==================== serial_subtractor
**serial_subtractor: clock network drawn from the DEF**

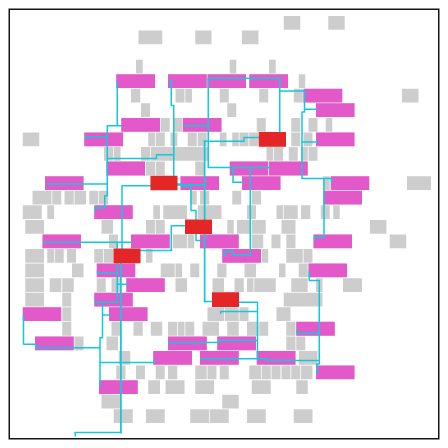

## config.mk

```make
export PLATFORM = sky130hd
export DESIGN_NAME = serial_subtractor
export DESIGN_NICKNAME = d
export VERILOG_FILES = /design/src/rtl/serial_sub_pkg.sv /design/src/rtl/serial_subtractor_fs_cell.sv /design/src/rtl/serial_subtractor.sv
export SDC_FILE = /design/constraint.sdc
export NUM_CORES = 1
export LEC_CHECK = 0
export CAP_MARGIN = 15
export CORE_UTILIZATION = 25
export CTS_CLUSTER_DIAMETER = 150
export DETAILED_ROUTE_END_ITERATION = 7
export GPL_TIMING_DRIVEN = 0
export MAX_ROUTING_LAYER = met4
export PLACE_DENSITY_LB_ADDON = 0.25
export SYNTH_ARGS = -nofsm -noshare
export SYNTH_HDL_FRONTEND = slang
export SYNTH_SLANG_ARGS = --single-unit
```

## constraint.sdc

```tcl
create_clock -name clk -period 1.6 [get_ports clk]
set_input_delay 0.16 -clock clk [delete_from_list [all_inputs] [get_ports clk]]
set_output_delay 0.16 -clock clk [all_outputs]
set_load 0.05 [all_outputs]
```

## src/rtl/serial_sub_pkg.sv

```systemverilog
// Shared types and helpers for the serial subtractor.
package serial_sub_pkg;

  typedef enum logic [1:0] {
    ST_IDLE = 2'd0,
    ST_RUN  = 2'd1,
    ST_DONE = 2'd2
  } state_e;

  // Counter width for n slices: clog2(n), never narrower than one bit.
  function automatic int cnt_width(input int n);
    if (n <= 2) begin
      return 1;
    end else begin
      return $clog2(n);
    end
  endfunction

endpackage

```

## src/rtl/serial_subtractor_fs_cell.sv

```systemverilog
// One-bit full-subtractor cell: d = x - y - bi with borrow-out bo.
module fs_cell (
  input  logic x,
  input  logic y,
  input  logic bi,
  output logic d,
  output logic bo
);

  assign d  = x ^ y ^ bi;
  assign bo = (~x & y) | (~(x ^ y) & bi);

endmodule

```

## src/rtl/serial_subtractor.sv

```systemverilog
// Multi-cycle subtractor {bout, diff} = a - b - bin, SLICE bits per clock.
// Optional signed-overflow output enabled by defining SERIAL_SUB_OVF_EN.
module serial_subtractor
  import serial_sub_pkg::*;
#(
  parameter int WIDTH = 8,
  parameter int SLICE = 1
) (
  input  logic             clk,
  input  logic             rst_n,
  input  logic             start,
  input  logic [WIDTH-1:0] a,
  input  logic [WIDTH-1:0] b,
  input  logic             bin,
  output logic             busy,
  output logic             done,
  output logic [WIDTH-1:0] diff,
  output logic             bout
`ifdef SERIAL_SUB_OVF_EN
  ,
  output logic             ovf
`endif
);

  localparam int N     = WIDTH / SLICE;
  localparam int CNT_W = cnt_width(N);
  localparam logic [CNT_W-1:0] LAST_CNT = CNT_W'(N - 1);

  if ((WIDTH < 1) || (SLICE < 1) || ((WIDTH % SLICE) != 0)) begin : g_bad_params
    $error("serial_subtractor: SLICE must divide WIDTH and both must be >= 1");
  end

  state_e           state_r;
  logic [WIDTH-1:0] a_sh_r;
  logic [WIDTH-1:0] b_sh_r;
  logic [WIDTH-1:0] res_sh_r;
  logic             borrow_r;
  logic [CNT_W-1:0] cnt_r;
  logic             busy_r;
  logic             done_r;
  logic [WIDTH-1:0] diff_r;
  logic             bout_r;

  logic [SLICE:0]   bc_s;
  logic [SLICE-1:0] slice_d_s;
  logic [WIDTH-1:0] res_next_s;

  assign bc_s[0] = borrow_r;

  for (genvar i = 0; i < SLICE; i++) begin : g_cell
    fs_cell u_cell (
      .x  (a_sh_r[i]),
      .y  (b_sh_r[i]),
      .bi (bc_s[i]),
      .d  (slice_d_s[i]),
      .bo (bc_s[i+1])
    );
  end

  // New slice enters at the top so the result fills LSB-first.
  assign res_next_s = (res_sh_r >> SLICE) | (WIDTH'(slice_d_s) << (WIDTH - SLICE));

`ifdef SERIAL_SUB_OVF_EN
  logic ovf_r;
  assign ovf = ovf_r;
`endif

  // Control FSM, operand/result shifting and result registers.
  always_ff @(posedge clk) begin
    if (!rst_n) begin
      state_r  <= ST_IDLE;
      a_sh_r   <= {WIDTH{1'b0}};
      b_sh_r   <= {WIDTH{1'b0}};
      res_sh_r <= {WIDTH{1'b0}};
      borrow_r <= 1'b0;
      cnt_r    <= {CNT_W{1'b0}};
      busy_r   <= 1'b0;
      done_r   <= 1'b0;
      diff_r   <= {WIDTH{1'b0}};
      bout_r   <= 1'b0;
`ifdef SERIAL_SUB_OVF_EN
      ovf_r    <= 1'b0;
`endif
    end else begin
      case (state_r)
        ST_IDLE, ST_DONE: begin
          if (start) begin
            a_sh_r   <= a;
            b_sh_r   <= b;
            res_sh_r <= {WIDTH{1'b0}};
            borrow_r <= bin;
            cnt_r    <= {CNT_W{1'b0}};
            busy_r   <= 1'b1;
            done_r   <= 1'b0;
            state_r  <= ST_RUN;
          end else begin
            busy_r   <= 1'b0;
            done_r   <= 1'b0;
            state_r  <= ST_IDLE;
          end
        end
        ST_RUN: begin
          a_sh_r   <= a_sh_r >> SLICE;
          b_sh_r   <= b_sh_r >> SLICE;
          res_sh_r <= res_next_s;
          borrow_r <= bc_s[SLICE];
          cnt_r    <= cnt_r + {{(CNT_W-1){1'b0}}, 1'b1};
          if (cnt_r == LAST_CNT) begin
            diff_r  <= res_next_s;
            bout_r  <= bc_s[SLICE];
`ifdef SERIAL_SUB_OVF_EN
            // The MSB is the top cell of the final slice.
            ovf_r   <= bc_s[SLICE-1] ^ bc_s[SLICE];
`endif
            busy_r  <= 1'b0;
            done_r  <= 1'b1;
            state_r <= ST_DONE;
          end else begin
            busy_r  <= 1'b1;
            done_r  <= 1'b0;
            state_r <= ST_RUN;
          end
        end
        default: begin
          busy_r  <= 1'b0;
          done_r  <= 1'b0;
          state_r <= ST_IDLE;
        end
      endcase
    end
  end

  assign busy = busy_r;
  assign done = done_r;
  assign diff = diff_r;
  assign bout = bout_r;

endmodule

```

==================== exp_table
==> src/rtl/store_sequence_checker_exp_table.sv <==
// Expected-store table: one synchronous write port, one asynchronous read port.
// Out-of-range read indices return zero so the comparator never sees stale data.
module exp_table #(
  parameter int ADDR_W  = 32,
  parameter int DATA_W  = 32,
  parameter int NUM_EXP = 8,
  parameter int IDX_W   = $clog2(NUM_EXP + 1)
) (
  input  logic              clk,
  input  logic              rst,
  input  logic              we,
  input  logic [IDX_W-1:0]  wr_idx,
  input  logic [ADDR_W-1:0] wr_addr,
  input  logic [DATA_W-1:0] wr_data,
  input  logic [IDX_W-1:0]  rd_idx,
  output logic [ADDR_W-1:0] rd_addr,
  output logic [DATA_W-1:0] rd_data
);

  logic [ADDR_W-1:0] addr_q [NUM_EXP];
  logic [DATA_W-1:0] data_q [NUM_EXP];

  generate
    for (genvar gi = 0; gi < NUM_EXP; gi++) begin : g_entry
      logic [ADDR_W-1:0] addr_reg;
      logic [DATA_W-1:0] data_reg;

      // Indices at or above NUM_EXP match no entry, so such writes vanish.
      always_ff @(posedge clk or negedge rst) begin
        if (!rst) begin
          addr_reg <= '0;
          data_reg <= '0;
        end else if (we && (wr_idx == IDX_W'(gi))) begin
          addr_reg <= wr_addr;
          data_reg <= wr_data;
        end
      end

      assign addr_q[gi] = addr_reg;
      assign data_q[gi] = data_reg;
    end
  endgenerate

  always_comb begin
    rd_addr = '0;
    rd_data = '0;
    for (int i = 0; i < NUM_EXP; i++) begin
      if (rd_idx == IDX_W'(i)) begin
        rd_addr = addr_q[i];
        rd_data = data_q[i];
      end
    end
  end

endmodule

==> config.mk <==
export PLATFORM = sky130hd
export DESIGN_NAME = exp_table
export DESIGN_NICKNAME = d
export VERILOG_FILES = /design/src/rtl/store_sequence_checker_exp_table.sv
export SDC_FILE = /design/constraint.sdc
export NUM_CORES = 1
export LEC_CHECK = 0
export CAP_MARGIN = 20
export CORE_MARGIN = 2
export CORE_UTILIZATION = 45
export CTS_BUF_LIST = sky130_fd_sc_hd__clkbuf_8
export DETAILED_ROUTE_END_ITERATION = 16
export GPL_TIMING_DRIVEN = 0
export PLACE_DENSITY = 0.64
export SETUP_SLACK_MARGIN = 0.02
export SLEW_MARGIN = 20
export SYNTH_ARGS = -nofsm -noshare
export SYNTH_HDL_FRONTEND = slang
export SYNTH_SLANG_ARGS = --single-unit
==> constraint.sdc <==
create_clock -name clk -period 1.8 [get_ports clk]
set_clock_uncertainty 0.05 [all_clocks]
set_input_delay 0.36 -clock clk [delete_from_list [all_inputs] [get_ports clk]]
set_output_delay 0.36 -clock clk [all_outputs]
set_load 0.1 [all_outputs]
==================== mole_spawner_flat
### config.mk
export PLATFORM = sky130hd
export DESIGN_NAME = mole_spawner_flat
export DESIGN_NICKNAME = d
export VERILOG_FILES = /design/src/rtl/mole_spawner_if.sv /design/src/rtl/mole_spawner.sv /design/src/flat_wrapper.sv
export SDC_FILE = /design/constraint.sdc
export NUM_CORES = 1
export LEC_CHECK = 0
export CAP_MARGIN = 20
export CELL_PAD_IN_SITES_DETAIL_PLACEMENT = 0
export CELL_PAD_IN_SITES_GLOBAL_PLACEMENT = 2
export CORE_UTILIZATION = 31
export DETAILED_ROUTE_END_ITERATION = 8
export PLACE_DENSITY = 0.84
export SLEW_MARGIN = 20
export SYNTH_ARGS = -nofsm -noshare
export SYNTH_HDL_FRONTEND = slang
export SYNTH_SLANG_ARGS = --single-unit
### constraint.sdc
create_clock -name clk -period 2.3 [get_ports clk]
set_input_delay 0.46 -clock clk [delete_from_list [all_inputs] [get_ports clk]]
set_output_delay 0.46 -clock clk [all_outputs]
set_load 0.05 [all_outputs]
### src/rtl/mole_spawner_if.sv
// Game-event bus between the whack-a-mole spawner and its neighbours.
// The slave side is the spawner; the master side drives enable/tick/rnd/btn.
interface mole_spawner_if #(
  parameter int unsigned NUM_HOLES = 4
) ();
  logic                 enable;
  logic                 tick;
  logic [7:0]           rnd;
  logic [NUM_HOLES-1:0] btn;
  logic [NUM_HOLES-1:0] mole;
  logic                 hit;
  logic                 miss;

  modport master (
    output enable, tick, rnd, btn,
    input  mole, hit, miss
  );

  modport slave (
    input  enable, tick, rnd, btn,
    output mole, hit, miss
  );
endinterface

### src/rtl/mole_spawner.sv
// Turns PRNG bytes into mole spawns and judges presses as hit/miss.
// Optional MOLE_SPEEDUP_EN: each hit shortens later mole-up times (level 0..7).
module mole_spawner #(
  parameter int unsigned NUM_HOLES = 4,
  parameter int unsigned UP_BASE   = 8,
  parameter int unsigned UP_STEP   = 2,
  parameter int unsigned GAP_TICKS = 4,
  parameter int unsigned MAX_TRIES = 8
) (
  input logic           clk,
  input logic           rst_n,
  mole_spawner_if.slave bus
);
  localparam int unsigned TriesW = (MAX_TRIES > 1) ? $clog2(MAX_TRIES) : 1;
  localparam logic [NUM_HOLES-1:0] HoleLsb = {{(NUM_HOLES-1){1'b0}}, 1'b1};

  typedef enum logic [1:0] {StIdle, StPick, StShow, StGap} state_e;

  state_e               r_state, w_state_d;
  logic [11:0]          r_cnt, w_cnt_d;
  logic [TriesW-1:0]    r_tries, w_tries_d;
  logic [2:0]           r_prev, w_prev_d;
  logic                 r_prev_valid, w_prev_valid_d;
  logic [NUM_HOLES-1:0] r_mole, w_mole_d;
  logic                 r_hit, w_hit_d;
  logic                 r_miss, w_miss_d;

  logic [2:0]           w_cand, w_wrap, w_idx;
  logic                 w_accept, w_take;
  logic [NUM_HOLES-1:0] w_idx_oh, w_prev_oh;
  logic [11:0]          w_up_full, w_load;
  logic                 w_press_ok, w_press_any, w_expire;
  logic                 w_unused_rnd3;

  assign w_unused_rnd3 = bus.rnd[3];
  assign w_cand    = bus.rnd[2:0];
  assign w_accept  = ({29'd0, w_cand} < NUM_HOLES) && (!r_prev_valid || (w_cand != r_prev));
  assign w_wrap    = ({29'd0, r_prev} == NUM_HOLES - 1) ? 3'd0 : r_prev + 3'd1;
  // After MAX_TRIES rejects fall back to the hole after the previous one.
  assign w_take    = w_accept || (r_tries == TriesW'(MAX_TRIES - 1));
  assign w_idx     = w_accept ? w_cand : w_wrap;
  assign w_idx_oh  = HoleLsb << w_idx;
  assign w_prev_oh = HoleLsb << r_prev;
  assign w_up_full = 12'(UP_BASE) + 12'(bus.rnd[7:4]) * 12'(UP_STEP);

  assign w_press_ok  = |(bus.btn & w_prev_oh);
  assign w_press_any = |bus.btn;
  assign w_expire    = bus.tick && (r_cnt <= 12'd1);

`ifdef MOLE_SPEEDUP_EN
  logic [2:0]  r_level, w_level_d;
  logic [11:0] w_up_dec;

  assign w_up_dec = 12'(r_level) * 12'(UP_STEP);
  assign w_load   = (w_up_full > w_up_dec) ? w_up_full - w_up_dec : 12'd1;

  always_comb begin
    w_level_d = r_level;
    if (!bus.enable) begin
      w_level_d = 3'd0;
    end else if (w_hit_d && (r_level != 3'd7)) begin
      w_level_d = r_level + 3'd1;
    end
  end

  always_ff @(posedge clk or negedge rst_n) begin
    if (!rst_n) begin
      r_level <= 3'd0;
    end else begin
      r_level <= w_level_d;
    end
  end
`else
  assign w_load = w_up_full;
`endif

  always_comb begin
    w_state_d      = r_state;
    w_cnt_d        = r_cnt;
    w_tries_d      = r_tries;
    w_prev_d       = r_prev;
    w_prev_valid_d = r_prev_valid;
    w_mole_d       = r_mole;
    w_hit_d        = 1'b0;
    w_miss_d       = 1'b0;
    if (!bus.enable) begin
      w_state_d = StIdle;
      w_mole_d  = '0;
      w_tries_d = '0;
    end else begin
      unique case (r_state)
        StIdle: begin
          w_mole_d  = '0;
          w_state_d = StPick;
        end
        StPick: begin
          if (w_take) begin
            w_prev_d       = w_idx;
            w_prev_valid_d = 1'b1;
            w_tries_d      = '0;
            w_cnt_d        = w_load;
            w_mole_d       = w_idx_oh;
            w_state_d      = StShow;
          end else begin
            w_tries_d = r_tries + 1'b1;
          end
        end
        StShow: begin
          // A correct bit wins over wrong bits and over the final tick.
          if (w_press_any || w_expire) begin
            w_hit_d   = w_press_ok;
            w_miss_d  = !w_press_ok;
            w_mole_d  = '0;
            w_cnt_d   = 12'(GAP_TICKS);
            w_state_d = StGap;
          end else if (bus.tick) begin
            w_cnt_d = r_cnt - 12'd1;
          end
        end
        StGap: begin
          if (bus.tick) begin
            if (r_cnt <= 12'd1) begin
              w_cnt_d   = '0;
              w_state_d = StPick;
            end else begin
              w_cnt_d = r_cnt - 12'd1;
            end
          end
        end
        default: w_state_d = StIdle;
      endcase
    end
  end

  always_ff @(posedge clk or negedge rst_n) begin
    if (!rst_n) begin
      r_state      <= StIdle;
      r_cnt        <= '0;
      r_tries      <= '0;
      r_prev       <= '0;
      r_prev_valid <= 1'b0;
      r_mole       <= '0;
      r_hit        <= 1'b0;
      r_miss       <= 1'b0;
    end else begin
      r_state      <= w_state_d;
      r_cnt        <= w_cnt_d;
      r_tries      <= w_tries_d;
      r_prev       <= w_prev_d;
      r_prev_valid <= w_prev_valid_d;
      r_mole       <= w_mole_d;
      r_hit        <= w_hit_d;
      r_miss       <= w_miss_d;
    end
  end

  assign bus.mole = r_mole;
  assign bus.hit  = r_hit;
  assign bus.miss = r_miss;
endmodule

### src/flat_wrapper.sv
// flat-port wrapper written by rule: the top's interface ports become plain ports
module mole_spawner_flat 
#(
  parameter int unsigned NUM_HOLES = 4,
  parameter int unsigned UP_BASE   = 8,
  parameter int unsigned UP_STEP   = 2,
  parameter int unsigned GAP_TICKS = 4,
  parameter int unsigned MAX_TRIES = 8
)
  (clk, rst_n, bus_enable, bus_tick, bus_rnd, bus_btn, bus_mole, bus_hit, bus_miss);
  mole_spawner_if #(.NUM_HOLES(NUM_HOLES)) bus_i ();
  input logic clk;
  input logic rst_n;
  input wire logic [$bits(bus_i.enable)-1:0] bus_enable;
  input wire logic [$bits(bus_i.tick)-1:0] bus_tick;
  input wire logic [$bits(bus_i.rnd)-1:0] bus_rnd;
  input wire logic [$bits(bus_i.btn)-1:0] bus_btn;
  output wire logic [$bits(bus_i.mole)-1:0] bus_mole;
  output wire logic [$bits(bus_i.hit)-1:0] bus_hit;
  output wire logic [$bits(bus_i.miss)-1:0] bus_miss;
  assign bus_i.enable = bus_enable;
  assign bus_i.tick = bus_tick;
  assign bus_i.rnd = bus_rnd;
  assign bus_i.btn = bus_btn;
  assign bus_mole = bus_i.mole;
  assign bus_hit = bus_i.hit;
  assign bus_miss = bus_i.miss;
  mole_spawner #(.NUM_HOLES(NUM_HOLES), .UP_BASE(UP_BASE), .UP_STEP(UP_STEP), .GAP_TICKS(GAP_TICKS), .MAX_TRIES(MAX_TRIES)) u_core (.clk(clk), .rst_n(rst_n), .bus(bus_i));
endmodule
**mole_spawner_flat: PDN straps and rails**

Pins as bars on the die edge. Tap cells in grey.
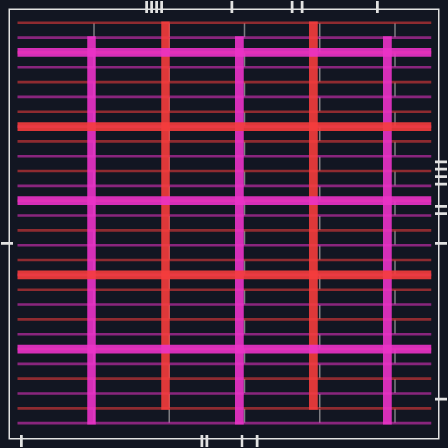
Key: VSS = magenta; VDD = red
5 straps on met4. 5 straps on met5. 22 signal pins sit on the boundary. 28 met1 rails follow the rows.
die height: 78.5 um
worst-case vdd ir drop: 0.329 mV
x dimension of the die: 78.5 um
placeable core area: 0.00557 sq mm

**mole_spawner_flat: cell classes on the final placement**

Scale bar: 20 um.
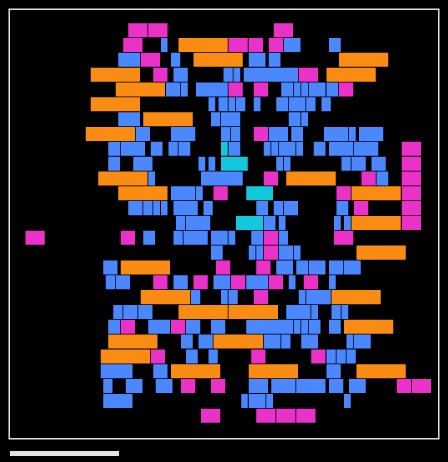
Key: registers = orange [cells 27, share of their area 30%]; remaining logic cells = blue [cells 159, share of their area 50%]; clock drivers and dummy loads = cyan [cells 4, share of their area 2.0%]; remaining buffers and delay cells = magenta [cells 51, share of their area 19%]
register share of the cell area: 0.284
FP Rows: 27

==> flow_metrics.rpt, mole_spawner_flat <==
IMPLEMENTATION SUMMARY REPORT
----------------------------------------------------
[Synthesis]
  Post-synthesis xor/xnor area fraction ........................ 0.0145
  FA/HA/MAJ Cells, Area Fraction ........................ 0.0952
  Syn. warnings ........................ 0
  Top logic family ........................ AND-OR/OR-AND gates
  Mean instance size in the synthesized netlist ........................ 9.50 sq um

[Clock tree]
  Inserted Clock Buffers ........................ 3
  Post-CTS setup buffer count ........................ 0
  Clock insertion delay at the later pin of the skew report ........................ 270 ps

[Pwr]
  Clock network fraction of design power ........................ 0.107

[Finish]
  Non-filler cells, final ........................ 313
  Area-dominant class ........................ logic gates
  Buffer share of cell area ........................ 0.182
  Comb/total area ........................ 0.458

[Final timing]
  Max Fclk ........................ 448 MHz
  Worst Clk Skew ........................ 2.30 ps

[GRT]
  Via count of the first global-routing pass ........................ approximately 1500
  Global-route usage over all layers ........................ 0.143

[Run status]
  Result of the run ........................ completed

[Setup path]
  Critical path startpoint category ........................ flop
  Endpoint required time on the critical path ........................ 2460 ps
  Count of buffer and inverter cells on the critical path ........................ 0

[Drt]
  Antenna violation net count after detailed routing ........................ 0
  Number of remaining DRC errors ........................ 0

[Floorplanning]
  Number of top-level pins ........................ 22

----------------------------------------------------
mole_spawner_flat: sequential cells by signal (all words and copies together), names as in the netlist:
signal	flops
u_core.bus.miss	1
u_core.r_prev	3
u_core.bus.mole	4
u_core.r_tries	3
u_core.r_cnt	12
u_core.r_state	2
u_core.r_prev_valid	1
u_core.bus.hit	1
mole_spawner_flat: metal layers:
layer / vias to the layer above / GRT usage / wire length (um)
met5: - / 0 / 0
met1: 710 / 0.212 / 2220
li1: 801 / - / -
met2: 13 / 0.217 / 1680
met4: 0 / 0.0389 / 29
met3: 2 / 0.0140 / 42
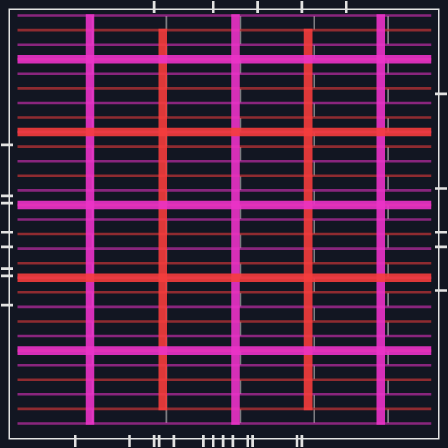
**Above:** serial_subtractor (PDN straps and rails).
Pins as bars on the die edge. Tap cells in grey.
Key: VDD = red; VSS = magenta
31 signal pins sit on the boundary. 75 tap cells. 29 met1 rails follow the rows. The core has 28 rows.
worst-case vdd ir drop: 0.387 mV
die height: 79.9 um
x dimension of the die: 79.9 um

**serial_subtractor: cell classes on the final placement**

Scale bar: 20 um.
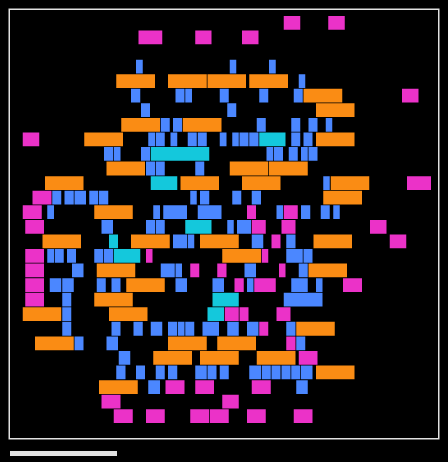
Key: remaining logic cells = blue [cells 121, share of their area 33%]; remaining buffers and delay cells = magenta [cells 47, share of their area 20%]; registers = orange [cells 39, share of their area 40%]; clock drivers and dummy loads = cyan [cells 8, share of their area 5.8%]
final core area utilization: 0.344
total non-filler cell area in the finished layout: 0.00203 sq mm
FP Rows: 28

## Picture notes: 'clock network drawn from the DEF' of serial_subtractor
Key: clock-net drivers = red [count 5]; flip-flops = magenta [count 39]; clock wires = cyan [length 539 um]
There are 6 routed clock nets.
clock insertion delay at the later pin of the skew report: 300 ps
clock network fraction of design power: 0.384
Worst Clk Skew: 9.01 ps
power attributed to the clock group: 832 uW

==> flow_metrics.rpt, serial_subtractor <==
IMPLEMENTATION SUMMARY REPORT
----------------------------------------------------
[Synthesis]
  Top logic family ........................ simple AND/OR/NAND/NOR gates
  Instance tally after logic synthesis ........................ 176
  Syn. warnings ........................ 0
  Flip-flops with a built-in enable ........................ 0

[Setup path]
  Critical R2R Launch ........................ cnt_r[0]
  Arr. time, crit path ........................ approximately 1300 ps
  Class of the most critical setup path ........................ flop to output port
  Cells traversed along the worst timing path ........................ dlygate4sd2_1

[Placed design]
  Gp weighted congestion ........................ 0.722
  Cell count after placement ........................ 281

[Clock tree]
  Clock sinks ........................ 39
  Inserted Clock Buffers ........................ 5

[Drt]
  Routed vias ........................ 1384
  Antenna violation net count after detailed routing ........................ 0

[Final timing]
  Max Fclk ........................ 705 MHz

[Finish]
  Filler Cells Inserted ........................ 652
  Sequential cell count ........................ 39
  Proportion of layout cells with a drive suffix above 1 ........................ 0.107

[GRT]
  Via count of the first global-routing pass ........................ 1287

[Pwr]
  PD cells ........................ 1070 mW/mm^2

[Worst hold path]
  Hold EP ........................ a_sh_r[7]

[Run status]
  Result of the run ........................ completed

----------------------------------------------------
[serial_subtractor: worst min-delay path, cell delays in order]
cell and delay (ps):
sky130_fd_sc_hd__clkdlybuf4s50_1 390, sky130_fd_sc_hd__nand2_1 50, sky130_fd_sc_hd__a21oi_1 50
[serial_subtractor: repair_timing]
item,in CTS,in global routing
endpoints found under the hold margin,0,0
setup endpoints to repair,9,6
resized,9,3
buffers inserted,0,1
[serial_subtractor: sequential cells by signal (all words and copies together) (netlist names)]
register and count:
a_sh_r 8, done 1, borrow_r 1, cnt_r 3
res_sh_r 7, b_sh_r 8, state_r 2, bout 1
diff 8
**exp_table: PDN straps and rails**

Pins as bars on the die edge. Tap cells in grey.
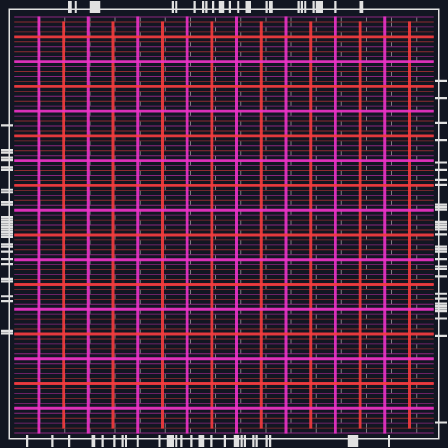
Key: VSS = magenta; VDD = red
688 tap cells. 16 straps on met5.
x dimension of the die: 235 um
placeable core area: 0.0527 sq mm
die height: 235 um
worst-case vdd ir drop: 0.612 mV

==> flow_metrics.rpt, exp_table <==
IMPLEMENTATION SUMMARY REPORT
----------------------------------------------------
[Finish]
  Filler Cells Inserted ........................ 3861
  Area-dominant class ........................ sequential cells
  Number of nets in the final layout ........................ 2082
  Layout Area Growth over Synthesis ........................ 36.9%
  Ant. Diodes ........................ 2

[Final timing]
  Finish-stage setup viols ........................ a little under 80
  Max_slew headroom ........................ 0.612
  PnR worst setup slack ........................ -684 ps
  Final max-slew violation count ........................ 0

[Pwr]
  Switching power ........................ 11.2 mW
  Int Pwr ........................ 25.1 mW
  Part of the power in registers ........................ 0.434

[Run status]
  Failing checks ........................ negative setup slack
  Result of the run ........................ finished, violations left

[Clock tree]
  Inserted Clock Buffers ........................ 88

[Setup path]
  Largest fanout of any net on the critical path ........................ 2
  CP max stage delay ........................ approximately 350 ps
  CP Capture Point ........................ rd_data[17]
  CP Depth ........................ 5
  Arr. time, crit path ........................ roughly 2100 ps

[Drt]
  Total detailed-routing wirelength ........................ a little under 80000 um
  Top routing layer used ........................ met4

[GRT]
  Global routing usage on met1 ........................ 0.376
  Global routing met3 resource utilization ........................ 0.0629

[Flow run]
  OpenROAD warning count ........................ 29

[Synthesis]
  Netlist Area Pre-Place ........................ ~0.024 sq mm
  Basic Gates by Area ........................ 0.0324
  Syn. warnings ........................ 0
  Synth flops ........................ 512

[Placed design]
  Gp weighted congestion ........................ 0.831

----------------------------------------------------
## exp_table: per-stage QoR
| stage | power (mW) | TNS [ps] | instances | setup slack [ps] | cell area (sq um) |
|---|---|---|---|---|---|
| global placement | 23.4 | - | 2532 | -22430 | 27500 |
| detailed placement | 23.8 | -481810 | 2537 | -2750 | 27700 |
| global route | 37.9 | -36500 | 2763 | -776 | 32900 |
| floorplan | 21.6 | -26000 | 1708 | -547 | 25300 |
| finish | 36.4 | -33400 | 2764 | -684 | 32900 |
| CTS | 36.1 | -34790 | 2747 | -696 | 32300 |

==================== seq_detect_param
**seq_detect_param: cell classes on the final placement**

Scale bar: 20 um.
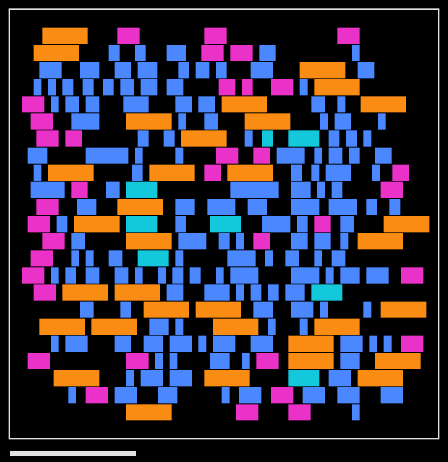

$ cat src/rtl/seq_detect_pkg.sv
// Shared constants and helpers for the programmable serial sequence detector.
package seq_detect_pkg;

  localparam int unsigned DEF_MAX_LEN = 8;
  localparam int unsigned DEF_LEN_W   = 4;
  localparam int unsigned DEF_CNT_W   = 8;

  // Map a requested pattern length into the legal range 1..max_len.
  function automatic int unsigned clamp_len(input int unsigned len, input int unsigned max_len);
    if (len == 0) begin
      return 1;
    end else if (len > max_len) begin
      return max_len;
    end else begin
      return len;
    end
  endfunction

endpackage

$ cat src/rtl/sat_counter.sv
// Up-counter that sticks at its all-ones value; synchronous clear has priority.
module sat_counter #(
  parameter int unsigned CNT_W = 8
) (
  input  logic             clk,
  input  logic             i_clear,
  input  logic             i_inc,
  output logic [CNT_W-1:0] o_count
);

  logic [CNT_W-1:0] r_count;

  always_ff @(posedge clk) begin
    if (i_clear) begin
      r_count <= '0;
    end else if (i_inc && (r_count != {CNT_W{1'b1}})) begin
      r_count <= r_count + CNT_W'(1);
    end
  end

  assign o_count = r_count;

endmodule

$ cat src/rtl/seq_detect_param.sv
// Run-time programmable Mealy serial pattern detector (pattern MSB first, 1..MAX_LEN bits),
// with registered match copy and saturating match counter.
module seq_detect_param
  import seq_detect_pkg::*;
#(
  parameter int unsigned         MAX_LEN = DEF_MAX_LEN,
  parameter int unsigned         LEN_W   = DEF_LEN_W,
  parameter int unsigned         CNT_W   = DEF_CNT_W,
  parameter logic [MAX_LEN-1:0]  PAT_RST = '0
) (
  input  logic               clk,
  input  logic               reset,
  input  logic               in_valid,
  input  logic               in,
  input  logic               cfg_load,
  input  logic [MAX_LEN-1:0] cfg_pattern,
  input  logic [LEN_W-1:0]   cfg_len,
  input  logic               cfg_overlap,
  output logic               out,
  output logic               out_q,
  output logic [CNT_W-1:0]   match_count
);

  localparam logic [LEN_W-1:0] LEN_MAX  = LEN_W'(MAX_LEN);
  localparam logic [LEN_W-1:0] FILL_MAX = LEN_W'(MAX_LEN - 1);

  logic [MAX_LEN-1:0] r_pat;
  logic [LEN_W-1:0]   r_len;
  logic               r_ovl;
  logic [MAX_LEN-2:0] r_hist;
  logic [LEN_W-1:0]   r_fill;
  logic               r_out_q;

  logic [MAX_LEN-1:0] w_win;
  logic [MAX_LEN-1:0] w_mask;
  logic [LEN_W-1:0]   w_len_clamped;
  logic               w_accept;
  logic               w_full;
  logic               w_hit;
  logic               w_out;

  assign w_win         = {r_hist, in};
  assign w_len_clamped = LEN_W'(clamp_len(32'(cfg_len), MAX_LEN));

  // Only the low r_len bits of the window take part in the compare.
  always_comb begin
    w_mask = '0;
    for (int unsigned i = 0; i < MAX_LEN; i++) begin
      w_mask[i] = (i < 32'(r_len));
    end
  end

  assign w_accept = in_valid & ~cfg_load;
  assign w_full   = (r_fill >= (r_len - LEN_W'(1)));
  assign w_hit    = (((w_win ^ r_pat) & w_mask) == '0);
  assign w_out    = w_accept & ~reset & w_full & w_hit;

  always_ff @(posedge clk) begin
    if (reset) begin
      r_pat  <= PAT_RST;
      r_len  <= LEN_MAX;
      r_ovl  <= 1'b1;
      r_hist <= '0;
      r_fill <= '0;
    end else if (cfg_load) begin
      r_pat  <= cfg_pattern;
      r_len  <= w_len_clamped;
      r_ovl  <= cfg_overlap;
      r_hist <= '0;
      r_fill <= '0;
    end else if (in_valid) begin
      r_hist <= w_win[MAX_LEN-2:0];
      // Non-overlapping mode restarts the fill so the next match needs fresh bits.
      if (w_out && !r_ovl) begin
        r_fill <= '0;
      end else if (r_fill != FILL_MAX) begin
        r_fill <= r_fill + LEN_W'(1);
      end
    end
  end

  always_ff @(posedge clk) begin
    if (reset) begin
      r_out_q <= 1'b0;
    end else begin
      r_out_q <= w_out;
    end
  end

  sat_counter #(
    .CNT_W (CNT_W)
  ) u_sat_counter (
    .clk     (clk),
    .i_clear (reset),
    .i_inc   (w_out),
    .o_count (match_count)
  );

  assign out   = w_out;
  assign out_q = r_out_q;

endmodule

$ cat config.mk
export PLATFORM = sky130hd
export DESIGN_NAME = seq_detect_param
export DESIGN_NICKNAME = d
export VERILOG_FILES = /design/src/rtl/seq_detect_pkg.sv /design/src/rtl/sat_counter.sv /design/src/rtl/seq_detect_param.sv
export SDC_FILE = /design/constraint.sdc
export NUM_CORES = 1
export LEC_CHECK = 0
export CELL_PAD_IN_SITES_DETAIL_PLACEMENT = 1
export CELL_PAD_IN_SITES_GLOBAL_PLACEMENT = 1
export CORE_UTILIZATION = 40
export CTS_CLUSTER_SIZE = 25
export DETAILED_ROUTE_END_ITERATION = 8
export GPL_ROUTABILITY_DRIVEN = 1
export PLACE_DENSITY_LB_ADDON = 0.1
export SLEW_MARGIN = 20
export SYNTH_ARGS = -nofsm -noshare
export SYNTH_HDL_FRONTEND = slang
export SYNTH_HIERARCHICAL = 1
export SYNTH_SLANG_ARGS = --single-unit
export TNS_END_PERCENT = 1
$ cat constraint.sdc
create_clock -name clk -period 3 [get_ports clk]
set_clock_uncertainty 0.05 [all_clocks]
set_input_delay 0.6 -clock clk [delete_from_list [all_inputs] [get_ports clk]]
set_output_delay 0.6 -clock clk [all_outputs]
set_load 0.02 [all_outputs]
==================== dmem_lsu
### config.mk
export PLATFORM = sky130hd
export DESIGN_NAME = dmem_lsu
export DESIGN_NICKNAME = d
export VERILOG_FILES = /design/src/rtl/dmem_lsu_pkg.sv /design/src/rtl/dmem_lsu_align.sv /design/src/rtl/dmem_lsu.sv
export SDC_FILE = /design/constraint.sdc
export NUM_CORES = 1
export LEC_CHECK = 0
export CORE_ASPECT_RATIO = 0.5
export CORE_MARGIN = 10
export CORE_UTILIZATION = 45
export CTS_CLUSTER_DIAMETER = 80
export DETAILED_ROUTE_END_ITERATION = 10
export PLACE_DENSITY = 0.82
export SYNTH_ARGS = -nofsm -noshare
export SYNTH_HDL_FRONTEND = slang
export SYNTH_SLANG_ARGS = --single-unit
### constraint.sdc
create_clock -name clk_i -period 2.48 [get_ports clk_i]
set_input_delay 0.496 -clock clk_i [delete_from_list [all_inputs] [get_ports clk_i]]
set_output_delay 0.496 -clock clk_i [all_outputs]
set_load 0.01 [all_outputs]
### src/rtl/dmem_lsu_pkg.sv
// Shared definitions for the data-memory load/store unit: funct3 encodings,
// FSM state encoding and the misalignment rule.
package dmem_lsu_pkg;

   localparam logic [2:0] F3_LB  = 3'b000;
   localparam logic [2:0] F3_LH  = 3'b001;
   localparam logic [2:0] F3_LW  = 3'b010;
   localparam logic [2:0] F3_LBU = 3'b100;
   localparam logic [2:0] F3_LHU = 3'b101;
   localparam logic [2:0] F3_SB  = 3'b000;
   localparam logic [2:0] F3_SH  = 3'b001;
   localparam logic [2:0] F3_SW  = 3'b010;

   typedef enum logic [1:0] {
      LSU_IDLE = 2'd0,
      LSU_REQ  = 2'd1,
      LSU_WAIT = 2'd2,
      LSU_DONE = 2'd3
   } lsu_state_e;

   // Store funct3 codes share the load encodings, so one rule covers both.
   function automatic logic lsu_misaligned(input logic [2:0] funct3, input logic [1:0] off);
      logic mis;
      mis = 1'b0;
      if ((funct3 == F3_LH) || (funct3 == F3_LHU)) mis = off[0];
      else if (funct3 == F3_LW)                    mis = (off != 2'b00);
      return mis;
   endfunction

endpackage

### src/rtl/dmem_lsu_align.sv
// Combinational lane logic: store byte-enables / replicated write data, and
// load result extraction with sign or zero extension.
module lsu_align
   import dmem_lsu_pkg::*;
#(
   parameter int XLEN = 32,
   parameter int BE_W = XLEN / 8
) (
   input  logic            st_we,
   input  logic [2:0]      st_funct3,
   input  logic [1:0]      st_off,
   input  logic [XLEN-1:0] st_wdata_raw,
   output logic [BE_W-1:0] st_be,
   output logic [XLEN-1:0] st_wdata,
   input  logic [2:0]      ld_funct3,
   input  logic [1:0]      ld_off,
   input  logic [XLEN-1:0] ld_rdata,
   output logic [XLEN-1:0] ld_data
);

   logic [XLEN-1:0] sh;

   always_comb begin
      st_be    = '1;
      st_wdata = st_wdata_raw;
      if (st_we) begin
         case (st_funct3)
            F3_SB: begin
               st_be    = BE_W'(1) << st_off;
               st_wdata = {BE_W{st_wdata_raw[7:0]}};
            end
            F3_SH: begin
               st_be    = BE_W'(3) << st_off;
               st_wdata = {(BE_W/2){st_wdata_raw[15:0]}};
            end
            F3_SW:   st_be = '1;
            default: st_be = '0;
         endcase
      end
   end

   assign sh = ld_rdata >> {ld_off, 3'b000};

   always_comb begin
      ld_data = '0;
      case (ld_funct3)
         F3_LB:   ld_data = {{(XLEN-8){sh[7]}}, sh[7:0]};
         F3_LBU:  ld_data = {{(XLEN-8){1'b0}}, sh[7:0]};
         F3_LH:   ld_data = {{(XLEN-16){sh[15]}}, sh[15:0]};
         F3_LHU:  ld_data = {{(XLEN-16){1'b0}}, sh[15:0]};
         F3_LW:   ld_data = ld_rdata;
         default: ld_data = '0;
      endcase
   end

endmodule

### src/rtl/dmem_lsu.sv
// Memory-stage load/store unit: runs one req/gnt/rvalid data-bus transaction
// per memory instruction and holds the stage until writeback accepts it.
module dmem_lsu
   import dmem_lsu_pkg::*;
#(
   parameter int XLEN = 32,
   parameter int BE_W = XLEN / 8
) (
   input  logic            clk_i,
   input  logic            rst,
   input  logic            execute_vaild_i,
   input  logic            write_back_allow_in_i,
   input  logic            ED_mem_rd_i,
   input  logic            ED_mem_wr_i,
   input  logic [2:0]      ED_funct3_i,
   input  logic [XLEN-1:0] ED_valE_i,
   input  logic [XLEN-1:0] ED_wdata_i,
   output logic            memory_ready_o,
   output logic [XLEN-1:0] M_valM_o,
   output logic            M_misalign_o,
   output logic            dbus_req_o,
   output logic            dbus_we_o,
   output logic [XLEN-1:0] dbus_addr_o,
   output logic [XLEN-1:0] dbus_wdata_o,
   output logic [BE_W-1:0] dbus_be_o,
   input  logic            dbus_gnt_i,
   input  logic            dbus_rvalid_i,
   input  logic [XLEN-1:0] dbus_rdata_i
);

   lsu_state_e state_q, state_d;

   logic [XLEN-1:0] addr_q, wdata_q, valm_q;
   logic [2:0]      f3_q;
   logic            we_q;
   logic [BE_W-1:0] be_q;

   logic            mem_op, st_op, misalign;
   logic [BE_W-1:0] st_be;
   logic [XLEN-1:0] st_wdata, ld_data;
   logic            latch_en, cap_en, clr_en;
   logic            ready_c, mis_c, req_c;

   // Both rd and wr asserted is illegal and falls back to a load.
   assign mem_op   = ED_mem_rd_i | ED_mem_wr_i;
   assign st_op    = ED_mem_wr_i & ~ED_mem_rd_i;
   assign misalign = lsu_misaligned(ED_funct3_i, ED_valE_i[1:0]);

   lsu_align #(.XLEN(XLEN), .BE_W(BE_W)) u_align (
      .st_we        (st_op),
      .st_funct3    (ED_funct3_i),
      .st_off       (ED_valE_i[1:0]),
      .st_wdata_raw (ED_wdata_i),
      .st_be        (st_be),
      .st_wdata     (st_wdata),
      .ld_funct3    (f3_q),
      .ld_off       (addr_q[1:0]),
      .ld_rdata     (dbus_rdata_i),
      .ld_data      (ld_data)
   );

   always_ff @(posedge clk_i) begin
      if (rst) state_q <= LSU_IDLE;
      else     state_q <= state_d;
   end

   always_comb begin
      state_d  = state_q;
      latch_en = 1'b0;
      cap_en   = 1'b0;
      clr_en   = 1'b0;
      ready_c  = 1'b0;
      mis_c    = 1'b0;
      req_c    = 1'b0;
      case (state_q)
         LSU_IDLE: begin
            ready_c = execute_vaild_i & (~mem_op | misalign);
            mis_c   = execute_vaild_i & mem_op & misalign;
            if (execute_vaild_i & mem_op & ~misalign) begin
               latch_en = 1'b1;
               state_d  = LSU_REQ;
            end
         end
         LSU_REQ: begin
            req_c = 1'b1;
            if (dbus_gnt_i) begin
               if (dbus_rvalid_i) begin
                  cap_en  = 1'b1;
                  state_d = LSU_DONE;
               end else begin
                  state_d = LSU_WAIT;
               end
            end
         end
         LSU_WAIT: begin
            if (dbus_rvalid_i) begin
               cap_en  = 1'b1;
               state_d = LSU_DONE;
            end
         end
         LSU_DONE: begin
            ready_c = 1'b1;
            if (write_back_allow_in_i) begin
               clr_en  = 1'b1;
               state_d = LSU_IDLE;
            end
         end
         default: state_d = LSU_IDLE;
      endcase
      if (rst) begin
         ready_c = 1'b0;
         mis_c   = 1'b0;
         req_c   = 1'b0;
      end
   end

   always_ff @(posedge clk_i) begin
      if (rst) begin
         addr_q  <= '0;
         wdata_q <= '0;
         f3_q    <= '0;
         we_q    <= 1'b0;
         be_q    <= '0;
         valm_q  <= '0;
      end else begin
         if (latch_en) begin
            addr_q  <= ED_valE_i;
            wdata_q <= st_wdata;
            f3_q    <= ED_funct3_i;
            we_q    <= st_op;
            be_q    <= st_be;
         end
         if (cap_en)      valm_q <= we_q ? '0 : ld_data;
         else if (clr_en) valm_q <= '0;
      end
   end

   assign memory_ready_o = ready_c;
   assign M_misalign_o   = mis_c;
   assign M_valM_o       = (state_q == LSU_DONE && !rst) ? valm_q : '0;
   assign dbus_req_o     = req_c;
   assign dbus_we_o      = we_q;
   assign dbus_addr_o    = {addr_q[XLEN-1:2], 2'b00};
   assign dbus_wdata_o   = wdata_q;
   assign dbus_be_o      = be_q;

endmodule

==================== warning_annunciator
## config.mk

```make
export PLATFORM = sky130hd
export DESIGN_NAME = warning_annunciator
export DESIGN_NICKNAME = d
export VERILOG_FILES = /design/src/rtl/warning_annunciator.sv
export SDC_FILE = /design/constraint.sdc
export NUM_CORES = 1
export LEC_CHECK = 0
export ABC_AREA = 1
export CELL_PAD_IN_SITES_DETAIL_PLACEMENT = 1
export CELL_PAD_IN_SITES_GLOBAL_PLACEMENT = 2
export CORE_MARGIN = 1
export CORE_UTILIZATION = 30
export CTS_CLUSTER_SIZE = 16
export DETAILED_ROUTE_END_ITERATION = 6
export PLACE_DENSITY = 0.75
export REMOVE_ABC_BUFFERS = 1
export SLEW_MARGIN = 25
export SYNTH_ARGS = -nofsm -noshare
export SYNTH_HDL_FRONTEND = slang
export SYNTH_SLANG_ARGS = --single-unit
```

## constraint.sdc

```tcl
create_clock -name clk -period 3.4 [get_ports clk]
set_input_delay 0.85 -clock clk [delete_from_list [all_inputs] [get_ports clk]]
set_output_delay 0.85 -clock clk [all_outputs]
set_load 0.01 [all_outputs]
```

## src/rtl/warning_annunciator.sv

```systemverilog
// Warning annunciator: time-shares one cluster display slot between active warnings
// and drives a single chime with a limited, acknowledgeable beep cadence.
module warning_annunciator #(
    parameter int         DWELL     = 8,
    parameter int         CHIME_ON  = 4,
    parameter int         CHIME_OFF = 4,
    parameter int         MAX_BEEPS = 3,
    parameter logic [6:0] PRI2_MASK = 7'b0001111
) (
    input  logic       clk,
    input  logic       rst_n,
    input  logic [6:0] warn_vec,
    input  logic       ack,
    output logic       disp_valid,
    output logic [2:0] disp_id,
    output logic       disp_pri2,
    output logic       chime,
    output logic       chime_muted
);

    localparam int TMAX_A = (DWELL > CHIME_ON) ? DWELL : CHIME_ON;
    localparam int TMAX   = (TMAX_A > CHIME_OFF) ? TMAX_A : CHIME_OFF;
    localparam int TW     = $clog2(TMAX + 1);
    localparam int BW     = $clog2(MAX_BEEPS + 1);

    typedef enum logic [1:0] {S_IDLE, S_ON, S_OFF, S_MUTED} chime_state_t;

    chime_state_t   state, state_d;
    logic [TW-1:0]  dwell_cnt, dwell_d, chime_tmr, chime_tmr_d;
    logic [BW-1:0]  beeps, beeps_d;
    logic [6:0]     prev_warn;
    logic [6:0]     pri2_act, pri1_act, act, rise;
    logic           want_pri2, valid_d, pri2_d;
    logic [2:0]     id_d;

    function automatic logic [2:0] lowest(input logic [6:0] v);
        lowest = '0;
        for (int i = 6; i >= 0; i--)
            if (v[3'(i)]) lowest = 3'(i);
    endfunction

    // Next active index strictly above cur, wrapping 6->0; returns cur if it is the only one.
    function automatic logic [2:0] next_above(input logic [6:0] v, input logic [2:0] cur);
        logic found;
        int   cand;
        next_above = cur;
        found      = 1'b0;
        for (int k = 1; k <= 7; k++) begin
            cand = (int'(cur) + k) % 7;
            if (!found && v[3'(cand)]) begin
                next_above = 3'(cand);
                found      = 1'b1;
            end
        end
    endfunction

    // NOTE: every variable gets a default before any branch so no latch is inferred.
    always_comb begin
        pri2_act  = warn_vec & PRI2_MASK;
        pri1_act  = warn_vec & ~PRI2_MASK;
        want_pri2 = |pri2_act;
        act       = want_pri2 ? pri2_act : pri1_act;
        valid_d   = disp_valid;
        id_d      = disp_id;
        pri2_d    = disp_pri2;
        dwell_d   = dwell_cnt;
        if (act == '0) begin
            valid_d = 1'b0;
            id_d    = '0;
            pri2_d  = 1'b0;
            dwell_d = '0;
        end else if (!disp_valid || (disp_pri2 != want_pri2)) begin
            valid_d = 1'b1;
            pri2_d  = want_pri2;
            id_d    = lowest(act);
            dwell_d = TW'(DWELL);
        end else if (!act[disp_id] || (dwell_cnt <= TW'(1))) begin
            // A cleared bit and a dwell expiry both step forward; the cleared case needs no extra branch.
            id_d    = next_above(act, disp_id);
            dwell_d = TW'(DWELL);
        end else begin
            dwell_d = dwell_cnt - TW'(1);
        end
    end

    always_comb begin
        rise        = warn_vec & ~prev_warn & PRI2_MASK;
        state_d     = state;
        chime_tmr_d = chime_tmr;
        beeps_d     = beeps;
        if (!want_pri2) begin
            state_d     = S_IDLE;
            chime_tmr_d = '0;
            beeps_d     = '0;
        end else if (|rise) begin
            state_d     = S_ON;
            chime_tmr_d = TW'(CHIME_ON);
            beeps_d     = BW'(1);
        end else begin
            case (state)
                S_ON: begin
                    if (ack) begin
                        state_d     = S_MUTED;
                        chime_tmr_d = '0;
                    end else if (chime_tmr <= TW'(1)) begin
                        if (beeps >= BW'(MAX_BEEPS)) begin
                            state_d     = S_MUTED;
                            chime_tmr_d = '0;
                        end else begin
                            state_d     = S_OFF;
                            chime_tmr_d = TW'(CHIME_OFF);
                        end
                    end else begin
                        chime_tmr_d = chime_tmr - TW'(1);
                    end
                end
                S_OFF: begin
                    if (ack) begin
                        state_d     = S_MUTED;
                        chime_tmr_d = '0;
                    end else if (chime_tmr <= TW'(1)) begin
                        state_d     = S_ON;
                        chime_tmr_d = TW'(CHIME_ON);
                        if (beeps != '1) beeps_d = beeps + BW'(1);
                    end else begin
                        chime_tmr_d = chime_tmr - TW'(1);
                    end
                end
                default: ;
            endcase
        end
    end

    // NOTE: sequential state uses non-blocking assignments so all flops update together.
    always_ff @(posedge clk) begin
        if (!rst_n) begin
            state       <= S_IDLE;
            chime_tmr   <= '0;
            beeps       <= '0;
            dwell_cnt   <= '0;
            prev_warn   <= '0;
            disp_valid  <= 1'b0;
            disp_id     <= '0;
            disp_pri2   <= 1'b0;
            chime       <= 1'b0;
            chime_muted <= 1'b0;
        end else begin
            state       <= state_d;
            chime_tmr   <= chime_tmr_d;
            beeps       <= beeps_d;
            dwell_cnt   <= dwell_d;
            prev_warn   <= warn_vec;
            disp_valid  <= valid_d;
            disp_id     <= id_d;
            disp_pri2   <= pri2_d;
            chime       <= (state_d == S_ON);
            chime_muted <= (state_d == S_MUTED);
        end
    end

endmodule

```

==================== dm_access_ctrl
<file path="src/rtl/dm_access_ctrl.sv">
// Two-requester access controller for the 128-byte big-endian word DM: arbitrates,
// turns sub-word stores into read-modify-write and right-justifies sub-word loads.
module dm_access_ctrl #(
  parameter bit RR_EN    = 1'b1,
  parameter bit SIGN_EXT = 1'b0
) (
  input  logic        clk,
  input  logic        rst,
  input  logic        req0,
  input  logic        req1,
  input  logic        we0,
  input  logic        we1,
  input  logic [1:0]  size0,
  input  logic [1:0]  size1,
  input  logic [6:0]  addr0,
  input  logic [6:0]  addr1,
  input  logic [31:0] wdata0,
  input  logic [31:0] wdata1,
  output logic        ack0,
  output logic        ack1,
  output logic        err0,
  output logic        err1,
  output logic [31:0] rdata0,
  output logic [31:0] rdata1,
  output logic [6:0]  MemAddr,
  output logic [31:0] MemWriteData,
  output logic        MemWrite,
  output logic        MemRead,
  input  logic [31:0] MemReadData
);

  typedef enum logic [1:0] {StIdle, StRd, StWr, StDone} state_e;

  state_e      state;
  logic        lat_id;
  logic        lat_we;
  logic [1:0]  lat_size;
  logic [1:0]  lat_off;
  logic [31:0] lat_wdata;
  logic        last_id;

  logic        sel_id;
  logic        sel_we;
  logic [1:0]  sel_size;
  logic [6:0]  sel_addr;
  logic [31:0] sel_wdata;
  logic        sel_bad;

  // Lane 0 is the most significant byte (big-endian).
  function automatic logic [31:0] merge_word(input logic [31:0] old, input logic [31:0] wd,
                                             input logic [1:0] sz, input logic [1:0] off);
    logic [31:0] m;
    m = old;
    case (sz)
      2'b00: begin
        case (off)
          2'd0:    m[31:24] = wd[7:0];
          2'd1:    m[23:16] = wd[7:0];
          2'd2:    m[15:8]  = wd[7:0];
          default: m[7:0]   = wd[7:0];
        endcase
      end
      2'b01: begin
        if (off[1]) m[15:0] = wd[15:0];
        else        m[31:16] = wd[15:0];
      end
      default: m = wd;
    endcase
    return m;
  endfunction

  function automatic logic [31:0] extract(input logic [31:0] w, input logic [1:0] sz,
                                          input logic [1:0] off);
    logic [7:0]  b;
    logic [15:0] h;
    logic [31:0] r;
    case (off)
      2'd0:    b = w[31:24];
      2'd1:    b = w[23:16];
      2'd2:    b = w[15:8];
      default: b = w[7:0];
    endcase
    h = off[1] ? w[15:0] : w[31:16];
    case (sz)
      2'b00:   r = SIGN_EXT ? {{24{b[7]}}, b} : {24'h0, b};
      2'b01:   r = SIGN_EXT ? {{16{h[15]}}, h} : {16'h0, h};
      default: r = w;
    endcase
    return r;
  endfunction

  // On a tie the requester not served last wins; otherwise whoever is asking.
  always_comb begin
    sel_id = 1'b0;
    if (req0 && req1) sel_id = RR_EN ? ~last_id : 1'b0;
    else if (req1)    sel_id = 1'b1;
  end

  always_comb begin
    sel_we    = sel_id ? we1 : we0;
    sel_size  = sel_id ? size1 : size0;
    sel_addr  = sel_id ? addr1 : addr0;
    sel_wdata = sel_id ? wdata1 : wdata0;
    sel_bad   = (sel_size == 2'b11) ||
                ((sel_size == 2'b01) && sel_addr[0]) ||
                ((sel_size == 2'b10) && (sel_addr[1:0] != 2'b00));
  end

  always_ff @(posedge clk or posedge rst) begin
    if (rst) begin
      state        <= StIdle;
      lat_id       <= 1'b0;
      lat_we       <= 1'b0;
      lat_size     <= 2'b00;
      lat_off      <= 2'b00;
      lat_wdata    <= '0;
      last_id      <= 1'b1;
      ack0         <= 1'b0;
      ack1         <= 1'b0;
      err0         <= 1'b0;
      err1         <= 1'b0;
      rdata0       <= '0;
      rdata1       <= '0;
      MemAddr      <= '0;
      MemWriteData <= '0;
      MemWrite     <= 1'b0;
      MemRead      <= 1'b0;
    end else begin
      ack0     <= 1'b0;
      ack1     <= 1'b0;
      err0     <= 1'b0;
      err1     <= 1'b0;
      MemRead  <= 1'b0;
      MemWrite <= 1'b0;
      unique case (state)
        StIdle: begin
          if (req0 || req1) begin
            lat_id    <= sel_id;
            lat_we    <= sel_we;
            lat_size  <= sel_size;
            lat_off   <= sel_addr[1:0];
            lat_wdata <= sel_wdata;
            MemAddr   <= {sel_addr[6:2], 2'b00};
            if (sel_bad) begin
              state <= StDone;
              ack0  <= ~sel_id;
              ack1  <= sel_id;
              err0  <= ~sel_id;
              err1  <= sel_id;
            end else if (sel_we && (sel_size == 2'b10)) begin
              state        <= StWr;
              MemWrite     <= 1'b1;
              MemWriteData <= sel_wdata;
            end else begin
              state   <= StRd;
              MemRead <= 1'b1;
            end
          end
        end
        StRd: begin
          if (lat_we) begin
            // MemWriteData doubles as the captured word register for the merge.
            state        <= StWr;
            MemWrite     <= 1'b1;
            MemWriteData <= merge_word(MemReadData, lat_wdata, lat_size, lat_off);
          end else begin
            state <= StDone;
            ack0  <= ~lat_id;
            ack1  <= lat_id;
            if (lat_id) rdata1 <= extract(MemReadData, lat_size, lat_off);
            else        rdata0 <= extract(MemReadData, lat_size, lat_off);
          end
        end
        StWr: begin
          state <= StDone;
          ack0  <= ~lat_id;
          ack1  <= lat_id;
        end
        StDone: begin
          state   <= StIdle;
          last_id <= lat_id;
        end
      endcase
    end
  end

endmodule
</file>
<file path="config.mk">
export PLATFORM = sky130hd
export DESIGN_NAME = dm_access_ctrl
export DESIGN_NICKNAME = d
export VERILOG_FILES = /design/src/rtl/dm_access_ctrl.sv
export SDC_FILE = /design/constraint.sdc
export NUM_CORES = 1
export LEC_CHECK = 0
export CAP_MARGIN = 20
export CORE_MARGIN = 2
export CORE_UTILIZATION = 24
export CTS_BUF_LIST = sky130_fd_sc_hd__clkbuf_8
export DETAILED_ROUTE_END_ITERATION = 10
export PLACE_DENSITY_LB_ADDON = 0.12
export SYNTH_ARGS = -nofsm -noshare
export SYNTH_HDL_FRONTEND = slang
export SYNTH_SLANG_ARGS = --single-unit
</file>
<file path="constraint.sdc">
create_clock -name clk -period 4.61 [get_ports clk]
set_input_delay 0.922 -clock clk [delete_from_list [all_inputs] [get_ports clk]]
set_output_delay 0.922 -clock clk [all_outputs]
set_load 0.01 [all_outputs]
</file>

==> screenshots <==
Where the registers sit.
image #1
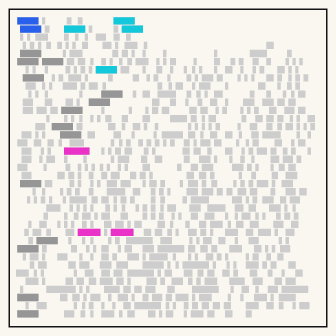
image #2
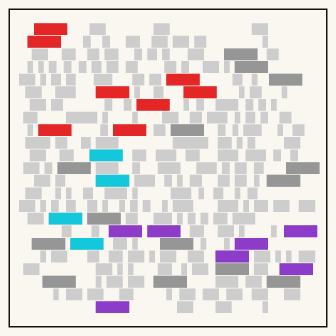
image #3
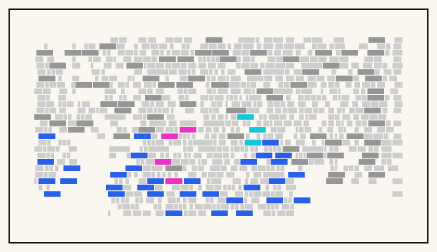
image #4
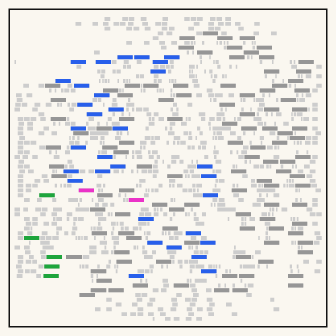
Of these, most cells: image #4
Of these, fewest sequential cells: image #1
dm_access_ctrl -> image #4
dmem_lsu -> image #3
warning_annunciator -> image #1
seq_detect_param -> image #2

Key to image #2:
Key: `r_hist` = purple [flops 7]; `r_len` = cyan [flops 4, where middle left]; `u_sat_counter/o_count` = red [flops 8]

**warning_annunciator: clock network drawn from the DEF**

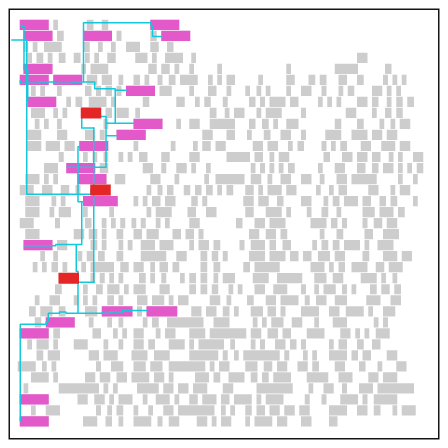
Key: flip-flops = magenta [count 23]; clock-net drivers = red [count 3]; clock wires = cyan [length 365 um]
There are 4 routed clock nets.
clock insertion delay at the later pin of the skew report: 280 ps
Worst Clk Skew: 2.88 ps

==> flow_metrics.rpt, warning_annunciator <==
IMPLEMENTATION SUMMARY REPORT
----------------------------------------------------
[Run status]
  Result of the run ........................ completed

[Floorplanning]
  Core utilization before placement ........................ 0.311
  FP Rows ........................ 37
  Number of top-level pins ........................ 17

[Finish]
  Final core area utilization ........................ 0.462
  Most frequent logic cell in the layout ........................ sky130_fd_sc_hd__nand2_1
  Largest registers ranked by flip-flop count ........................ chime_tmr x4, dwell_cnt x4, prev_warn x4
  Proportion of layout cells with a drive suffix above 1 ........................ 0.348

[Drt]
  Routed vias ........................ 3991
  Met3 routed WL ........................ 265 um

[Setup path]
  Endpoint required time on the critical path ........................ 3570 ps
  Setup slack, reg-to-reg ........................ ~160 ps
  CP max stage delay ........................ 360 ps
  Cell at the slowest stage of the critical path ........................ sky130_fd_sc_hd__dfxtp_2
  Kind of capture point of the worst setup path ........................ flop

[Final timing]
  RSZ-0062 raised after global routing ........................ true

[Synthesis]
  Fraction of registers with async set/reset ........................ 0
  Aoi/oai-family share of the synthesized area ........................ 0.140
  Area contributors post-synth ........................ sky130_fd_sc_hd__nand2_1 (17%), sky130_fd_sc_hd__dfxtp_1 (14%), sky130_fd_sc_hd__ha_1 (11%)
  Instance tally after logic synthesis ........................ roughly 540
  Most used flip-flop cell ........................ sky130_fd_sc_hd__dfxtp_1
  Cell taking the most area after synthesis ........................ sky130_fd_sc_hd__nand2_1

[GRT]
  Largest net degree at the start of global routing ........................ 22
  GR Util met2 ........................ 0.416
  Global routing usage on met1 ........................ 0.283
  Via count of the first global-routing pass ........................ 4205
  Busiest grt layer ........................ met2

[Worst hold path]
  Hold EP ........................ dwell_cnt[0]

[Flow run]
  Max cap viols ........................ 0
  OpenROAD warning count ........................ 39

[Clock tree]
  Clock sinks ........................ 23

----------------------------------------------------
[warning_annunciator: area by class of cell]
type / count / share of cell area
clock buffers: 3 / 0.00861
clock inverters: 1 / 0.00104
inverters: 89 / 0.0702
multi-input cells: 425 / 0.582
flip-flops and latches: 23 / 0.0973
well taps: 136 / 0.0355
repair buffers: 120 / 0.205
[warning_annunciator: worst max-delay path: cells and delay by family, from the launching register on]
kind,cells,cell delay [ps]
adder cells (fa/ha/maj),3,760
AND-OR/OR-AND,6,720
AND/OR/NAND/NOR,9,960
flip-flops,1,360
buffers and inverters,4,340
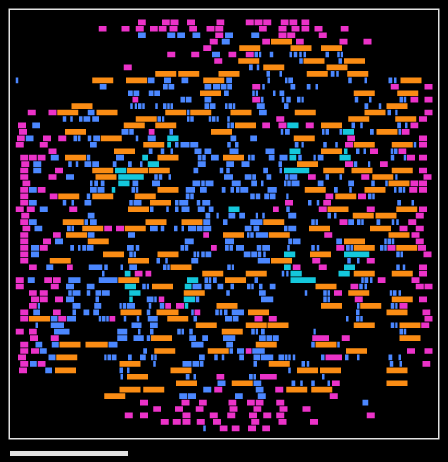
**Above:** dm_access_ctrl (cell classes on the final placement).
Scale bar: 50 um.
Key: registers = orange [cells 148, share of their area 37%]; remaining logic cells = blue [cells 552, share of their area 35%]; remaining buffers and delay cells = magenta [cells 241, share of their area 24%]; clock drivers and dummy loads = cyan [cells 31, share of their area 4.2%]
placeable core area: 0.0307 sq mm
register share of the cell area: 0.352
FP Rows: 64
total non-filler cell area in the finished layout: 0.0105 sq mm
final core area utilization: 0.343

==> flow_metrics.rpt, dm_access_ctrl <==
IMPLEMENTATION SUMMARY REPORT
----------------------------------------------------
[Finish]
  Multi-Input Combinational ........................ 545
  Comb. cell area ........................ 0.00347 sq mm
  Area-dominant class ........................ sequential cells
  Non-clk invs ........................ 7

[Clock tree]
  Clock-pin slew on the worst setup and hold paths ........................ approximately 80 ps
  Number of buffers inserted for hold repair after clock tree synthesis ........................ 0
  Inserted Clock Buffers ........................ 17
  Maximum count of clock buffers along a single path ........................ 2

[Final timing]
  Final max-slew violation count ........................ 0
  Final worst path period share ........................ 0.700
  RSZ-0062 raised after global routing ........................ false

[Flow run]
  OpenROAD warning count ........................ 30

[Floorplanning]
  Tap cell count ........................ 396

[Placed design]
  Post-Place Worst Slack ........................ just under 900 ps

[Setup path]
  Class of the most critical setup path ........................ primary input to flop
  Setup crit start ........................ req1
  Dominant delay contributor by cell family on the critical path ........................ AND-OR/OR-AND gates

[Synthesis]
  Instance tally after logic synthesis ........................ 765
  Fraction of registers with async set/reset ........................ 1.00
  Area contributors post-synth ........................ sky130_fd_sc_hd__dfrtp_1 (49%), sky130_fd_sc_hd__o21ai_0 (8.3%), sky130_fd_sc_hd__mux2i_1 (7.6%)

[Drt]
  First-pass detailed-route iteration total ........................ 4
  Antenna violation net count after detailed routing ........................ 0

[GRT]
  GR Util met2 ........................ 0.259
  Antenna violations before repair ........................ 0

[Run status]
  Result of the run ........................ completed

----------------------------------------------------
**dmem_lsu: routing congestion map**

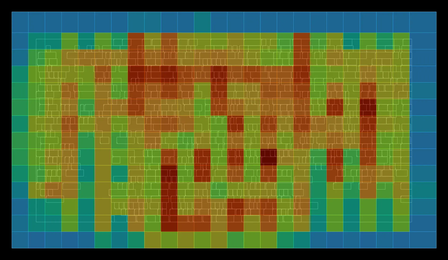
final core area utilization: 0.668
GR Util met2: 0.339
busiest grt layer: met2

==> flow_metrics.rpt, dmem_lsu <==
IMPLEMENTATION SUMMARY REPORT
----------------------------------------------------
[Drt]
  Total detailed-routing wirelength ........................ 18600 um
  Via density ........................ roughly 5.7
  First-pass detailed-route iteration total ........................ 5

[Finish]
  Layout Area Growth over Synthesis ........................ 43.9%
  Comb/total area ........................ 0.355
  Non-filler cells, final ........................ a little under 1000
  Multi-Input Combinational ........................ 427
  Number of clock-tree buffers in the layout ........................ 12
  Reg area ........................ between 0.002 and 0.0025 sq mm
  Number of nets in the final layout ........................ between 900 and 1000
  Register share of the cell area ........................ 0.267

[Final timing]
  Max_slew headroom ........................ 0.447
  Final worst path period share ........................ 0.976
  Max Fclk ........................ 413 MHz
  Worst Hold Margin ........................ 448 ps
  PnR worst setup slack ........................ just under 60 ps
  Final max-slew violation count ........................ 0
  Final Critical Period ........................ 2420 ps
  Slew at the pin closest to its max-slew limit ........................ 829 ps

[Placed design]
  Final HPWL from detailed placement ........................ 13300 um
  Cell count after placement ........................ 957
  Total cell area at the placement stage ........................ about 0.0076 sq mm
  Count of input and output buffers ........................ 208

[Setup path]
  Setup slack, reg-to-reg ........................ 300 ps
  Critical path startpoint category ........................ flop
  CP Capture Point ........................ M_valM_o[29]
  Kind of capture point of the worst setup path ........................ output port
  Setup crit start ........................ state_q[0]
  Largest fanout of any net on the critical path ........................ 32
  Cells traversed along the worst timing path ........................ ha_1 -> nor2b_4 -> buf_12 -> and2_1 -> clkdlybuf4s50_1

[Worst hold path]
  Min-Delay Startpoint ........................ valm_q[15]

[Clock tree]
  Clock insertion delay at the later pin of the skew report ........................ between 300 and 400 ps

[GRT]
  Wire length of the first global-routing pass ........................ 28600 um
  Global routing met3 resource utilization ........................ 0.0534

[Run status]
  Result of the run ........................ completed

[Synthesis]
  Register share after synthesis ........................ 0.384
  Fraction of registers with async set/reset ........................ 0
  Synth flops ........................ 106
  Chip area from the yosys synthesis statistics ........................ 0.00553 sq mm
  Top cell type by instance count after synthesis ........................ sky130_fd_sc_hd__dfxtp_1

[Floorplanning]
  Tap cell count ........................ 165

----------------------------------------------------
dmem_lsu: logic make-up after synthesis:
kind of cell	share of synthesized area
multiplexers	0.0548
AND/OR/NAND/NOR	0.167
AND-OR/OR-AND	0.272
buffers and inverters	0.113
adder cells (fa/ha/maj)	0.00905
flip-flops	0.384
other	0.000678
dmem_lsu: metal layers:
layer  part of all wire  up-vias
met5                  0        -
met1               0.41     2637
met3              0.068       33
met2               0.50      190
met4              0.024        0
li1                   -     2657
**seq_detect_param: clock network drawn from the DEF**

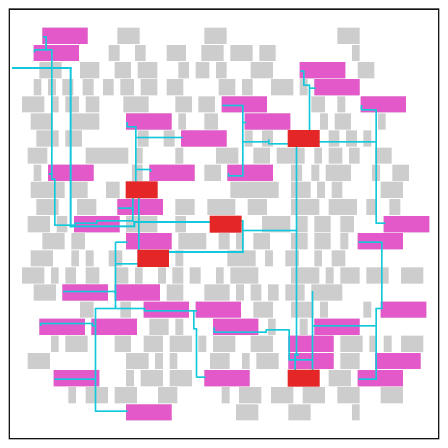
Key: flip-flops = magenta [count 33]; clock-net drivers = red [count 5]; clock wires = cyan [length 468 um]
There are 6 routed clock nets.
clock insertion delay at the later pin of the skew report: 280 ps

**seq_detect_param: PDN straps and rails**

Pins as bars on the die edge. Tap cells in grey.
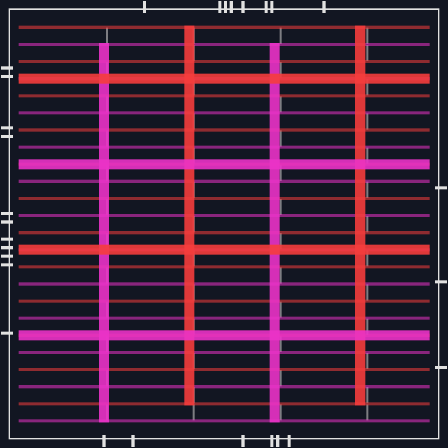
Key: VDD = red; VSS = magenta
The core has 23 rows. 4 straps on met4. 4 straps on met5. 50 tap cells.
die height: 68.0 um
placeable core area: 0.00409 sq mm
x dimension of the die: 68.0 um

Notes on 'cell classes on the final placement' of seq_detect_param above:
Key: registers = orange [cells 33, share of their area 31%]; clock drivers and dummy loads = cyan [cells 8, share of their area 4.8%]; remaining buffers and delay cells = magenta [cells 35, share of their area 15%]; remaining logic cells = blue [cells 152, share of their area 49%]
total non-filler cell area in the finished layout: 0.00218 sq mm
FP Rows: 23

==> flow_metrics.rpt, seq_detect_param <==
IMPLEMENTATION SUMMARY REPORT
----------------------------------------------------
[Synthesis]
  Mean instance size in the synthesized netlist ........................ around 9 sq um
  Most used flip-flop cell ........................ sky130_fd_sc_hd__dfxtp_1

[Placed design]
  Final HPWL from detailed placement ........................ 3180 um

[Drt]
  Routed vias ........................ approximately 1500
  Number of remaining DRC errors ........................ 0
  First-pass detailed-route iteration total ........................ 4
  Met3 routed WL ........................ 130 um

[Setup path]
  Largest fanout of any net on the critical path ........................ 5
  Critical path startpoint category ........................ flop
  Endpoint of the most critical register-to-register path ........................ u_sat_counter/o_count[3]
  Arr. time, crit path ........................ approximately 2200 ps

[GRT]
  GR Util met2 ........................ 0.350
  Global-route usage over all layers ........................ 0.204

[Final timing]
  Final-report hold violation count ........................ 0
  RSZ-0062 raised after global routing ........................ false
  Final max-slew violation count ........................ 0

[Clock tree]
  Clock sinks ........................ 33

[Finish]
  Number of nets in the final layout ........................ 254
  Top cells excl fill/tap ........................ sky130_fd_sc_hd__dfxtp_1 (33), sky130_fd_sc_hd__clkdlybuf4s50_1 (26), sky130_fd_sc_hd__nor2_1 (25)
  Filler Cells Inserted ........................ roughly 500

[Run status]
  Result of the run ........................ completed

----------------------------------------------------
seq_detect_param: kinds of logic (layout without fill, tap and decap cells):
| kind of cell | Yosys count | after routing | synth area share |
|---|---|---|---|
| adders and majority gates | 9 | 9 | 0.0646 |
| AOI/OAI and AO/OA | 42 | 42 | 0.168 |
| DFF | 33 | 33 | 0.379 |
| muxes | 17 | 17 | 0.100 |
| buffers and inverters | 17 | 51 | 0.0459 |
| xor gates and xnor gates | 10 | 10 | 0.0502 |
| and+or+nand+nor | 66 | 66 | 0.192 |

==================== sha256_msg_sched
**src/rtl/sha256_sched_pkg.sv**
```systemverilog
// sha256_sched_pkg
//   Shared types, constants and SHA-256 small-sigma helpers for the
//   message-schedule feeder (sha256_msg_sched / sha256_w_buf).
//   Optional build macro used by the top: SHA256_SCHED_SIG_REG_EN.
package sha256_sched_pkg;

    localparam int WORD_W    = 32;
    localparam int BUF_DEPTH = 16;

    typedef enum logic [1:0] {
        IDLE   = 2'd0,
        LOAD   = 2'd1,
        EXPAND = 2'd2
    } state_e;

    function automatic logic [WORD_W-1:0] ror32(input logic [WORD_W-1:0] x,
                                                input int unsigned       n);
        return (x >> n) | (x << (WORD_W - n));
    endfunction

    function automatic logic [WORD_W-1:0] shr32(input logic [WORD_W-1:0] x,
                                                input int unsigned       n);
        return x >> n;
    endfunction

    function automatic logic [WORD_W-1:0] sigma0_32(input logic [WORD_W-1:0] x);
        return ror32(x, 7) ^ ror32(x, 18) ^ shr32(x, 3);
    endfunction

    function automatic logic [WORD_W-1:0] sigma1_32(input logic [WORD_W-1:0] x);
        return ror32(x, 17) ^ ror32(x, 19) ^ shr32(x, 10);
    endfunction

endpackage

```
**src/rtl/sha256_w_buf.sv**
```systemverilog
// sha256_w_buf
//   16 x 32 circular buffer holding the last 16 schedule words.
//   One write port at slot t[3:0], four combinational read taps at
//   (t-2), (t-7), (t-15) and (t-16) mod 16.
//   Ports:
//     clk_i        clock
//     we_i         write enable
//     t_i          low 4 bits of the schedule index t
//     wdata_i      word written to slot t[3:0]
//     tap2_o..     W[t-2], W[t-7], W[t-15], W[t-16]
//   Contents are not reset. The t-16 tap aliases the write slot; the read
//   returns the old word while the new one lands on the clock edge.
module sha256_w_buf
    import sha256_sched_pkg::*;
(
    input  logic              clk_i,
    input  logic              we_i,
    input  logic [3:0]        t_i,
    input  logic [WORD_W-1:0] wdata_i,
    output logic [WORD_W-1:0] tap2_o,
    output logic [WORD_W-1:0] tap7_o,
    output logic [WORD_W-1:0] tap15_o,
    output logic [WORD_W-1:0] tap16_o
);

    logic [WORD_W-1:0] mem_q [BUF_DEPTH];

    always_ff @(posedge clk_i) begin
        if (we_i) begin
            mem_q[t_i] <= wdata_i;
        end
    end

    assign tap2_o  = mem_q[t_i - 4'd2];
    assign tap7_o  = mem_q[t_i - 4'd7];
    assign tap15_o = mem_q[t_i - 4'd15];
    assign tap16_o = mem_q[t_i];

endmodule

```
**src/rtl/sha256_msg_sched.sv**
```systemverilog
// sha256_msg_sched
//   SHA-256 message-schedule feeder for one 512-bit block. Passes W[0..15]
//   through from the input stream, then expands W[16..ROUNDS-1].
//   Parameter ROUNDS (17..64): words emitted per block.
//   Ports:
//     clk, rst (async, active low)
//     start     one-cycle start pulse, honoured in IDLE only
//     clear     synchronous abort back to IDLE
//     in_valid / in_ready / in_data    message word input stream
//     w_valid / w_ready / w_data / w_idx   schedule word output stream
//     busy      state != IDLE
//     done      registered pulse after the last word is accepted
//   Build macro SHA256_SCHED_SIG_REG_EN: adds a register stage for the
//   sigma terms, expansion then runs at one word per two cycles.
//
//   state  | meaning
//   -------+------------------------------------------------------
//   IDLE   | waiting for start, outputs quiet
//   LOAD   | accepting W[0..15] and passing them to the output
//   EXPAND | generating W[16..ROUNDS-1], leave on last handshake
module sha256_msg_sched
    import sha256_sched_pkg::*;
#(
    parameter int ROUNDS = 64
) (
    input  logic              clk,
    input  logic              rst,
    input  logic              start,
    input  logic              clear,
    input  logic              in_valid,
    output logic              in_ready,
    input  logic [WORD_W-1:0] in_data,
    output logic              w_valid,
    input  logic              w_ready,
    output logic [WORD_W-1:0] w_data,
    output logic [5:0]        w_idx,
    output logic              busy,
    output logic              done
);

    localparam logic [6:0] ROUNDS_T = 7'(ROUNDS);
    localparam logic [5:0] LAST_IDX = 6'(ROUNDS - 1);

    state_e            state_q, state_d;
    logic [6:0]        t_q, t_d;
    logic [WORD_W-1:0] w_data_q, w_data_d;
    logic [5:0]        w_idx_q, w_idx_d;
    logic              w_valid_q, w_valid_d;
    logic              done_q, done_d;

    logic              slot_free, in_hs, out_hs, last_hs;
    logic              gen_en;
    logic              buf_we;
    logic [WORD_W-1:0] buf_wdata, w_new;
    logic [WORD_W-1:0] tap2, tap7, tap15, tap16;

    assign slot_free = !w_valid_q || w_ready;
    assign in_ready  = (state_q == LOAD) && slot_free;
    assign in_hs     = in_valid && in_ready;
    assign out_hs    = w_valid_q && w_ready;
    assign last_hs   = (state_q == EXPAND) && out_hs && (w_idx_q == LAST_IDX);

    sha256_w_buf u_buf (
        .clk_i   (clk),
        .we_i    (buf_we),
        .t_i     (t_q[3:0]),
        .wdata_i (buf_wdata),
        .tap2_o  (tap2),
        .tap7_o  (tap7),
        .tap15_o (tap15),
        .tap16_o (tap16)
    );

`ifdef SHA256_SCHED_SIG_REG_EN
    // Sub-phase A (phase_q = 0) registers the four terms; sub-phase B adds
    // them once the output slot is free. A always follows the previous B,
    // so W[t-2] is already in the buffer when it is tapped.
    logic              phase_q;
    logic              cap_en;
    logic [WORD_W-1:0] s0_q, s1_q, w7_q, w16_q;

    assign cap_en = (state_q == EXPAND) && (t_q < ROUNDS_T) && !phase_q;
    assign gen_en = (state_q == EXPAND) && phase_q && slot_free;
    assign w_new  = s1_q + w7_q + s0_q + w16_q;

    always_ff @(posedge clk or negedge rst) begin
        if (!rst) begin
            phase_q <= 1'b0;
            s0_q    <= '0;
            s1_q    <= '0;
            w7_q    <= '0;
            w16_q   <= '0;
        end else if (clear) begin
            phase_q <= 1'b0;
            s0_q    <= '0;
            s1_q    <= '0;
            w7_q    <= '0;
            w16_q   <= '0;
        end else if (cap_en) begin
            phase_q <= 1'b1;
            s0_q    <= sigma0_32(tap15);
            s1_q    <= sigma1_32(tap2);
            w7_q    <= tap7;
            w16_q   <= tap16;
        end else if (gen_en) begin
            phase_q <= 1'b0;
        end
    end
`else
    assign gen_en = (state_q == EXPAND) && (t_q < ROUNDS_T) && slot_free;
    assign w_new  = sigma1_32(tap2) + tap7 + sigma0_32(tap15) + tap16;
`endif

    always_comb begin
        state_d   = state_q;
        t_d       = t_q;
        w_data_d  = w_data_q;
        w_idx_d   = w_idx_q;
        w_valid_d = w_valid_q;
        done_d    = 1'b0;
        buf_we    = 1'b0;
        buf_wdata = in_data;

        // A handshake empties the slot unless a new word is loaded below.
        if (out_hs) begin
            w_valid_d = 1'b0;
        end

        unique case (state_q)
            IDLE: begin
                if (start) begin
                    state_d = LOAD;
                    t_d     = '0;
                end
            end
            LOAD: begin
                if (in_hs) begin
                    buf_we    = 1'b1;
                    buf_wdata = in_data;
                    w_data_d  = in_data;
                    w_idx_d   = t_q[5:0];
                    w_valid_d = 1'b1;
                    t_d       = t_q + 7'd1;
                    if (t_q == 7'd15) begin
                        state_d = EXPAND;
                    end
                end
            end
            EXPAND: begin
                if (gen_en) begin
                    buf_we    = 1'b1;
                    buf_wdata = w_new;
                    w_data_d  = w_new;
                    w_idx_d   = t_q[5:0];
                    w_valid_d = 1'b1;
                    t_d       = t_q + 7'd1;
                end
                if (last_hs) begin
                    state_d = IDLE;
                    t_d     = '0;
                    done_d  = 1'b1;
                end
            end
            default: begin
                state_d = IDLE;
            end
        endcase

        if (clear) begin
            state_d   = IDLE;
            w_valid_d = 1'b0;
            t_d       = '0;
            done_d    = 1'b0;
            buf_we    = 1'b0;
        end
    end

    always_ff @(posedge clk or negedge rst) begin
        if (!rst) begin
            state_q   <= IDLE;
            t_q       <= '0;
            w_data_q  <= '0;
            w_idx_q   <= '0;
            w_valid_q <= 1'b0;
            done_q    <= 1'b0;
        end else begin
            state_q   <= state_d;
            t_q       <= t_d;
            w_data_q  <= w_data_d;
            w_idx_q   <= w_idx_d;
            w_valid_q <= w_valid_d;
            done_q    <= done_d;
        end
    end

    assign w_valid = w_valid_q;
    assign w_data  = w_data_q;
    assign w_idx   = w_idx_q;
    assign busy    = (state_q != IDLE);
    assign done    = done_q;

endmodule

```
**config.mk**
```make
export PLATFORM = sky130hd
export DESIGN_NAME = sha256_msg_sched
export DESIGN_NICKNAME = d
export VERILOG_FILES = /design/src/rtl/sha256_sched_pkg.sv /design/src/rtl/sha256_w_buf.sv /design/src/rtl/sha256_msg_sched.sv
export SDC_FILE = /design/constraint.sdc
export NUM_CORES = 1
export LEC_CHECK = 0
export CAP_MARGIN = 0
export CORE_MARGIN = 5
export CORE_UTILIZATION = 30
export CTS_CLUSTER_SIZE = 16
export DETAILED_ROUTE_END_ITERATION = 10
export PLACE_DENSITY = 0.49
export SYNTH_ARGS = -nofsm -noshare
export SYNTH_HDL_FRONTEND = slang
export SYNTH_SLANG_ARGS = --single-unit
```
**constraint.sdc**
```tcl
create_clock -name clk -period 11.8 [get_ports clk]
set_input_delay 1.18 -clock clk [delete_from_list [all_inputs] [get_ports clk]]
set_output_delay 1.18 -clock clk [all_outputs]
set_load 0.01 [all_outputs]
```
==================== conv_output_collector
==> config.mk <==
export PLATFORM = sky130hd
export DESIGN_NAME = conv_output_collector
export DESIGN_NICKNAME = d
export VERILOG_FILES = /design/src/rtl/conv_pkg.sv /design/src/rtl/sync_fifo.sv /design/src/rtl/conv_output_collector.sv
export SDC_FILE = /design/constraint.sdc
export NUM_CORES = 1
export LEC_CHECK = 0
export CAP_MARGIN = 20
export CORE_MARGIN = 4
export CORE_UTILIZATION = 35
export DETAILED_ROUTE_END_ITERATION = 12
export GPL_TIMING_DRIVEN = 0
export HOLD_SLACK_MARGIN = 0.08
export SYNTH_ARGS = -nofsm -noshare
export SYNTH_HDL_FRONTEND = slang
export SYNTH_SLANG_ARGS = --single-unit
==> constraint.sdc <==
create_clock -name i_clk -period 3.32 [get_ports i_clk]
set_clock_uncertainty 0.2 [all_clocks]
set_input_delay 0.664 -clock i_clk [delete_from_list [all_inputs] [get_ports i_clk]]
set_output_delay 0.664 -clock i_clk [all_outputs]
set_load 0.02 [all_outputs]
==> src/rtl/conv_pkg.sv <==
// Shared definitions for the streaming 5x5 convolution chain.
//
// Holds the image geometry and pipeline latency used by both the
// convolution delay lines and the output collector, the collector FSM
// state type, the output FIFO entry layout and a small ReLU helper.
// No ports; import with "import conv_pkg::*;".
package conv_pkg;

  // Width of the saturated partial sum leaving the convolution chain
  localparam int O_SAT = 16;

  // Image geometry and kernel size (row pitch of the delay lines)
  localparam int IMG_W = 32;
  localparam int IMG_H = 32;
  localparam int K     = 5;

  // Cycles from a pixel entering the chain to its psum at the collector
  localparam int LAT   = 5;

  // Width of the output row/column tags
  localparam int RC_W  = 8;

  typedef enum logic [1:0] {
    IDLE,
    FILL,
    COLLECT,
    DRAIN
  } collector_state_t;

  typedef struct packed {
    logic signed [O_SAT-1:0] data;
    logic [RC_W-1:0]         row;
    logic [RC_W-1:0]         col;
  } fifo_entry_t;

  localparam int ENTRY_W = $bits(fifo_entry_t);

  // Clamp negative values to zero when enabled, otherwise pass through
  function automatic logic signed [O_SAT-1:0] apply_relu(
    input logic signed [O_SAT-1:0] value,
    input logic                    enable
  );
    if (enable && (value < 0)) begin
      return '0;
    end
    return value;
  endfunction

endpackage

==> src/rtl/sync_fifo.sv <==
// Single-clock FIFO with registered storage.
//
// The head entry is read straight from the storage registers, so it is
// visible the cycle after it is written and holds still until popped.
// A pop on a full FIFO frees its slot in the same cycle, letting a
// simultaneous push succeed. DEPTH must be a power of two (>= 2) so the
// pointers wrap naturally.
//
// Ports:
//   i_clk    rising-edge clock
//   i_rst_n  asynchronous active-low reset, empties the FIFO
//   i_push   write request (ignored when full and not popping)
//   i_data   write data
//   i_pop    read request (ignored when empty)
//   o_data   head entry
//   o_full   DEPTH entries stored
//   o_empty  no entries stored
module sync_fifo #(
  parameter int WIDTH = 32,
  parameter int DEPTH = 8
) (
  input  logic             i_clk,
  input  logic             i_rst_n,
  input  logic             i_push,
  input  logic [WIDTH-1:0] i_data,
  input  logic             i_pop,
  output logic [WIDTH-1:0] o_data,
  output logic             o_full,
  output logic             o_empty
);

  localparam int AW = (DEPTH > 1) ? $clog2(DEPTH) : 1;
  localparam int CW = AW + 1;

  logic [WIDTH-1:0] r_mem [DEPTH];
  logic [AW-1:0]    r_wr_ptr;
  logic [AW-1:0]    r_rd_ptr;
  logic [CW-1:0]    r_count;

  logic w_pop_ok;
  logic w_push_ok;

  assign o_full    = (r_count == CW'(DEPTH));
  assign o_empty   = (r_count == '0);
  assign w_pop_ok  = i_pop && !o_empty;
  assign w_push_ok = i_push && (!o_full || w_pop_ok);
  assign o_data    = r_mem[r_rd_ptr];

  // When full, the write slot is the head slot being popped this cycle,
  // so the overwrite lands exactly as the old head leaves.
  always_ff @(posedge i_clk or negedge i_rst_n) begin
    if (!i_rst_n) begin
      for (int i = 0; i < DEPTH; i++) begin
        r_mem[i] <= '0;
      end
    end else if (w_push_ok) begin
      r_mem[r_wr_ptr] <= i_data;
    end
  end

  always_ff @(posedge i_clk or negedge i_rst_n) begin
    if (!i_rst_n) begin
      r_wr_ptr <= '0;
      r_rd_ptr <= '0;
      r_count  <= '0;
    end else begin
      if (w_push_ok) begin
        r_wr_ptr <= r_wr_ptr + AW'(1);
      end
      if (w_pop_ok) begin
        r_rd_ptr <= r_rd_ptr + AW'(1);
      end
      case ({w_push_ok, w_pop_ok})
        2'b10:   r_count <= r_count + CW'(1);
        2'b01:   r_count <= r_count - CW'(1);
        default: r_count <= r_count;
      endcase
    end
  end

endmodule

==> src/rtl/conv_output_collector.sv <==
// Output-side consumer of the streaming convolution chain.
//
// Tracks the raster position of the free-running psum stream, keeps only
// full-window results (col >= K-1 and row >= K-1), tags them with their
// output row/column, optionally applies ReLU and queues them in a FIFO
// that drains over a valid/ready handshake.
//
// Ports:
//   i_clk       rising-edge clock
//   i_rst_n     asynchronous active-low reset
//   i_start     pulse with the first pixel of a frame entering the chain
//   i_psum      convolution output stream (signed)
//   o_data      result at FIFO head (signed)
//   o_row       output row of o_data, 0..IMG_H-K
//   o_col       output column of o_data, 0..IMG_W-K
//   o_valid     FIFO head valid
//   i_ready     downstream accepts; transfer when o_valid && i_ready
//   o_busy      frame in progress
//   o_done      one-cycle pulse once a frame is fully drained
//   o_overflow  sticky: a valid window was dropped on a full FIFO
module conv_output_collector
  import conv_pkg::*;
#(
  parameter int FIFO_DEPTH = 8,
  parameter bit RELU       = 1'b0
) (
  input  logic                    i_clk,
  input  logic                    i_rst_n,
  input  logic                    i_start,
  input  logic signed [O_SAT-1:0] i_psum,
  output logic signed [O_SAT-1:0] o_data,
  output logic [RC_W-1:0]         o_row,
  output logic [RC_W-1:0]         o_col,
  output logic                    o_valid,
  input  logic                    i_ready,
  output logic                    o_busy,
  output logic                    o_done,
  output logic                    o_overflow
);

  localparam int COL_W = $clog2(IMG_W);
  localparam int ROW_W = $clog2(IMG_H);
  localparam int CNT_W = (LAT < 2) ? 1 : $clog2(LAT);

  collector_state_t r_state;
  collector_state_t w_next_state;

  logic [CNT_W-1:0] r_lat_cnt;
  logic [COL_W-1:0] r_col;
  logic [ROW_W-1:0] r_row;
  logic             r_overflow;

  logic        w_sample;
  logic        w_last_pix;
  logic        w_window;
  logic        w_pop;
  logic        w_fifo_full;
  logic        w_fifo_empty;
  fifo_entry_t w_wr_entry;
  fifo_entry_t w_head;
  logic [ENTRY_W-1:0] w_fifo_rd;

  // With zero latency the start cycle itself already carries pixel (0,0)
  assign w_sample   = (r_state == COLLECT) ||
                      ((r_state == IDLE) && i_start && (LAT == 0));
  assign w_last_pix = w_sample && (r_row == ROW_W'(IMG_H - 1)) &&
                      (r_col == COL_W'(IMG_W - 1));
  assign w_window   = w_sample && (r_col >= COL_W'(K - 1)) &&
                      (r_row >= ROW_W'(K - 1));

  assign w_wr_entry.data = apply_relu(i_psum, RELU);
  assign w_wr_entry.row  = RC_W'(r_row - ROW_W'(K - 1));
  assign w_wr_entry.col  = RC_W'(r_col - COL_W'(K - 1));

  assign w_head     = fifo_entry_t'(w_fifo_rd);
  assign o_data     = w_head.data;
  assign o_row      = w_head.row;
  assign o_col      = w_head.col;
  assign o_valid    = !w_fifo_empty;
  assign w_pop      = o_valid && i_ready;
  assign o_busy     = (r_state != IDLE);
  assign o_overflow = r_overflow;

  sync_fifo #(
    .WIDTH (ENTRY_W),
    .DEPTH (FIFO_DEPTH)
  ) u_fifo (
    .i_clk   (i_clk),
    .i_rst_n (i_rst_n),
    .i_push  (w_window),
    .i_data  (w_wr_entry),
    .i_pop   (w_pop),
    .o_data  (w_fifo_rd),
    .o_full  (w_fifo_full),
    .o_empty (w_fifo_empty)
  );

  always_ff @(posedge i_clk or negedge i_rst_n) begin
    if (!i_rst_n) begin
      r_state <= IDLE;
    end else begin
      r_state <= w_next_state;
    end
  end

  // FILL ends when the countdown reaches zero, so COLLECT starts exactly
  // LAT cycles after i_start; LAT of 0 or 1 skips FILL entirely.
  always_comb begin
    w_next_state = r_state;
    o_done       = 1'b0;
    unique case (r_state)
      IDLE: begin
        if (i_start) begin
          w_next_state = (LAT <= 1) ? COLLECT : FILL;
        end
      end
      FILL: begin
        if (r_lat_cnt == CNT_W'(1)) begin
          w_next_state = COLLECT;
        end
      end
      COLLECT: begin
        if (w_last_pix) begin
          w_next_state = DRAIN;
        end
      end
      DRAIN: begin
        if (w_fifo_empty) begin
          o_done       = 1'b1;
          w_next_state = IDLE;
        end
      end
      default: w_next_state = IDLE;
    endcase
  end

  always_ff @(posedge i_clk or negedge i_rst_n) begin
    if (!i_rst_n) begin
      r_lat_cnt <= '0;
    end else if ((r_state == IDLE) && i_start) begin
      r_lat_cnt <= CNT_W'(LAT - 1);
    end else if (r_state == FILL) begin
      r_lat_cnt <= r_lat_cnt - CNT_W'(1);
    end
  end

  // Raster position of the psum on i_psum; wraps back to (0,0) after the
  // last pixel so the next frame starts clean.
  always_ff @(posedge i_clk or negedge i_rst_n) begin
    if (!i_rst_n) begin
      r_col <= '0;
      r_row <= '0;
    end else if (w_sample) begin
      if (r_col == COL_W'(IMG_W - 1)) begin
        r_col <= '0;
        r_row <= (r_row == ROW_W'(IMG_H - 1)) ? '0 : r_row + ROW_W'(1);
      end else begin
        r_col <= r_col + COL_W'(1);
      end
    end
  end

  // A pop in the same cycle frees a slot, so only a full FIFO that is not
  // being read drops the window.
  always_ff @(posedge i_clk or negedge i_rst_n) begin
    if (!i_rst_n) begin
      r_overflow <= 1'b0;
    end else if (w_window && w_fifo_full && !w_pop) begin
      r_overflow <= 1'b1;
    end
  end

endmodule
==================== uart_tx_controller
File: src/rtl/uart_tx_controller.sv
// uart_tx_controller: frame sequencer for an 8N1 UART transmitter.
// Drives LOAD/SHIFT strobes to an external shift register and builds the serial line from
// its LSB. Optional parity bit is built when the macro UART_TX_PARITY_EN is defined.
module uart_tx_controller #(
    parameter int unsigned CLKS_PER_BIT = 16,
    parameter int unsigned PARITY_ODD   = 0
) (
    input  logic       CLK,
    input  logic       RST,
    input  logic       DATA_VALID,
    input  logic [7:0] DATA_IN,
    input  logic       SER_DATA,
    output logic       LOAD,
    output logic       SHIFT,
    output logic       TX_OUT,
    output logic       BUSY,
    output logic       DONE
);

    localparam int unsigned CntW = (CLKS_PER_BIT > 2) ? $clog2(CLKS_PER_BIT) : 1;
    localparam logic [CntW-1:0] CntLast = CntW'(CLKS_PER_BIT - 1);

`ifdef UART_TX_PARITY_EN
    typedef enum logic [2:0] {StIdle, StStart, StData, StParity, StStop} state_e;
`else
    typedef enum logic [2:0] {StIdle, StStart, StData, StStop} state_e;
`endif

    state_e          state_q, state_d;
    logic [CntW-1:0] cnt_q, cnt_d;
    logic [2:0]      idx_q, idx_d;
    logic            bit_end;

`ifdef UART_TX_PARITY_EN
    logic            parity_q, parity_d;
`else
    // DATA_IN and PARITY_ODD only feed the parity logic, which is not built here.
    logic            unused_cfg;
    assign unused_cfg = ^{DATA_IN, 1'(PARITY_ODD)};
`endif

    assign bit_end = (cnt_q == CntLast);

    // Next-state, baud counter and bit index.
    always_comb begin
        state_d = state_q;
        cnt_d   = cnt_q;
        idx_d   = idx_q;
`ifdef UART_TX_PARITY_EN
        parity_d = parity_q;
`endif
        case (state_q)
            StIdle: begin
                if (LOAD) begin
                    state_d = StStart;
                    cnt_d   = '0;
                    idx_d   = '0;
`ifdef UART_TX_PARITY_EN
                    parity_d = (^DATA_IN) ^ 1'(PARITY_ODD);
`endif
                end
            end
            StStart: begin
                cnt_d = bit_end ? '0 : cnt_q + CntW'(1);
                if (bit_end) begin
                    state_d = StData;
                end
            end
            StData: begin
                cnt_d = bit_end ? '0 : cnt_q + CntW'(1);
                if (bit_end) begin
                    idx_d = idx_q + 3'd1;
                    if (idx_q == 3'd7) begin
`ifdef UART_TX_PARITY_EN
                        state_d = StParity;
`else
                        state_d = StStop;
`endif
                    end
                end
            end
`ifdef UART_TX_PARITY_EN
            StParity: begin
                cnt_d = bit_end ? '0 : cnt_q + CntW'(1);
                if (bit_end) begin
                    state_d = StStop;
                end
            end
`endif
            StStop: begin
                cnt_d = bit_end ? '0 : cnt_q + CntW'(1);
                // DATA_VALID in this cycle is not looked at; the next accept is from IDLE.
                if (bit_end) begin
                    state_d = StIdle;
                end
            end
            default: begin
                state_d = StIdle;
                cnt_d   = '0;
                idx_d   = '0;
            end
        endcase
    end

    // State registers with asynchronous active-low reset.
    always_ff @(posedge CLK or negedge RST) begin
        if (!RST) begin
            state_q <= StIdle;
            cnt_q   <= '0;
            idx_q   <= '0;
`ifdef UART_TX_PARITY_EN
            parity_q <= 1'b0;
`endif
        end else begin
            state_q <= state_d;
            cnt_q   <= cnt_d;
            idx_q   <= idx_d;
`ifdef UART_TX_PARITY_EN
            parity_q <= parity_d;
`endif
        end
    end

    // Strobes and status; LOAD is gated by RST so it stays low throughout reset.
    always_comb begin
        LOAD  = RST && (state_q == StIdle) && DATA_VALID;
        SHIFT = (state_q == StData) && bit_end;
        DONE  = (state_q == StStop) && bit_end;
        BUSY  = (state_q != StIdle);
    end

    // Serial line decoded from registers and the shift-register LSB only.
    always_comb begin
        TX_OUT = 1'b1;
        case (state_q)
            StIdle:   TX_OUT = 1'b1;
            StStart:  TX_OUT = 1'b0;
            StData:   TX_OUT = SER_DATA;
`ifdef UART_TX_PARITY_EN
            StParity: TX_OUT = parity_q;
`endif
            StStop:   TX_OUT = 1'b1;
            default:  TX_OUT = 1'b1;
        endcase
    end

endmodule

File: config.mk
export PLATFORM = sky130hd
export DESIGN_NAME = uart_tx_controller
export DESIGN_NICKNAME = d
export VERILOG_FILES = /design/src/rtl/uart_tx_controller.sv
export SDC_FILE = /design/constraint.sdc
export NUM_CORES = 1
export LEC_CHECK = 0
export ABC_AREA = 1
export CORE_MARGIN = 2
export CORE_UTILIZATION = 45
export CTS_CLUSTER_DIAMETER = 100
export DETAILED_ROUTE_END_ITERATION = 7
export PLACE_DENSITY = 0.74
export SYNTH_ARGS = -nofsm -noshare
export SYNTH_HDL_FRONTEND = slang
export SYNTH_SLANG_ARGS = --single-unit
File: constraint.sdc
create_clock -name CLK -period 1.6 [get_ports CLK]
set_input_delay 0.24 -clock CLK [delete_from_list [all_inputs] [get_ports CLK]]
set_output_delay 0.24 -clock CLK [all_outputs]
set_load 0.02 [all_outputs]
==================== bcd_to_bin_seq
### config.mk
export PLATFORM = sky130hd
export DESIGN_NAME = bcd_to_bin_seq
export DESIGN_NICKNAME = d
export VERILOG_FILES = /design/src/rtl/bcd_to_bin_seq_pkg.sv /design/src/rtl/bcd_digit_adj.sv /design/src/rtl/bcd_to_bin_seq.sv
export SDC_FILE = /design/constraint.sdc
export NUM_CORES = 1
export LEC_CHECK = 0
export CELL_PAD_IN_SITES_DETAIL_PLACEMENT = 2
export CELL_PAD_IN_SITES_GLOBAL_PLACEMENT = 2
export CORE_MARGIN = 2
export CORE_UTILIZATION = 39
export CTS_BUF_LIST = sky130_fd_sc_hd__clkbuf_4
export CTS_CLUSTER_SIZE = 25
export DETAILED_ROUTE_END_ITERATION = 8
export GPL_TIMING_DRIVEN = 0
export HOLD_SLACK_MARGIN = 0.03
export PLACE_DENSITY = 0.95
export SKIP_LAST_GASP = 1
export SLEW_MARGIN = 20
export SYNTH_ARGS = -nofsm -noshare
export SYNTH_HDL_FRONTEND = slang
export SYNTH_SLANG_ARGS = --single-unit
### constraint.sdc
create_clock -name clk -period 4.47 [get_ports clk]
set_input_delay 0.6705 -clock clk [delete_from_list [all_inputs] [get_ports clk]]
set_output_delay 0.6705 -clock clk [all_outputs]
set_load 0.01 [all_outputs]
### src/rtl/bcd_to_bin_seq_pkg.sv
// Shared definitions for the sequential BCD-to-binary converter:
// FSM state encoding, default sizes and the BCD digit-valid check.
package bcd_to_bin_seq_pkg;

    localparam int BCD_ND_DEF = 3;
    localparam int BCD_BW_DEF = 10;

    typedef enum logic [1:0] {
        ST_IDLE,
        ST_SHIFT,
        ST_DONE
    } state_t;

    function automatic logic digit_valid(input logic [3:0] d);
        return d <= 4'd9;
    endfunction

endpackage

### src/rtl/bcd_digit_adj.sv
// Reverse double dabble digit correction: subtract 3 from a digit >= 8.
// Ports: d (4-bit digit in), y (4-bit corrected digit out).
module bcd_digit_adj (
    input  logic [3:0] d,
    output logic [3:0] y
);

    assign y = (d >= 4'd8) ? d - 4'd3 : d;

endmodule

### src/rtl/bcd_to_bin_seq.sv
// Sequential BCD-to-binary converter, one right shift per clock.
// Ports: clk, reset_n (async low), start, bcd[4*ND-1:0] in;
//        bin[BW-1:0], busy, done (1-cycle pulse), err out.
module bcd_to_bin_seq
    import bcd_to_bin_seq_pkg::*;
#(
    parameter int ND = BCD_ND_DEF,
    parameter int BW = BCD_BW_DEF
) (
    input  logic            clk,
    input  logic            reset_n,
    input  logic            start,
    input  logic [4*ND-1:0] bcd,
    output logic [BW-1:0]   bin,
    output logic            busy,
    output logic            done,
    output logic            err
);

    localparam int CW = $clog2(BW + 1);

    state_t          state;
    state_t          state_nx;
    logic [4*ND-1:0] dig_reg;
    logic [4*ND-1:0] dig_sh;
    logic [4*ND-1:0] dig_adj;
    logic [BW-1:0]   bin_sh;
    logic [BW-1:0]   bin_nx;
    logic [CW-1:0]   cnt;
    logic            bcd_ok;
    logic            last;

    always_comb begin
        bcd_ok = 1'b1;
        for (int i = 0; i < ND; i++) begin
            if (!digit_valid(bcd[4*i +: 4])) begin
                bcd_ok = 1'b0;
            end
        end
    end

    // Digits and binary accumulator shift as one long register.
    assign {dig_sh, bin_nx} = {dig_reg, bin_sh} >> 1;

    for (genvar g = 0; g < ND; g++) begin : g_adj
        bcd_digit_adj u_adj (
            .d (dig_sh[4*g +: 4]),
            .y (dig_adj[4*g +: 4])
        );
    end

    assign last = (cnt == CW'(1));

    always_comb begin
        state_nx = state;
        unique case (state)
            ST_IDLE: begin
                if (start) begin
                    state_nx = bcd_ok ? ST_SHIFT : ST_DONE;
                end
            end
            ST_SHIFT: begin
                if (last) begin
                    state_nx = ST_DONE;
                end
            end
            ST_DONE: state_nx = ST_IDLE;
            default: state_nx = ST_IDLE;
        endcase
    end

    always_ff @(posedge clk or negedge reset_n) begin
        if (!reset_n) begin
            state <= ST_IDLE;
        end else begin
            state <= state_nx;
        end
    end

    // bin is captured on the final shift so it is already valid
    // during the cycle in which done is high.
    always_ff @(posedge clk or negedge reset_n) begin
        if (!reset_n) begin
            dig_reg <= '0;
            bin_sh  <= '0;
            cnt     <= '0;
            bin     <= '0;
            err     <= 1'b0;
        end else begin
            unique case (state)
                ST_IDLE: begin
                    if (start) begin
                        if (bcd_ok) begin
                            dig_reg <= bcd;
                            bin_sh  <= '0;
                            cnt     <= CW'(BW);
                            err     <= 1'b0;
                        end else begin
                            err <= 1'b1;
                            bin <= '0;
                        end
                    end
                end
                ST_SHIFT: begin
                    dig_reg <= dig_adj;
                    bin_sh  <= bin_nx;
                    cnt     <= cnt - CW'(1);
                    if (last) begin
                        bin <= bin_nx;
                    end
                end
                default: begin
                end
            endcase
        end
    end

    assign busy = (state == ST_SHIFT);
    assign done = (state == ST_DONE);

endmodule
**sha256_msg_sched: cell classes on the final placement**

Scale bar: 100 um.
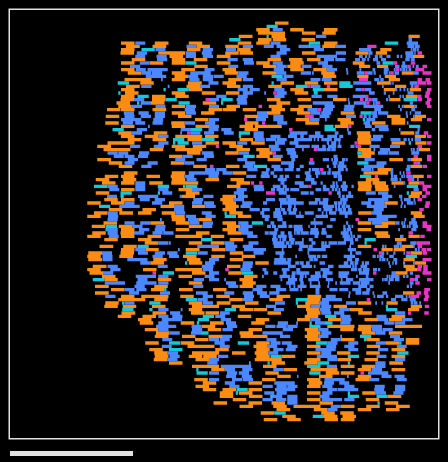
Key: clock drivers and dummy loads = cyan [cells 118, share of their area 5.8%]; registers = orange [cells 561, share of their area 44%]; remaining logic cells = blue [cells 1299, share of their area 47%]; remaining buffers and delay cells = magenta [cells 129, share of their area 3.2%]
total non-filler cell area in the finished layout: 0.0393 sq mm
register share of the cell area: 0.422
placeable core area: 0.114 sq mm

==> flow_metrics.rpt, sha256_msg_sched <==
IMPLEMENTATION SUMMARY REPORT
----------------------------------------------------
[Synthesis]
  Fraction of registers with async set/reset ........................ 0.0873
  Area contributors post-synth ........................ sky130_fd_sc_hd__edfxtp_1 (45%), sky130_fd_sc_hd__mux4_2 (33%), sky130_fd_sc_hd__fa_1 (3.6%)
  Netlist Area Pre-Place ........................ 0.0345 sq mm
  Instance tally after logic synthesis ........................ ~2000

[Setup path]
  Setup slack, reg-to-reg ........................ 2950 ps
  Critical R2R Launch ........................ t_q[0]
  Count of buffer and inverter cells on the critical path ........................ 5
  Critical path startpoint category ........................ flop
  CP Capture Point ........................ u_buf.mem_q[12][31]
  Endpoint of the most critical register-to-register path ........................ u_buf.mem_q[12][31]
  Cell at the slowest stage of the critical path ........................ sky130_fd_sc_hd__o21ai_1

[Drt]
  Initial DRC count ........................ between 2000 and 2500
  Total detailed-routing wirelength ........................ 112000 um
  Metal2 WL ........................ 53900 um

[Finish]
  Layout Area Growth over Synthesis ........................ 13.8%
  Sequential cell count ........................ 561
  Most frequent logic cell in the layout ........................ sky130_fd_sc_hd__edfxtp_1
  Non-clk invs ........................ 111
  Ant. Diodes ........................ 0
  Filler Cells Inserted ........................ 10668
  Top cells excl fill/tap ........................ sky130_fd_sc_hd__edfxtp_1 (512), sky130_fd_sc_hd__mux4_2 (505), sky130_fd_sc_hd__nand2_1 (147)
  Multi-Input Combinational ........................ between 1000 and 1500
  Number of signal-net buffers in the layout ........................ 129
  Proportion of cell area spent on the clock network ........................ 0.0553
  Area-dominant class ........................ logic gates

[Run status]
  Result of the run ........................ completed

[Clock tree]
  Count of instances resized after the clock tree is built ........................ 0
  Number of buffers inserted for hold repair after clock tree synthesis ........................ 0
  Inserted Clock Buffers ........................ 67

[Floorplanning]
  Die height ........................ 349 um

[GRT]
  Global routing met3 resource utilization ........................ 0.0282
  GR Util met2 ........................ 0.297
  Antenna violations before repair ........................ 4
  Via count of the first global-routing pass ........................ approximately 21000

[Final timing]
  Worst Hold Margin ........................ 481 ps
  PnR worst setup slack ........................ approximately 3000 ps
  RSZ-0062 raised after global routing ........................ false

----------------------------------------------------
sha256_msg_sched: cells by family (layout without fill, tap and decap cells):
kind of cell	after synthesis	count (layout)	synth area share
AOI/OAI and AO/OA	171	171	0.0303
xor gates and xnor gates	148	148	0.0383
adders and majority gates	103	103	0.0508
buffers and inverters	250	358	0.0300
DFF	561	561	0.481
muxes	530	530	0.340
and+or+nand+nor	236	236	0.0300
sha256_msg_sched: registers in the layout (all words and copies together), names as in the netlist:
name         cells
u_buf.mem_q    512
w_data          32
t_q              7
w_idx            6
state_q          2
done             1
w_valid          1
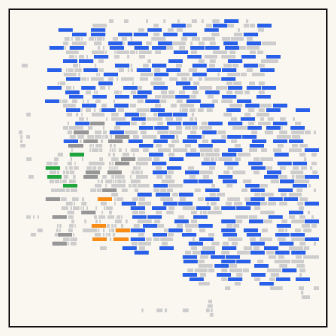
**Above:** conv_output_collector (where the registers sit).
Key: `u_fifo.r_count` = green [flops 4, where middle left]; `u_fifo.r_mem` = blue [flops 224]; `r_row` = orange [flops 5]
Another 17 sequential cells are not coloured.
final core area utilization: 0.423
register share of the cell area: 0.439
Reg area: 0.00626 sq mm

**conv_output_collector: routing congestion map**

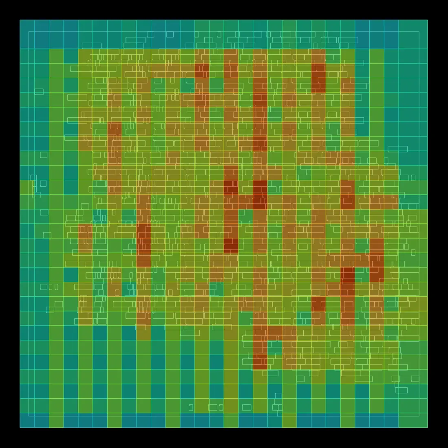
global routing met3 resource utilization: 0.0229
global routing usage on met1: 0.204

==> flow_metrics.rpt, conv_output_collector <==
IMPLEMENTATION SUMMARY REPORT
----------------------------------------------------
[Finish]
  Total non-filler cell area in the finished layout ........................ 0.0143 sq mm
  Reg with most FFs ........................ u_fifo.r_mem
  Number of clock-tree buffers in the layout ........................ 41
  Proportion of layout cells with a drive suffix above 1 ........................ 0.400
  Number of signal-net buffers in the layout ........................ 119
  Sequential cell count ........................ 250

[Final timing]
  Final-report hold violation count ........................ 0
  Final Critical Period ........................ 3270 ps

[Worst hold path]
  Min-Delay Startpoint ........................ u_fifo.r_mem[130]

[Run status]
  Result of the run ........................ completed

[Floorplanning]
  Floorplan die area ........................ 0.0373 sq mm

[GRT]
  Largest net degree at the start of global routing ........................ 111

[Drt]
  Number of remaining DRC errors ........................ 0

[Synthesis]
  Aoi/oai-family share of the synthesized area ........................ 0.0146
  Top cell type by instance count after synthesis ........................ sky130_fd_sc_hd__dfrtp_1

[Flow run]
  Max cap viols ........................ 0

----------------------------------------------------
[conv_output_collector: metal layers]
metal	vias up	share of wire
li1	3041	-
met1	3477	0.47
met2	94	0.48
met3	29	0.041
met4	2	0.015
met5	-	0.00049
[conv_output_collector: critical path, stage by stage (launching register included)]
cell	delay [ps]
sky130_fd_sc_hd__dfrtp_2	450
sky130_fd_sc_hd__buf_12	160
sky130_fd_sc_hd__buf_12	140
sky130_fd_sc_hd__mux4_2	510
sky130_fd_sc_hd__mux2_4	320
sky130_fd_sc_hd__clkdlybuf4s15_1	290
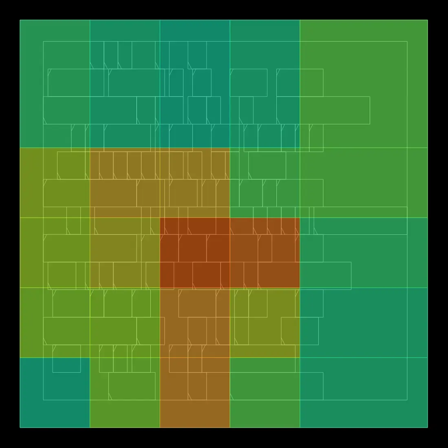
**Above:** uart_tx_controller (routing congestion map).
global routing usage on met1: 0.229
detailed-route wire length per cell: 10.4 um
global routing met3 resource utilization: 0.100

==> flow_metrics.rpt, uart_tx_controller <==
IMPLEMENTATION SUMMARY REPORT
----------------------------------------------------
[Final timing]
  Final worst path period share ........................ 0.965
  Worst Clk Skew ........................ 9.13 ps
  Max Fclk ........................ 648 MHz

[Clock tree]
  TritonCTS clock tree ........................ built
  Number of buffers inserted for hold repair after clock tree synthesis ........................ 0
  Master cell of the clock root buffer ........................ sky130_fd_sc_hd__clkbuf_4

[Drt]
  First-pass detailed-route iteration total ........................ 2

[Run status]
  Result of the run ........................ completed

[Setup path]
  Kind of capture point of the worst setup path ........................ output port
  Critical path startpoint category ........................ flop

[Synthesis]
  Count of instantiated cells in the yosys netlist ........................ slightly below 80

[Finish]
  Total non-filler cell area in the finished layout ........................ 782 sq um
  Number of clock-tree buffers in the layout ........................ 4
  Filler Cells Inserted ........................ 108

[Worst hold path]
  Hold WC Path Type ........................ primary input to asynchronous set/reset pin

----------------------------------------------------
-- uart_tx_controller: state kept, by name, indices dropped and copies added, names as in the netlist --
signal   count
state_q      2
cnt_q        4
idx_q        3
-- uart_tx_controller: metrics by stage --
stage	setup TNS, ps	std cells	hold WS [ps]	setup slack [ps]
detailed placement	-437	112	470	-131
global placement	-427	112	460	-161
finish	0	116	322	56.5
global route	-5.40	116	335	-5.40
floorplan	0	78	-55.6	142
CTS	0	116	319	3.65
**bcd_to_bin_seq: where the registers sit**

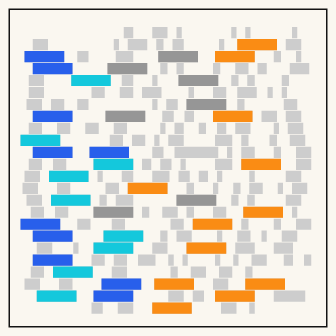
Key: `dig_reg` = orange [flops 12]; `bin_sh` = cyan [flops 9]; `bin` = blue [flops 10]
Another 7 sequential cells are not coloured.
register share of the cell area: 0.433
final core area utilization: 0.501
Reg area: 951 sq um

**bcd_to_bin_seq: routing congestion map**

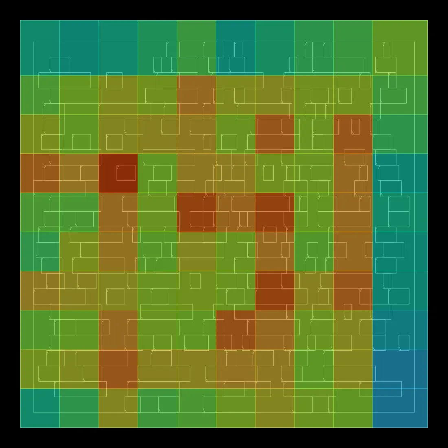
detailed-route wire length per cell: 20.2 um
GR Util met2: 0.388

==> flow_metrics.rpt, bcd_to_bin_seq <==
IMPLEMENTATION SUMMARY REPORT
----------------------------------------------------
[Run status]
  Result of the run ........................ completed

[Drt]
  Routed vias ........................ 1364
  Total detailed-routing wirelength ........................ roughly 4900 um
  Metal2 WL ........................ 2560 um

[Clock tree]
  TritonCTS clock tree ........................ built
  Count of instances resized after the clock tree is built ........................ 0
  Maximum count of clock buffers along a single path ........................ 2
  Clock insertion delay at the later pin of the skew report ........................ 360 ps

[Floorplanning]
  Placeable core area ........................ 0.00438 sq mm
  Core utilization before placement ........................ 0.409

[Finish]
  Total non-filler cell area in the finished layout ........................ 0.00220 sq mm
  Non-clk invs ........................ 11

[Synthesis]
  Chip area from the yosys synthesis statistics ........................ 0.00179 sq mm
  Top logic family ........................ AND-OR/OR-AND gates
  Most used flip-flop cell ........................ sky130_fd_sc_hd__dfrtp_1
  Instance tally after logic synthesis ........................ 157

----------------------------------------------------
==> bcd_to_bin_seq: critical path, stage by stage, from the launching register on <==
cell and delay (ps):
sky130_fd_sc_hd__dfrtp_1 480, sky130_fd_sc_hd__nand2b_1 200, sky130_fd_sc_hd__buf_6 160, sky130_fd_sc_hd__inv_6 110, sky130_fd_sc_hd__buf_2 250, sky130_fd_sc_hd__clkdlybuf4s50_1 580

==> screenshots <==
Clock network drawn from the DEF.
Plate I
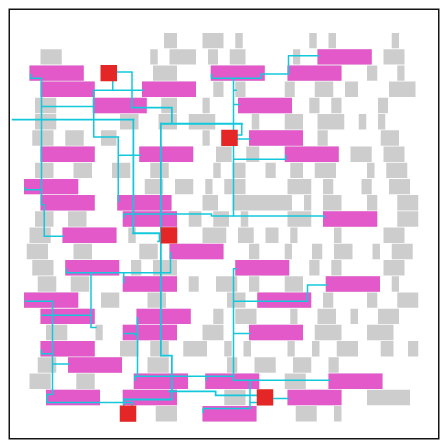
Plate II
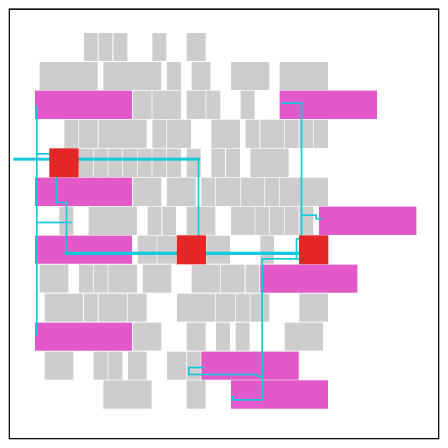
Plate III
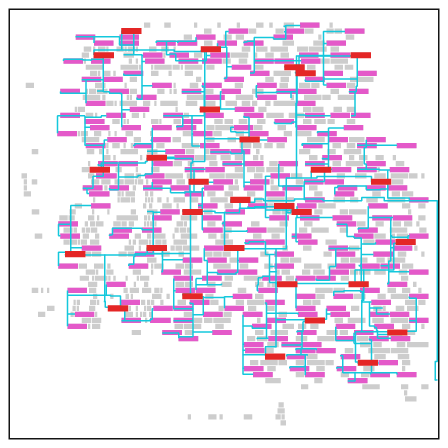
Plate IV
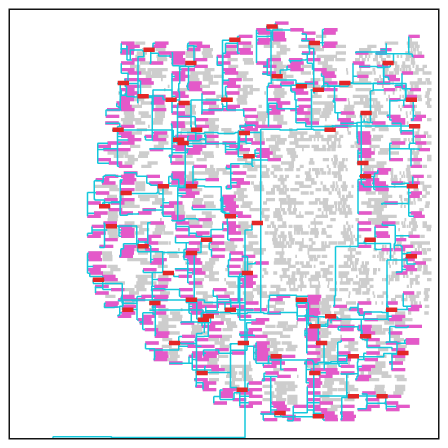
- fewest sequential cells: Plate II
Plate IV is sha256_msg_sched.
Plate III is conv_output_collector.
Plate II is uart_tx_controller.
Plate I is bcd_to_bin_seq.



==> notes/layouts.md <==
Pictures saved along the way, in no particular order.

Routing congestion map.
(a)
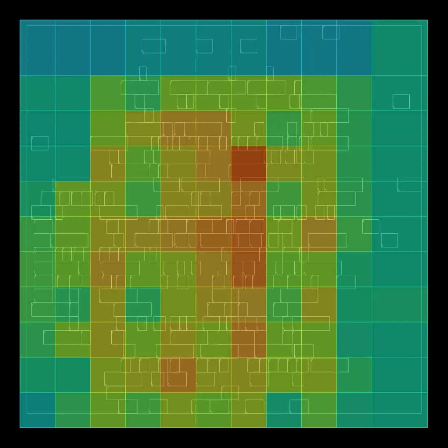
(b)
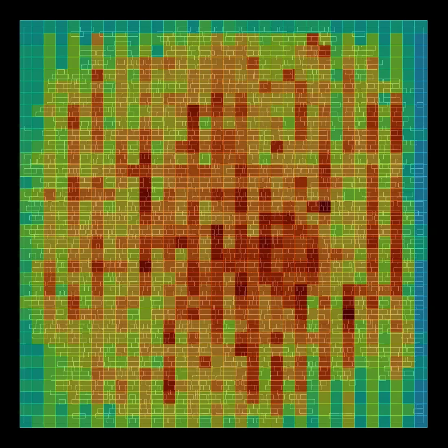
(c)
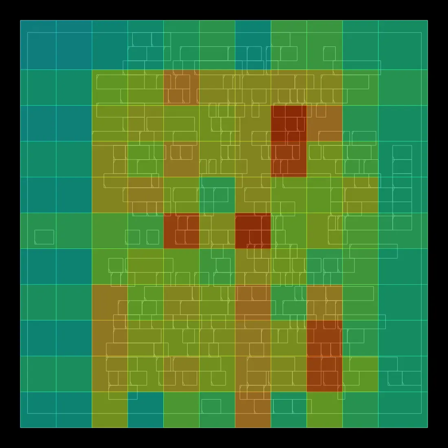
(d)
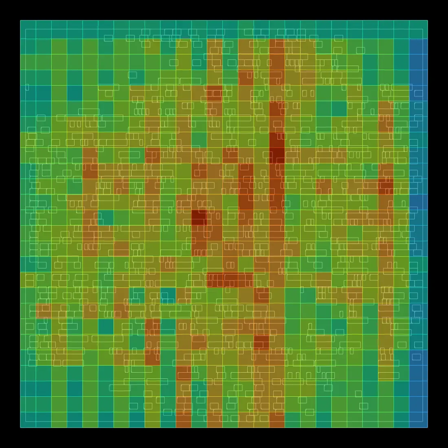
(e)
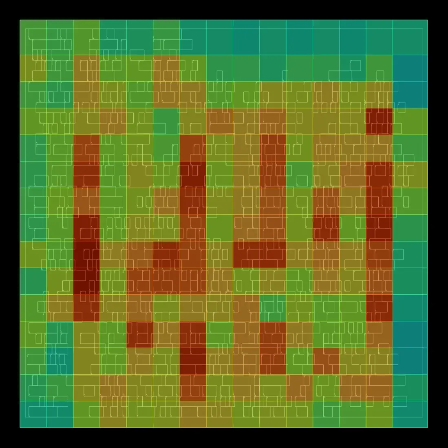
(f)
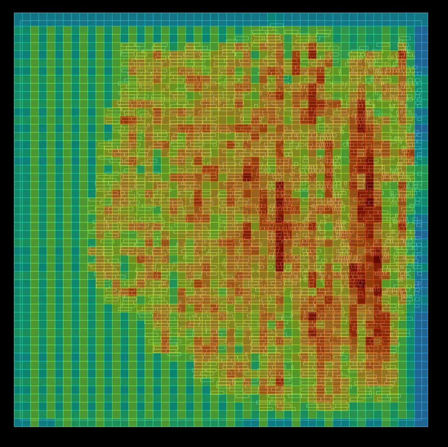
| picture | from |
|---|---|
| (b) | exp_table |
| (e) | warning_annunciator |
| (a) | serial_subtractor |
| (f) | sha256_msg_sched |
| (c) | mole_spawner_flat |
| (d) | dm_access_ctrl |


==> notes/layouts.md <==
Pictures saved along the way, in no particular order.

Cell classes on the final placement.
panel A
Scale bar: 50 um.
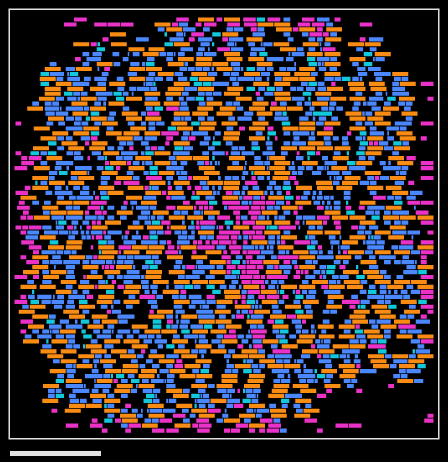
panel B
Scale bar: 50 um.
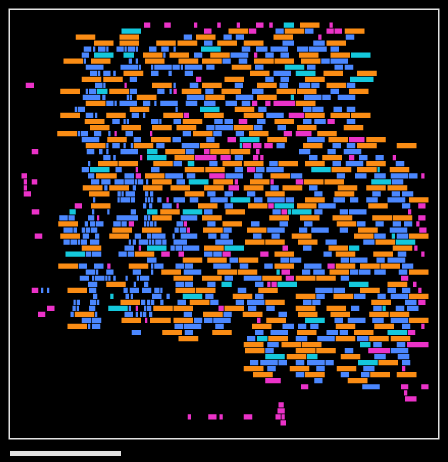
panel C
Scale bar: 10 um.
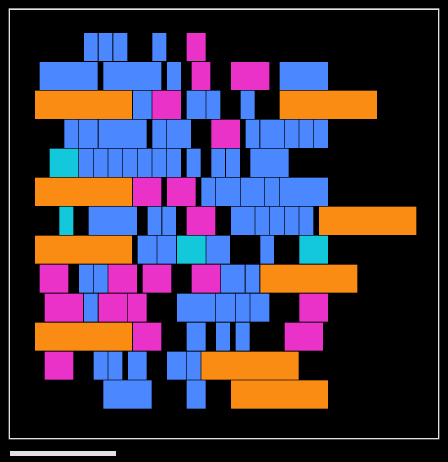
panel D
Scale bar: 20 um.
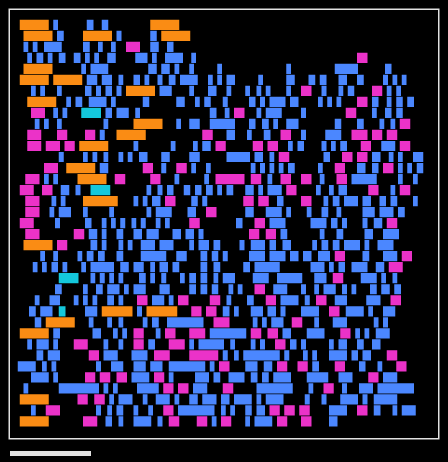
panel E
Scale bar: 20 um.
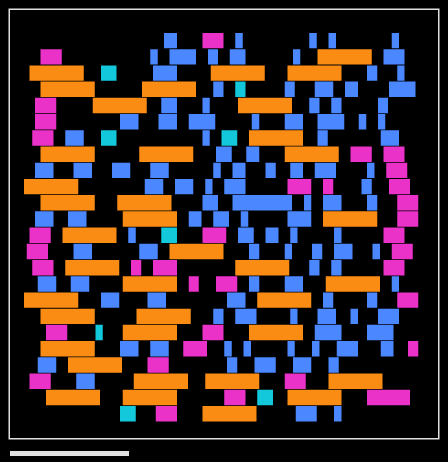
panel F
Scale bar: 50 um.
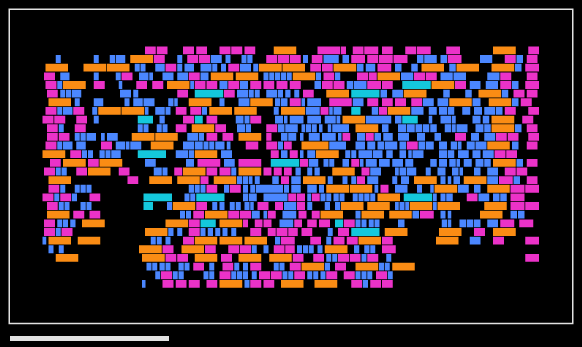
panel C: uart_tx_controller
panel A: exp_table
panel F: dmem_lsu
panel E: bcd_to_bin_seq
panel D: warning_annunciator
panel B: conv_output_collector

Key to panel C:
Key: clock drivers and dummy loads = cyan [cells 4, share of their area 3.4%]; remaining buffers and delay cells = magenta [cells 19, share of their area 19%]; registers = orange [cells 9, share of their area 30%]; remaining logic cells = blue [cells 69, share of their area 48%]

Power is estimated from default activity; no workload was simulated.
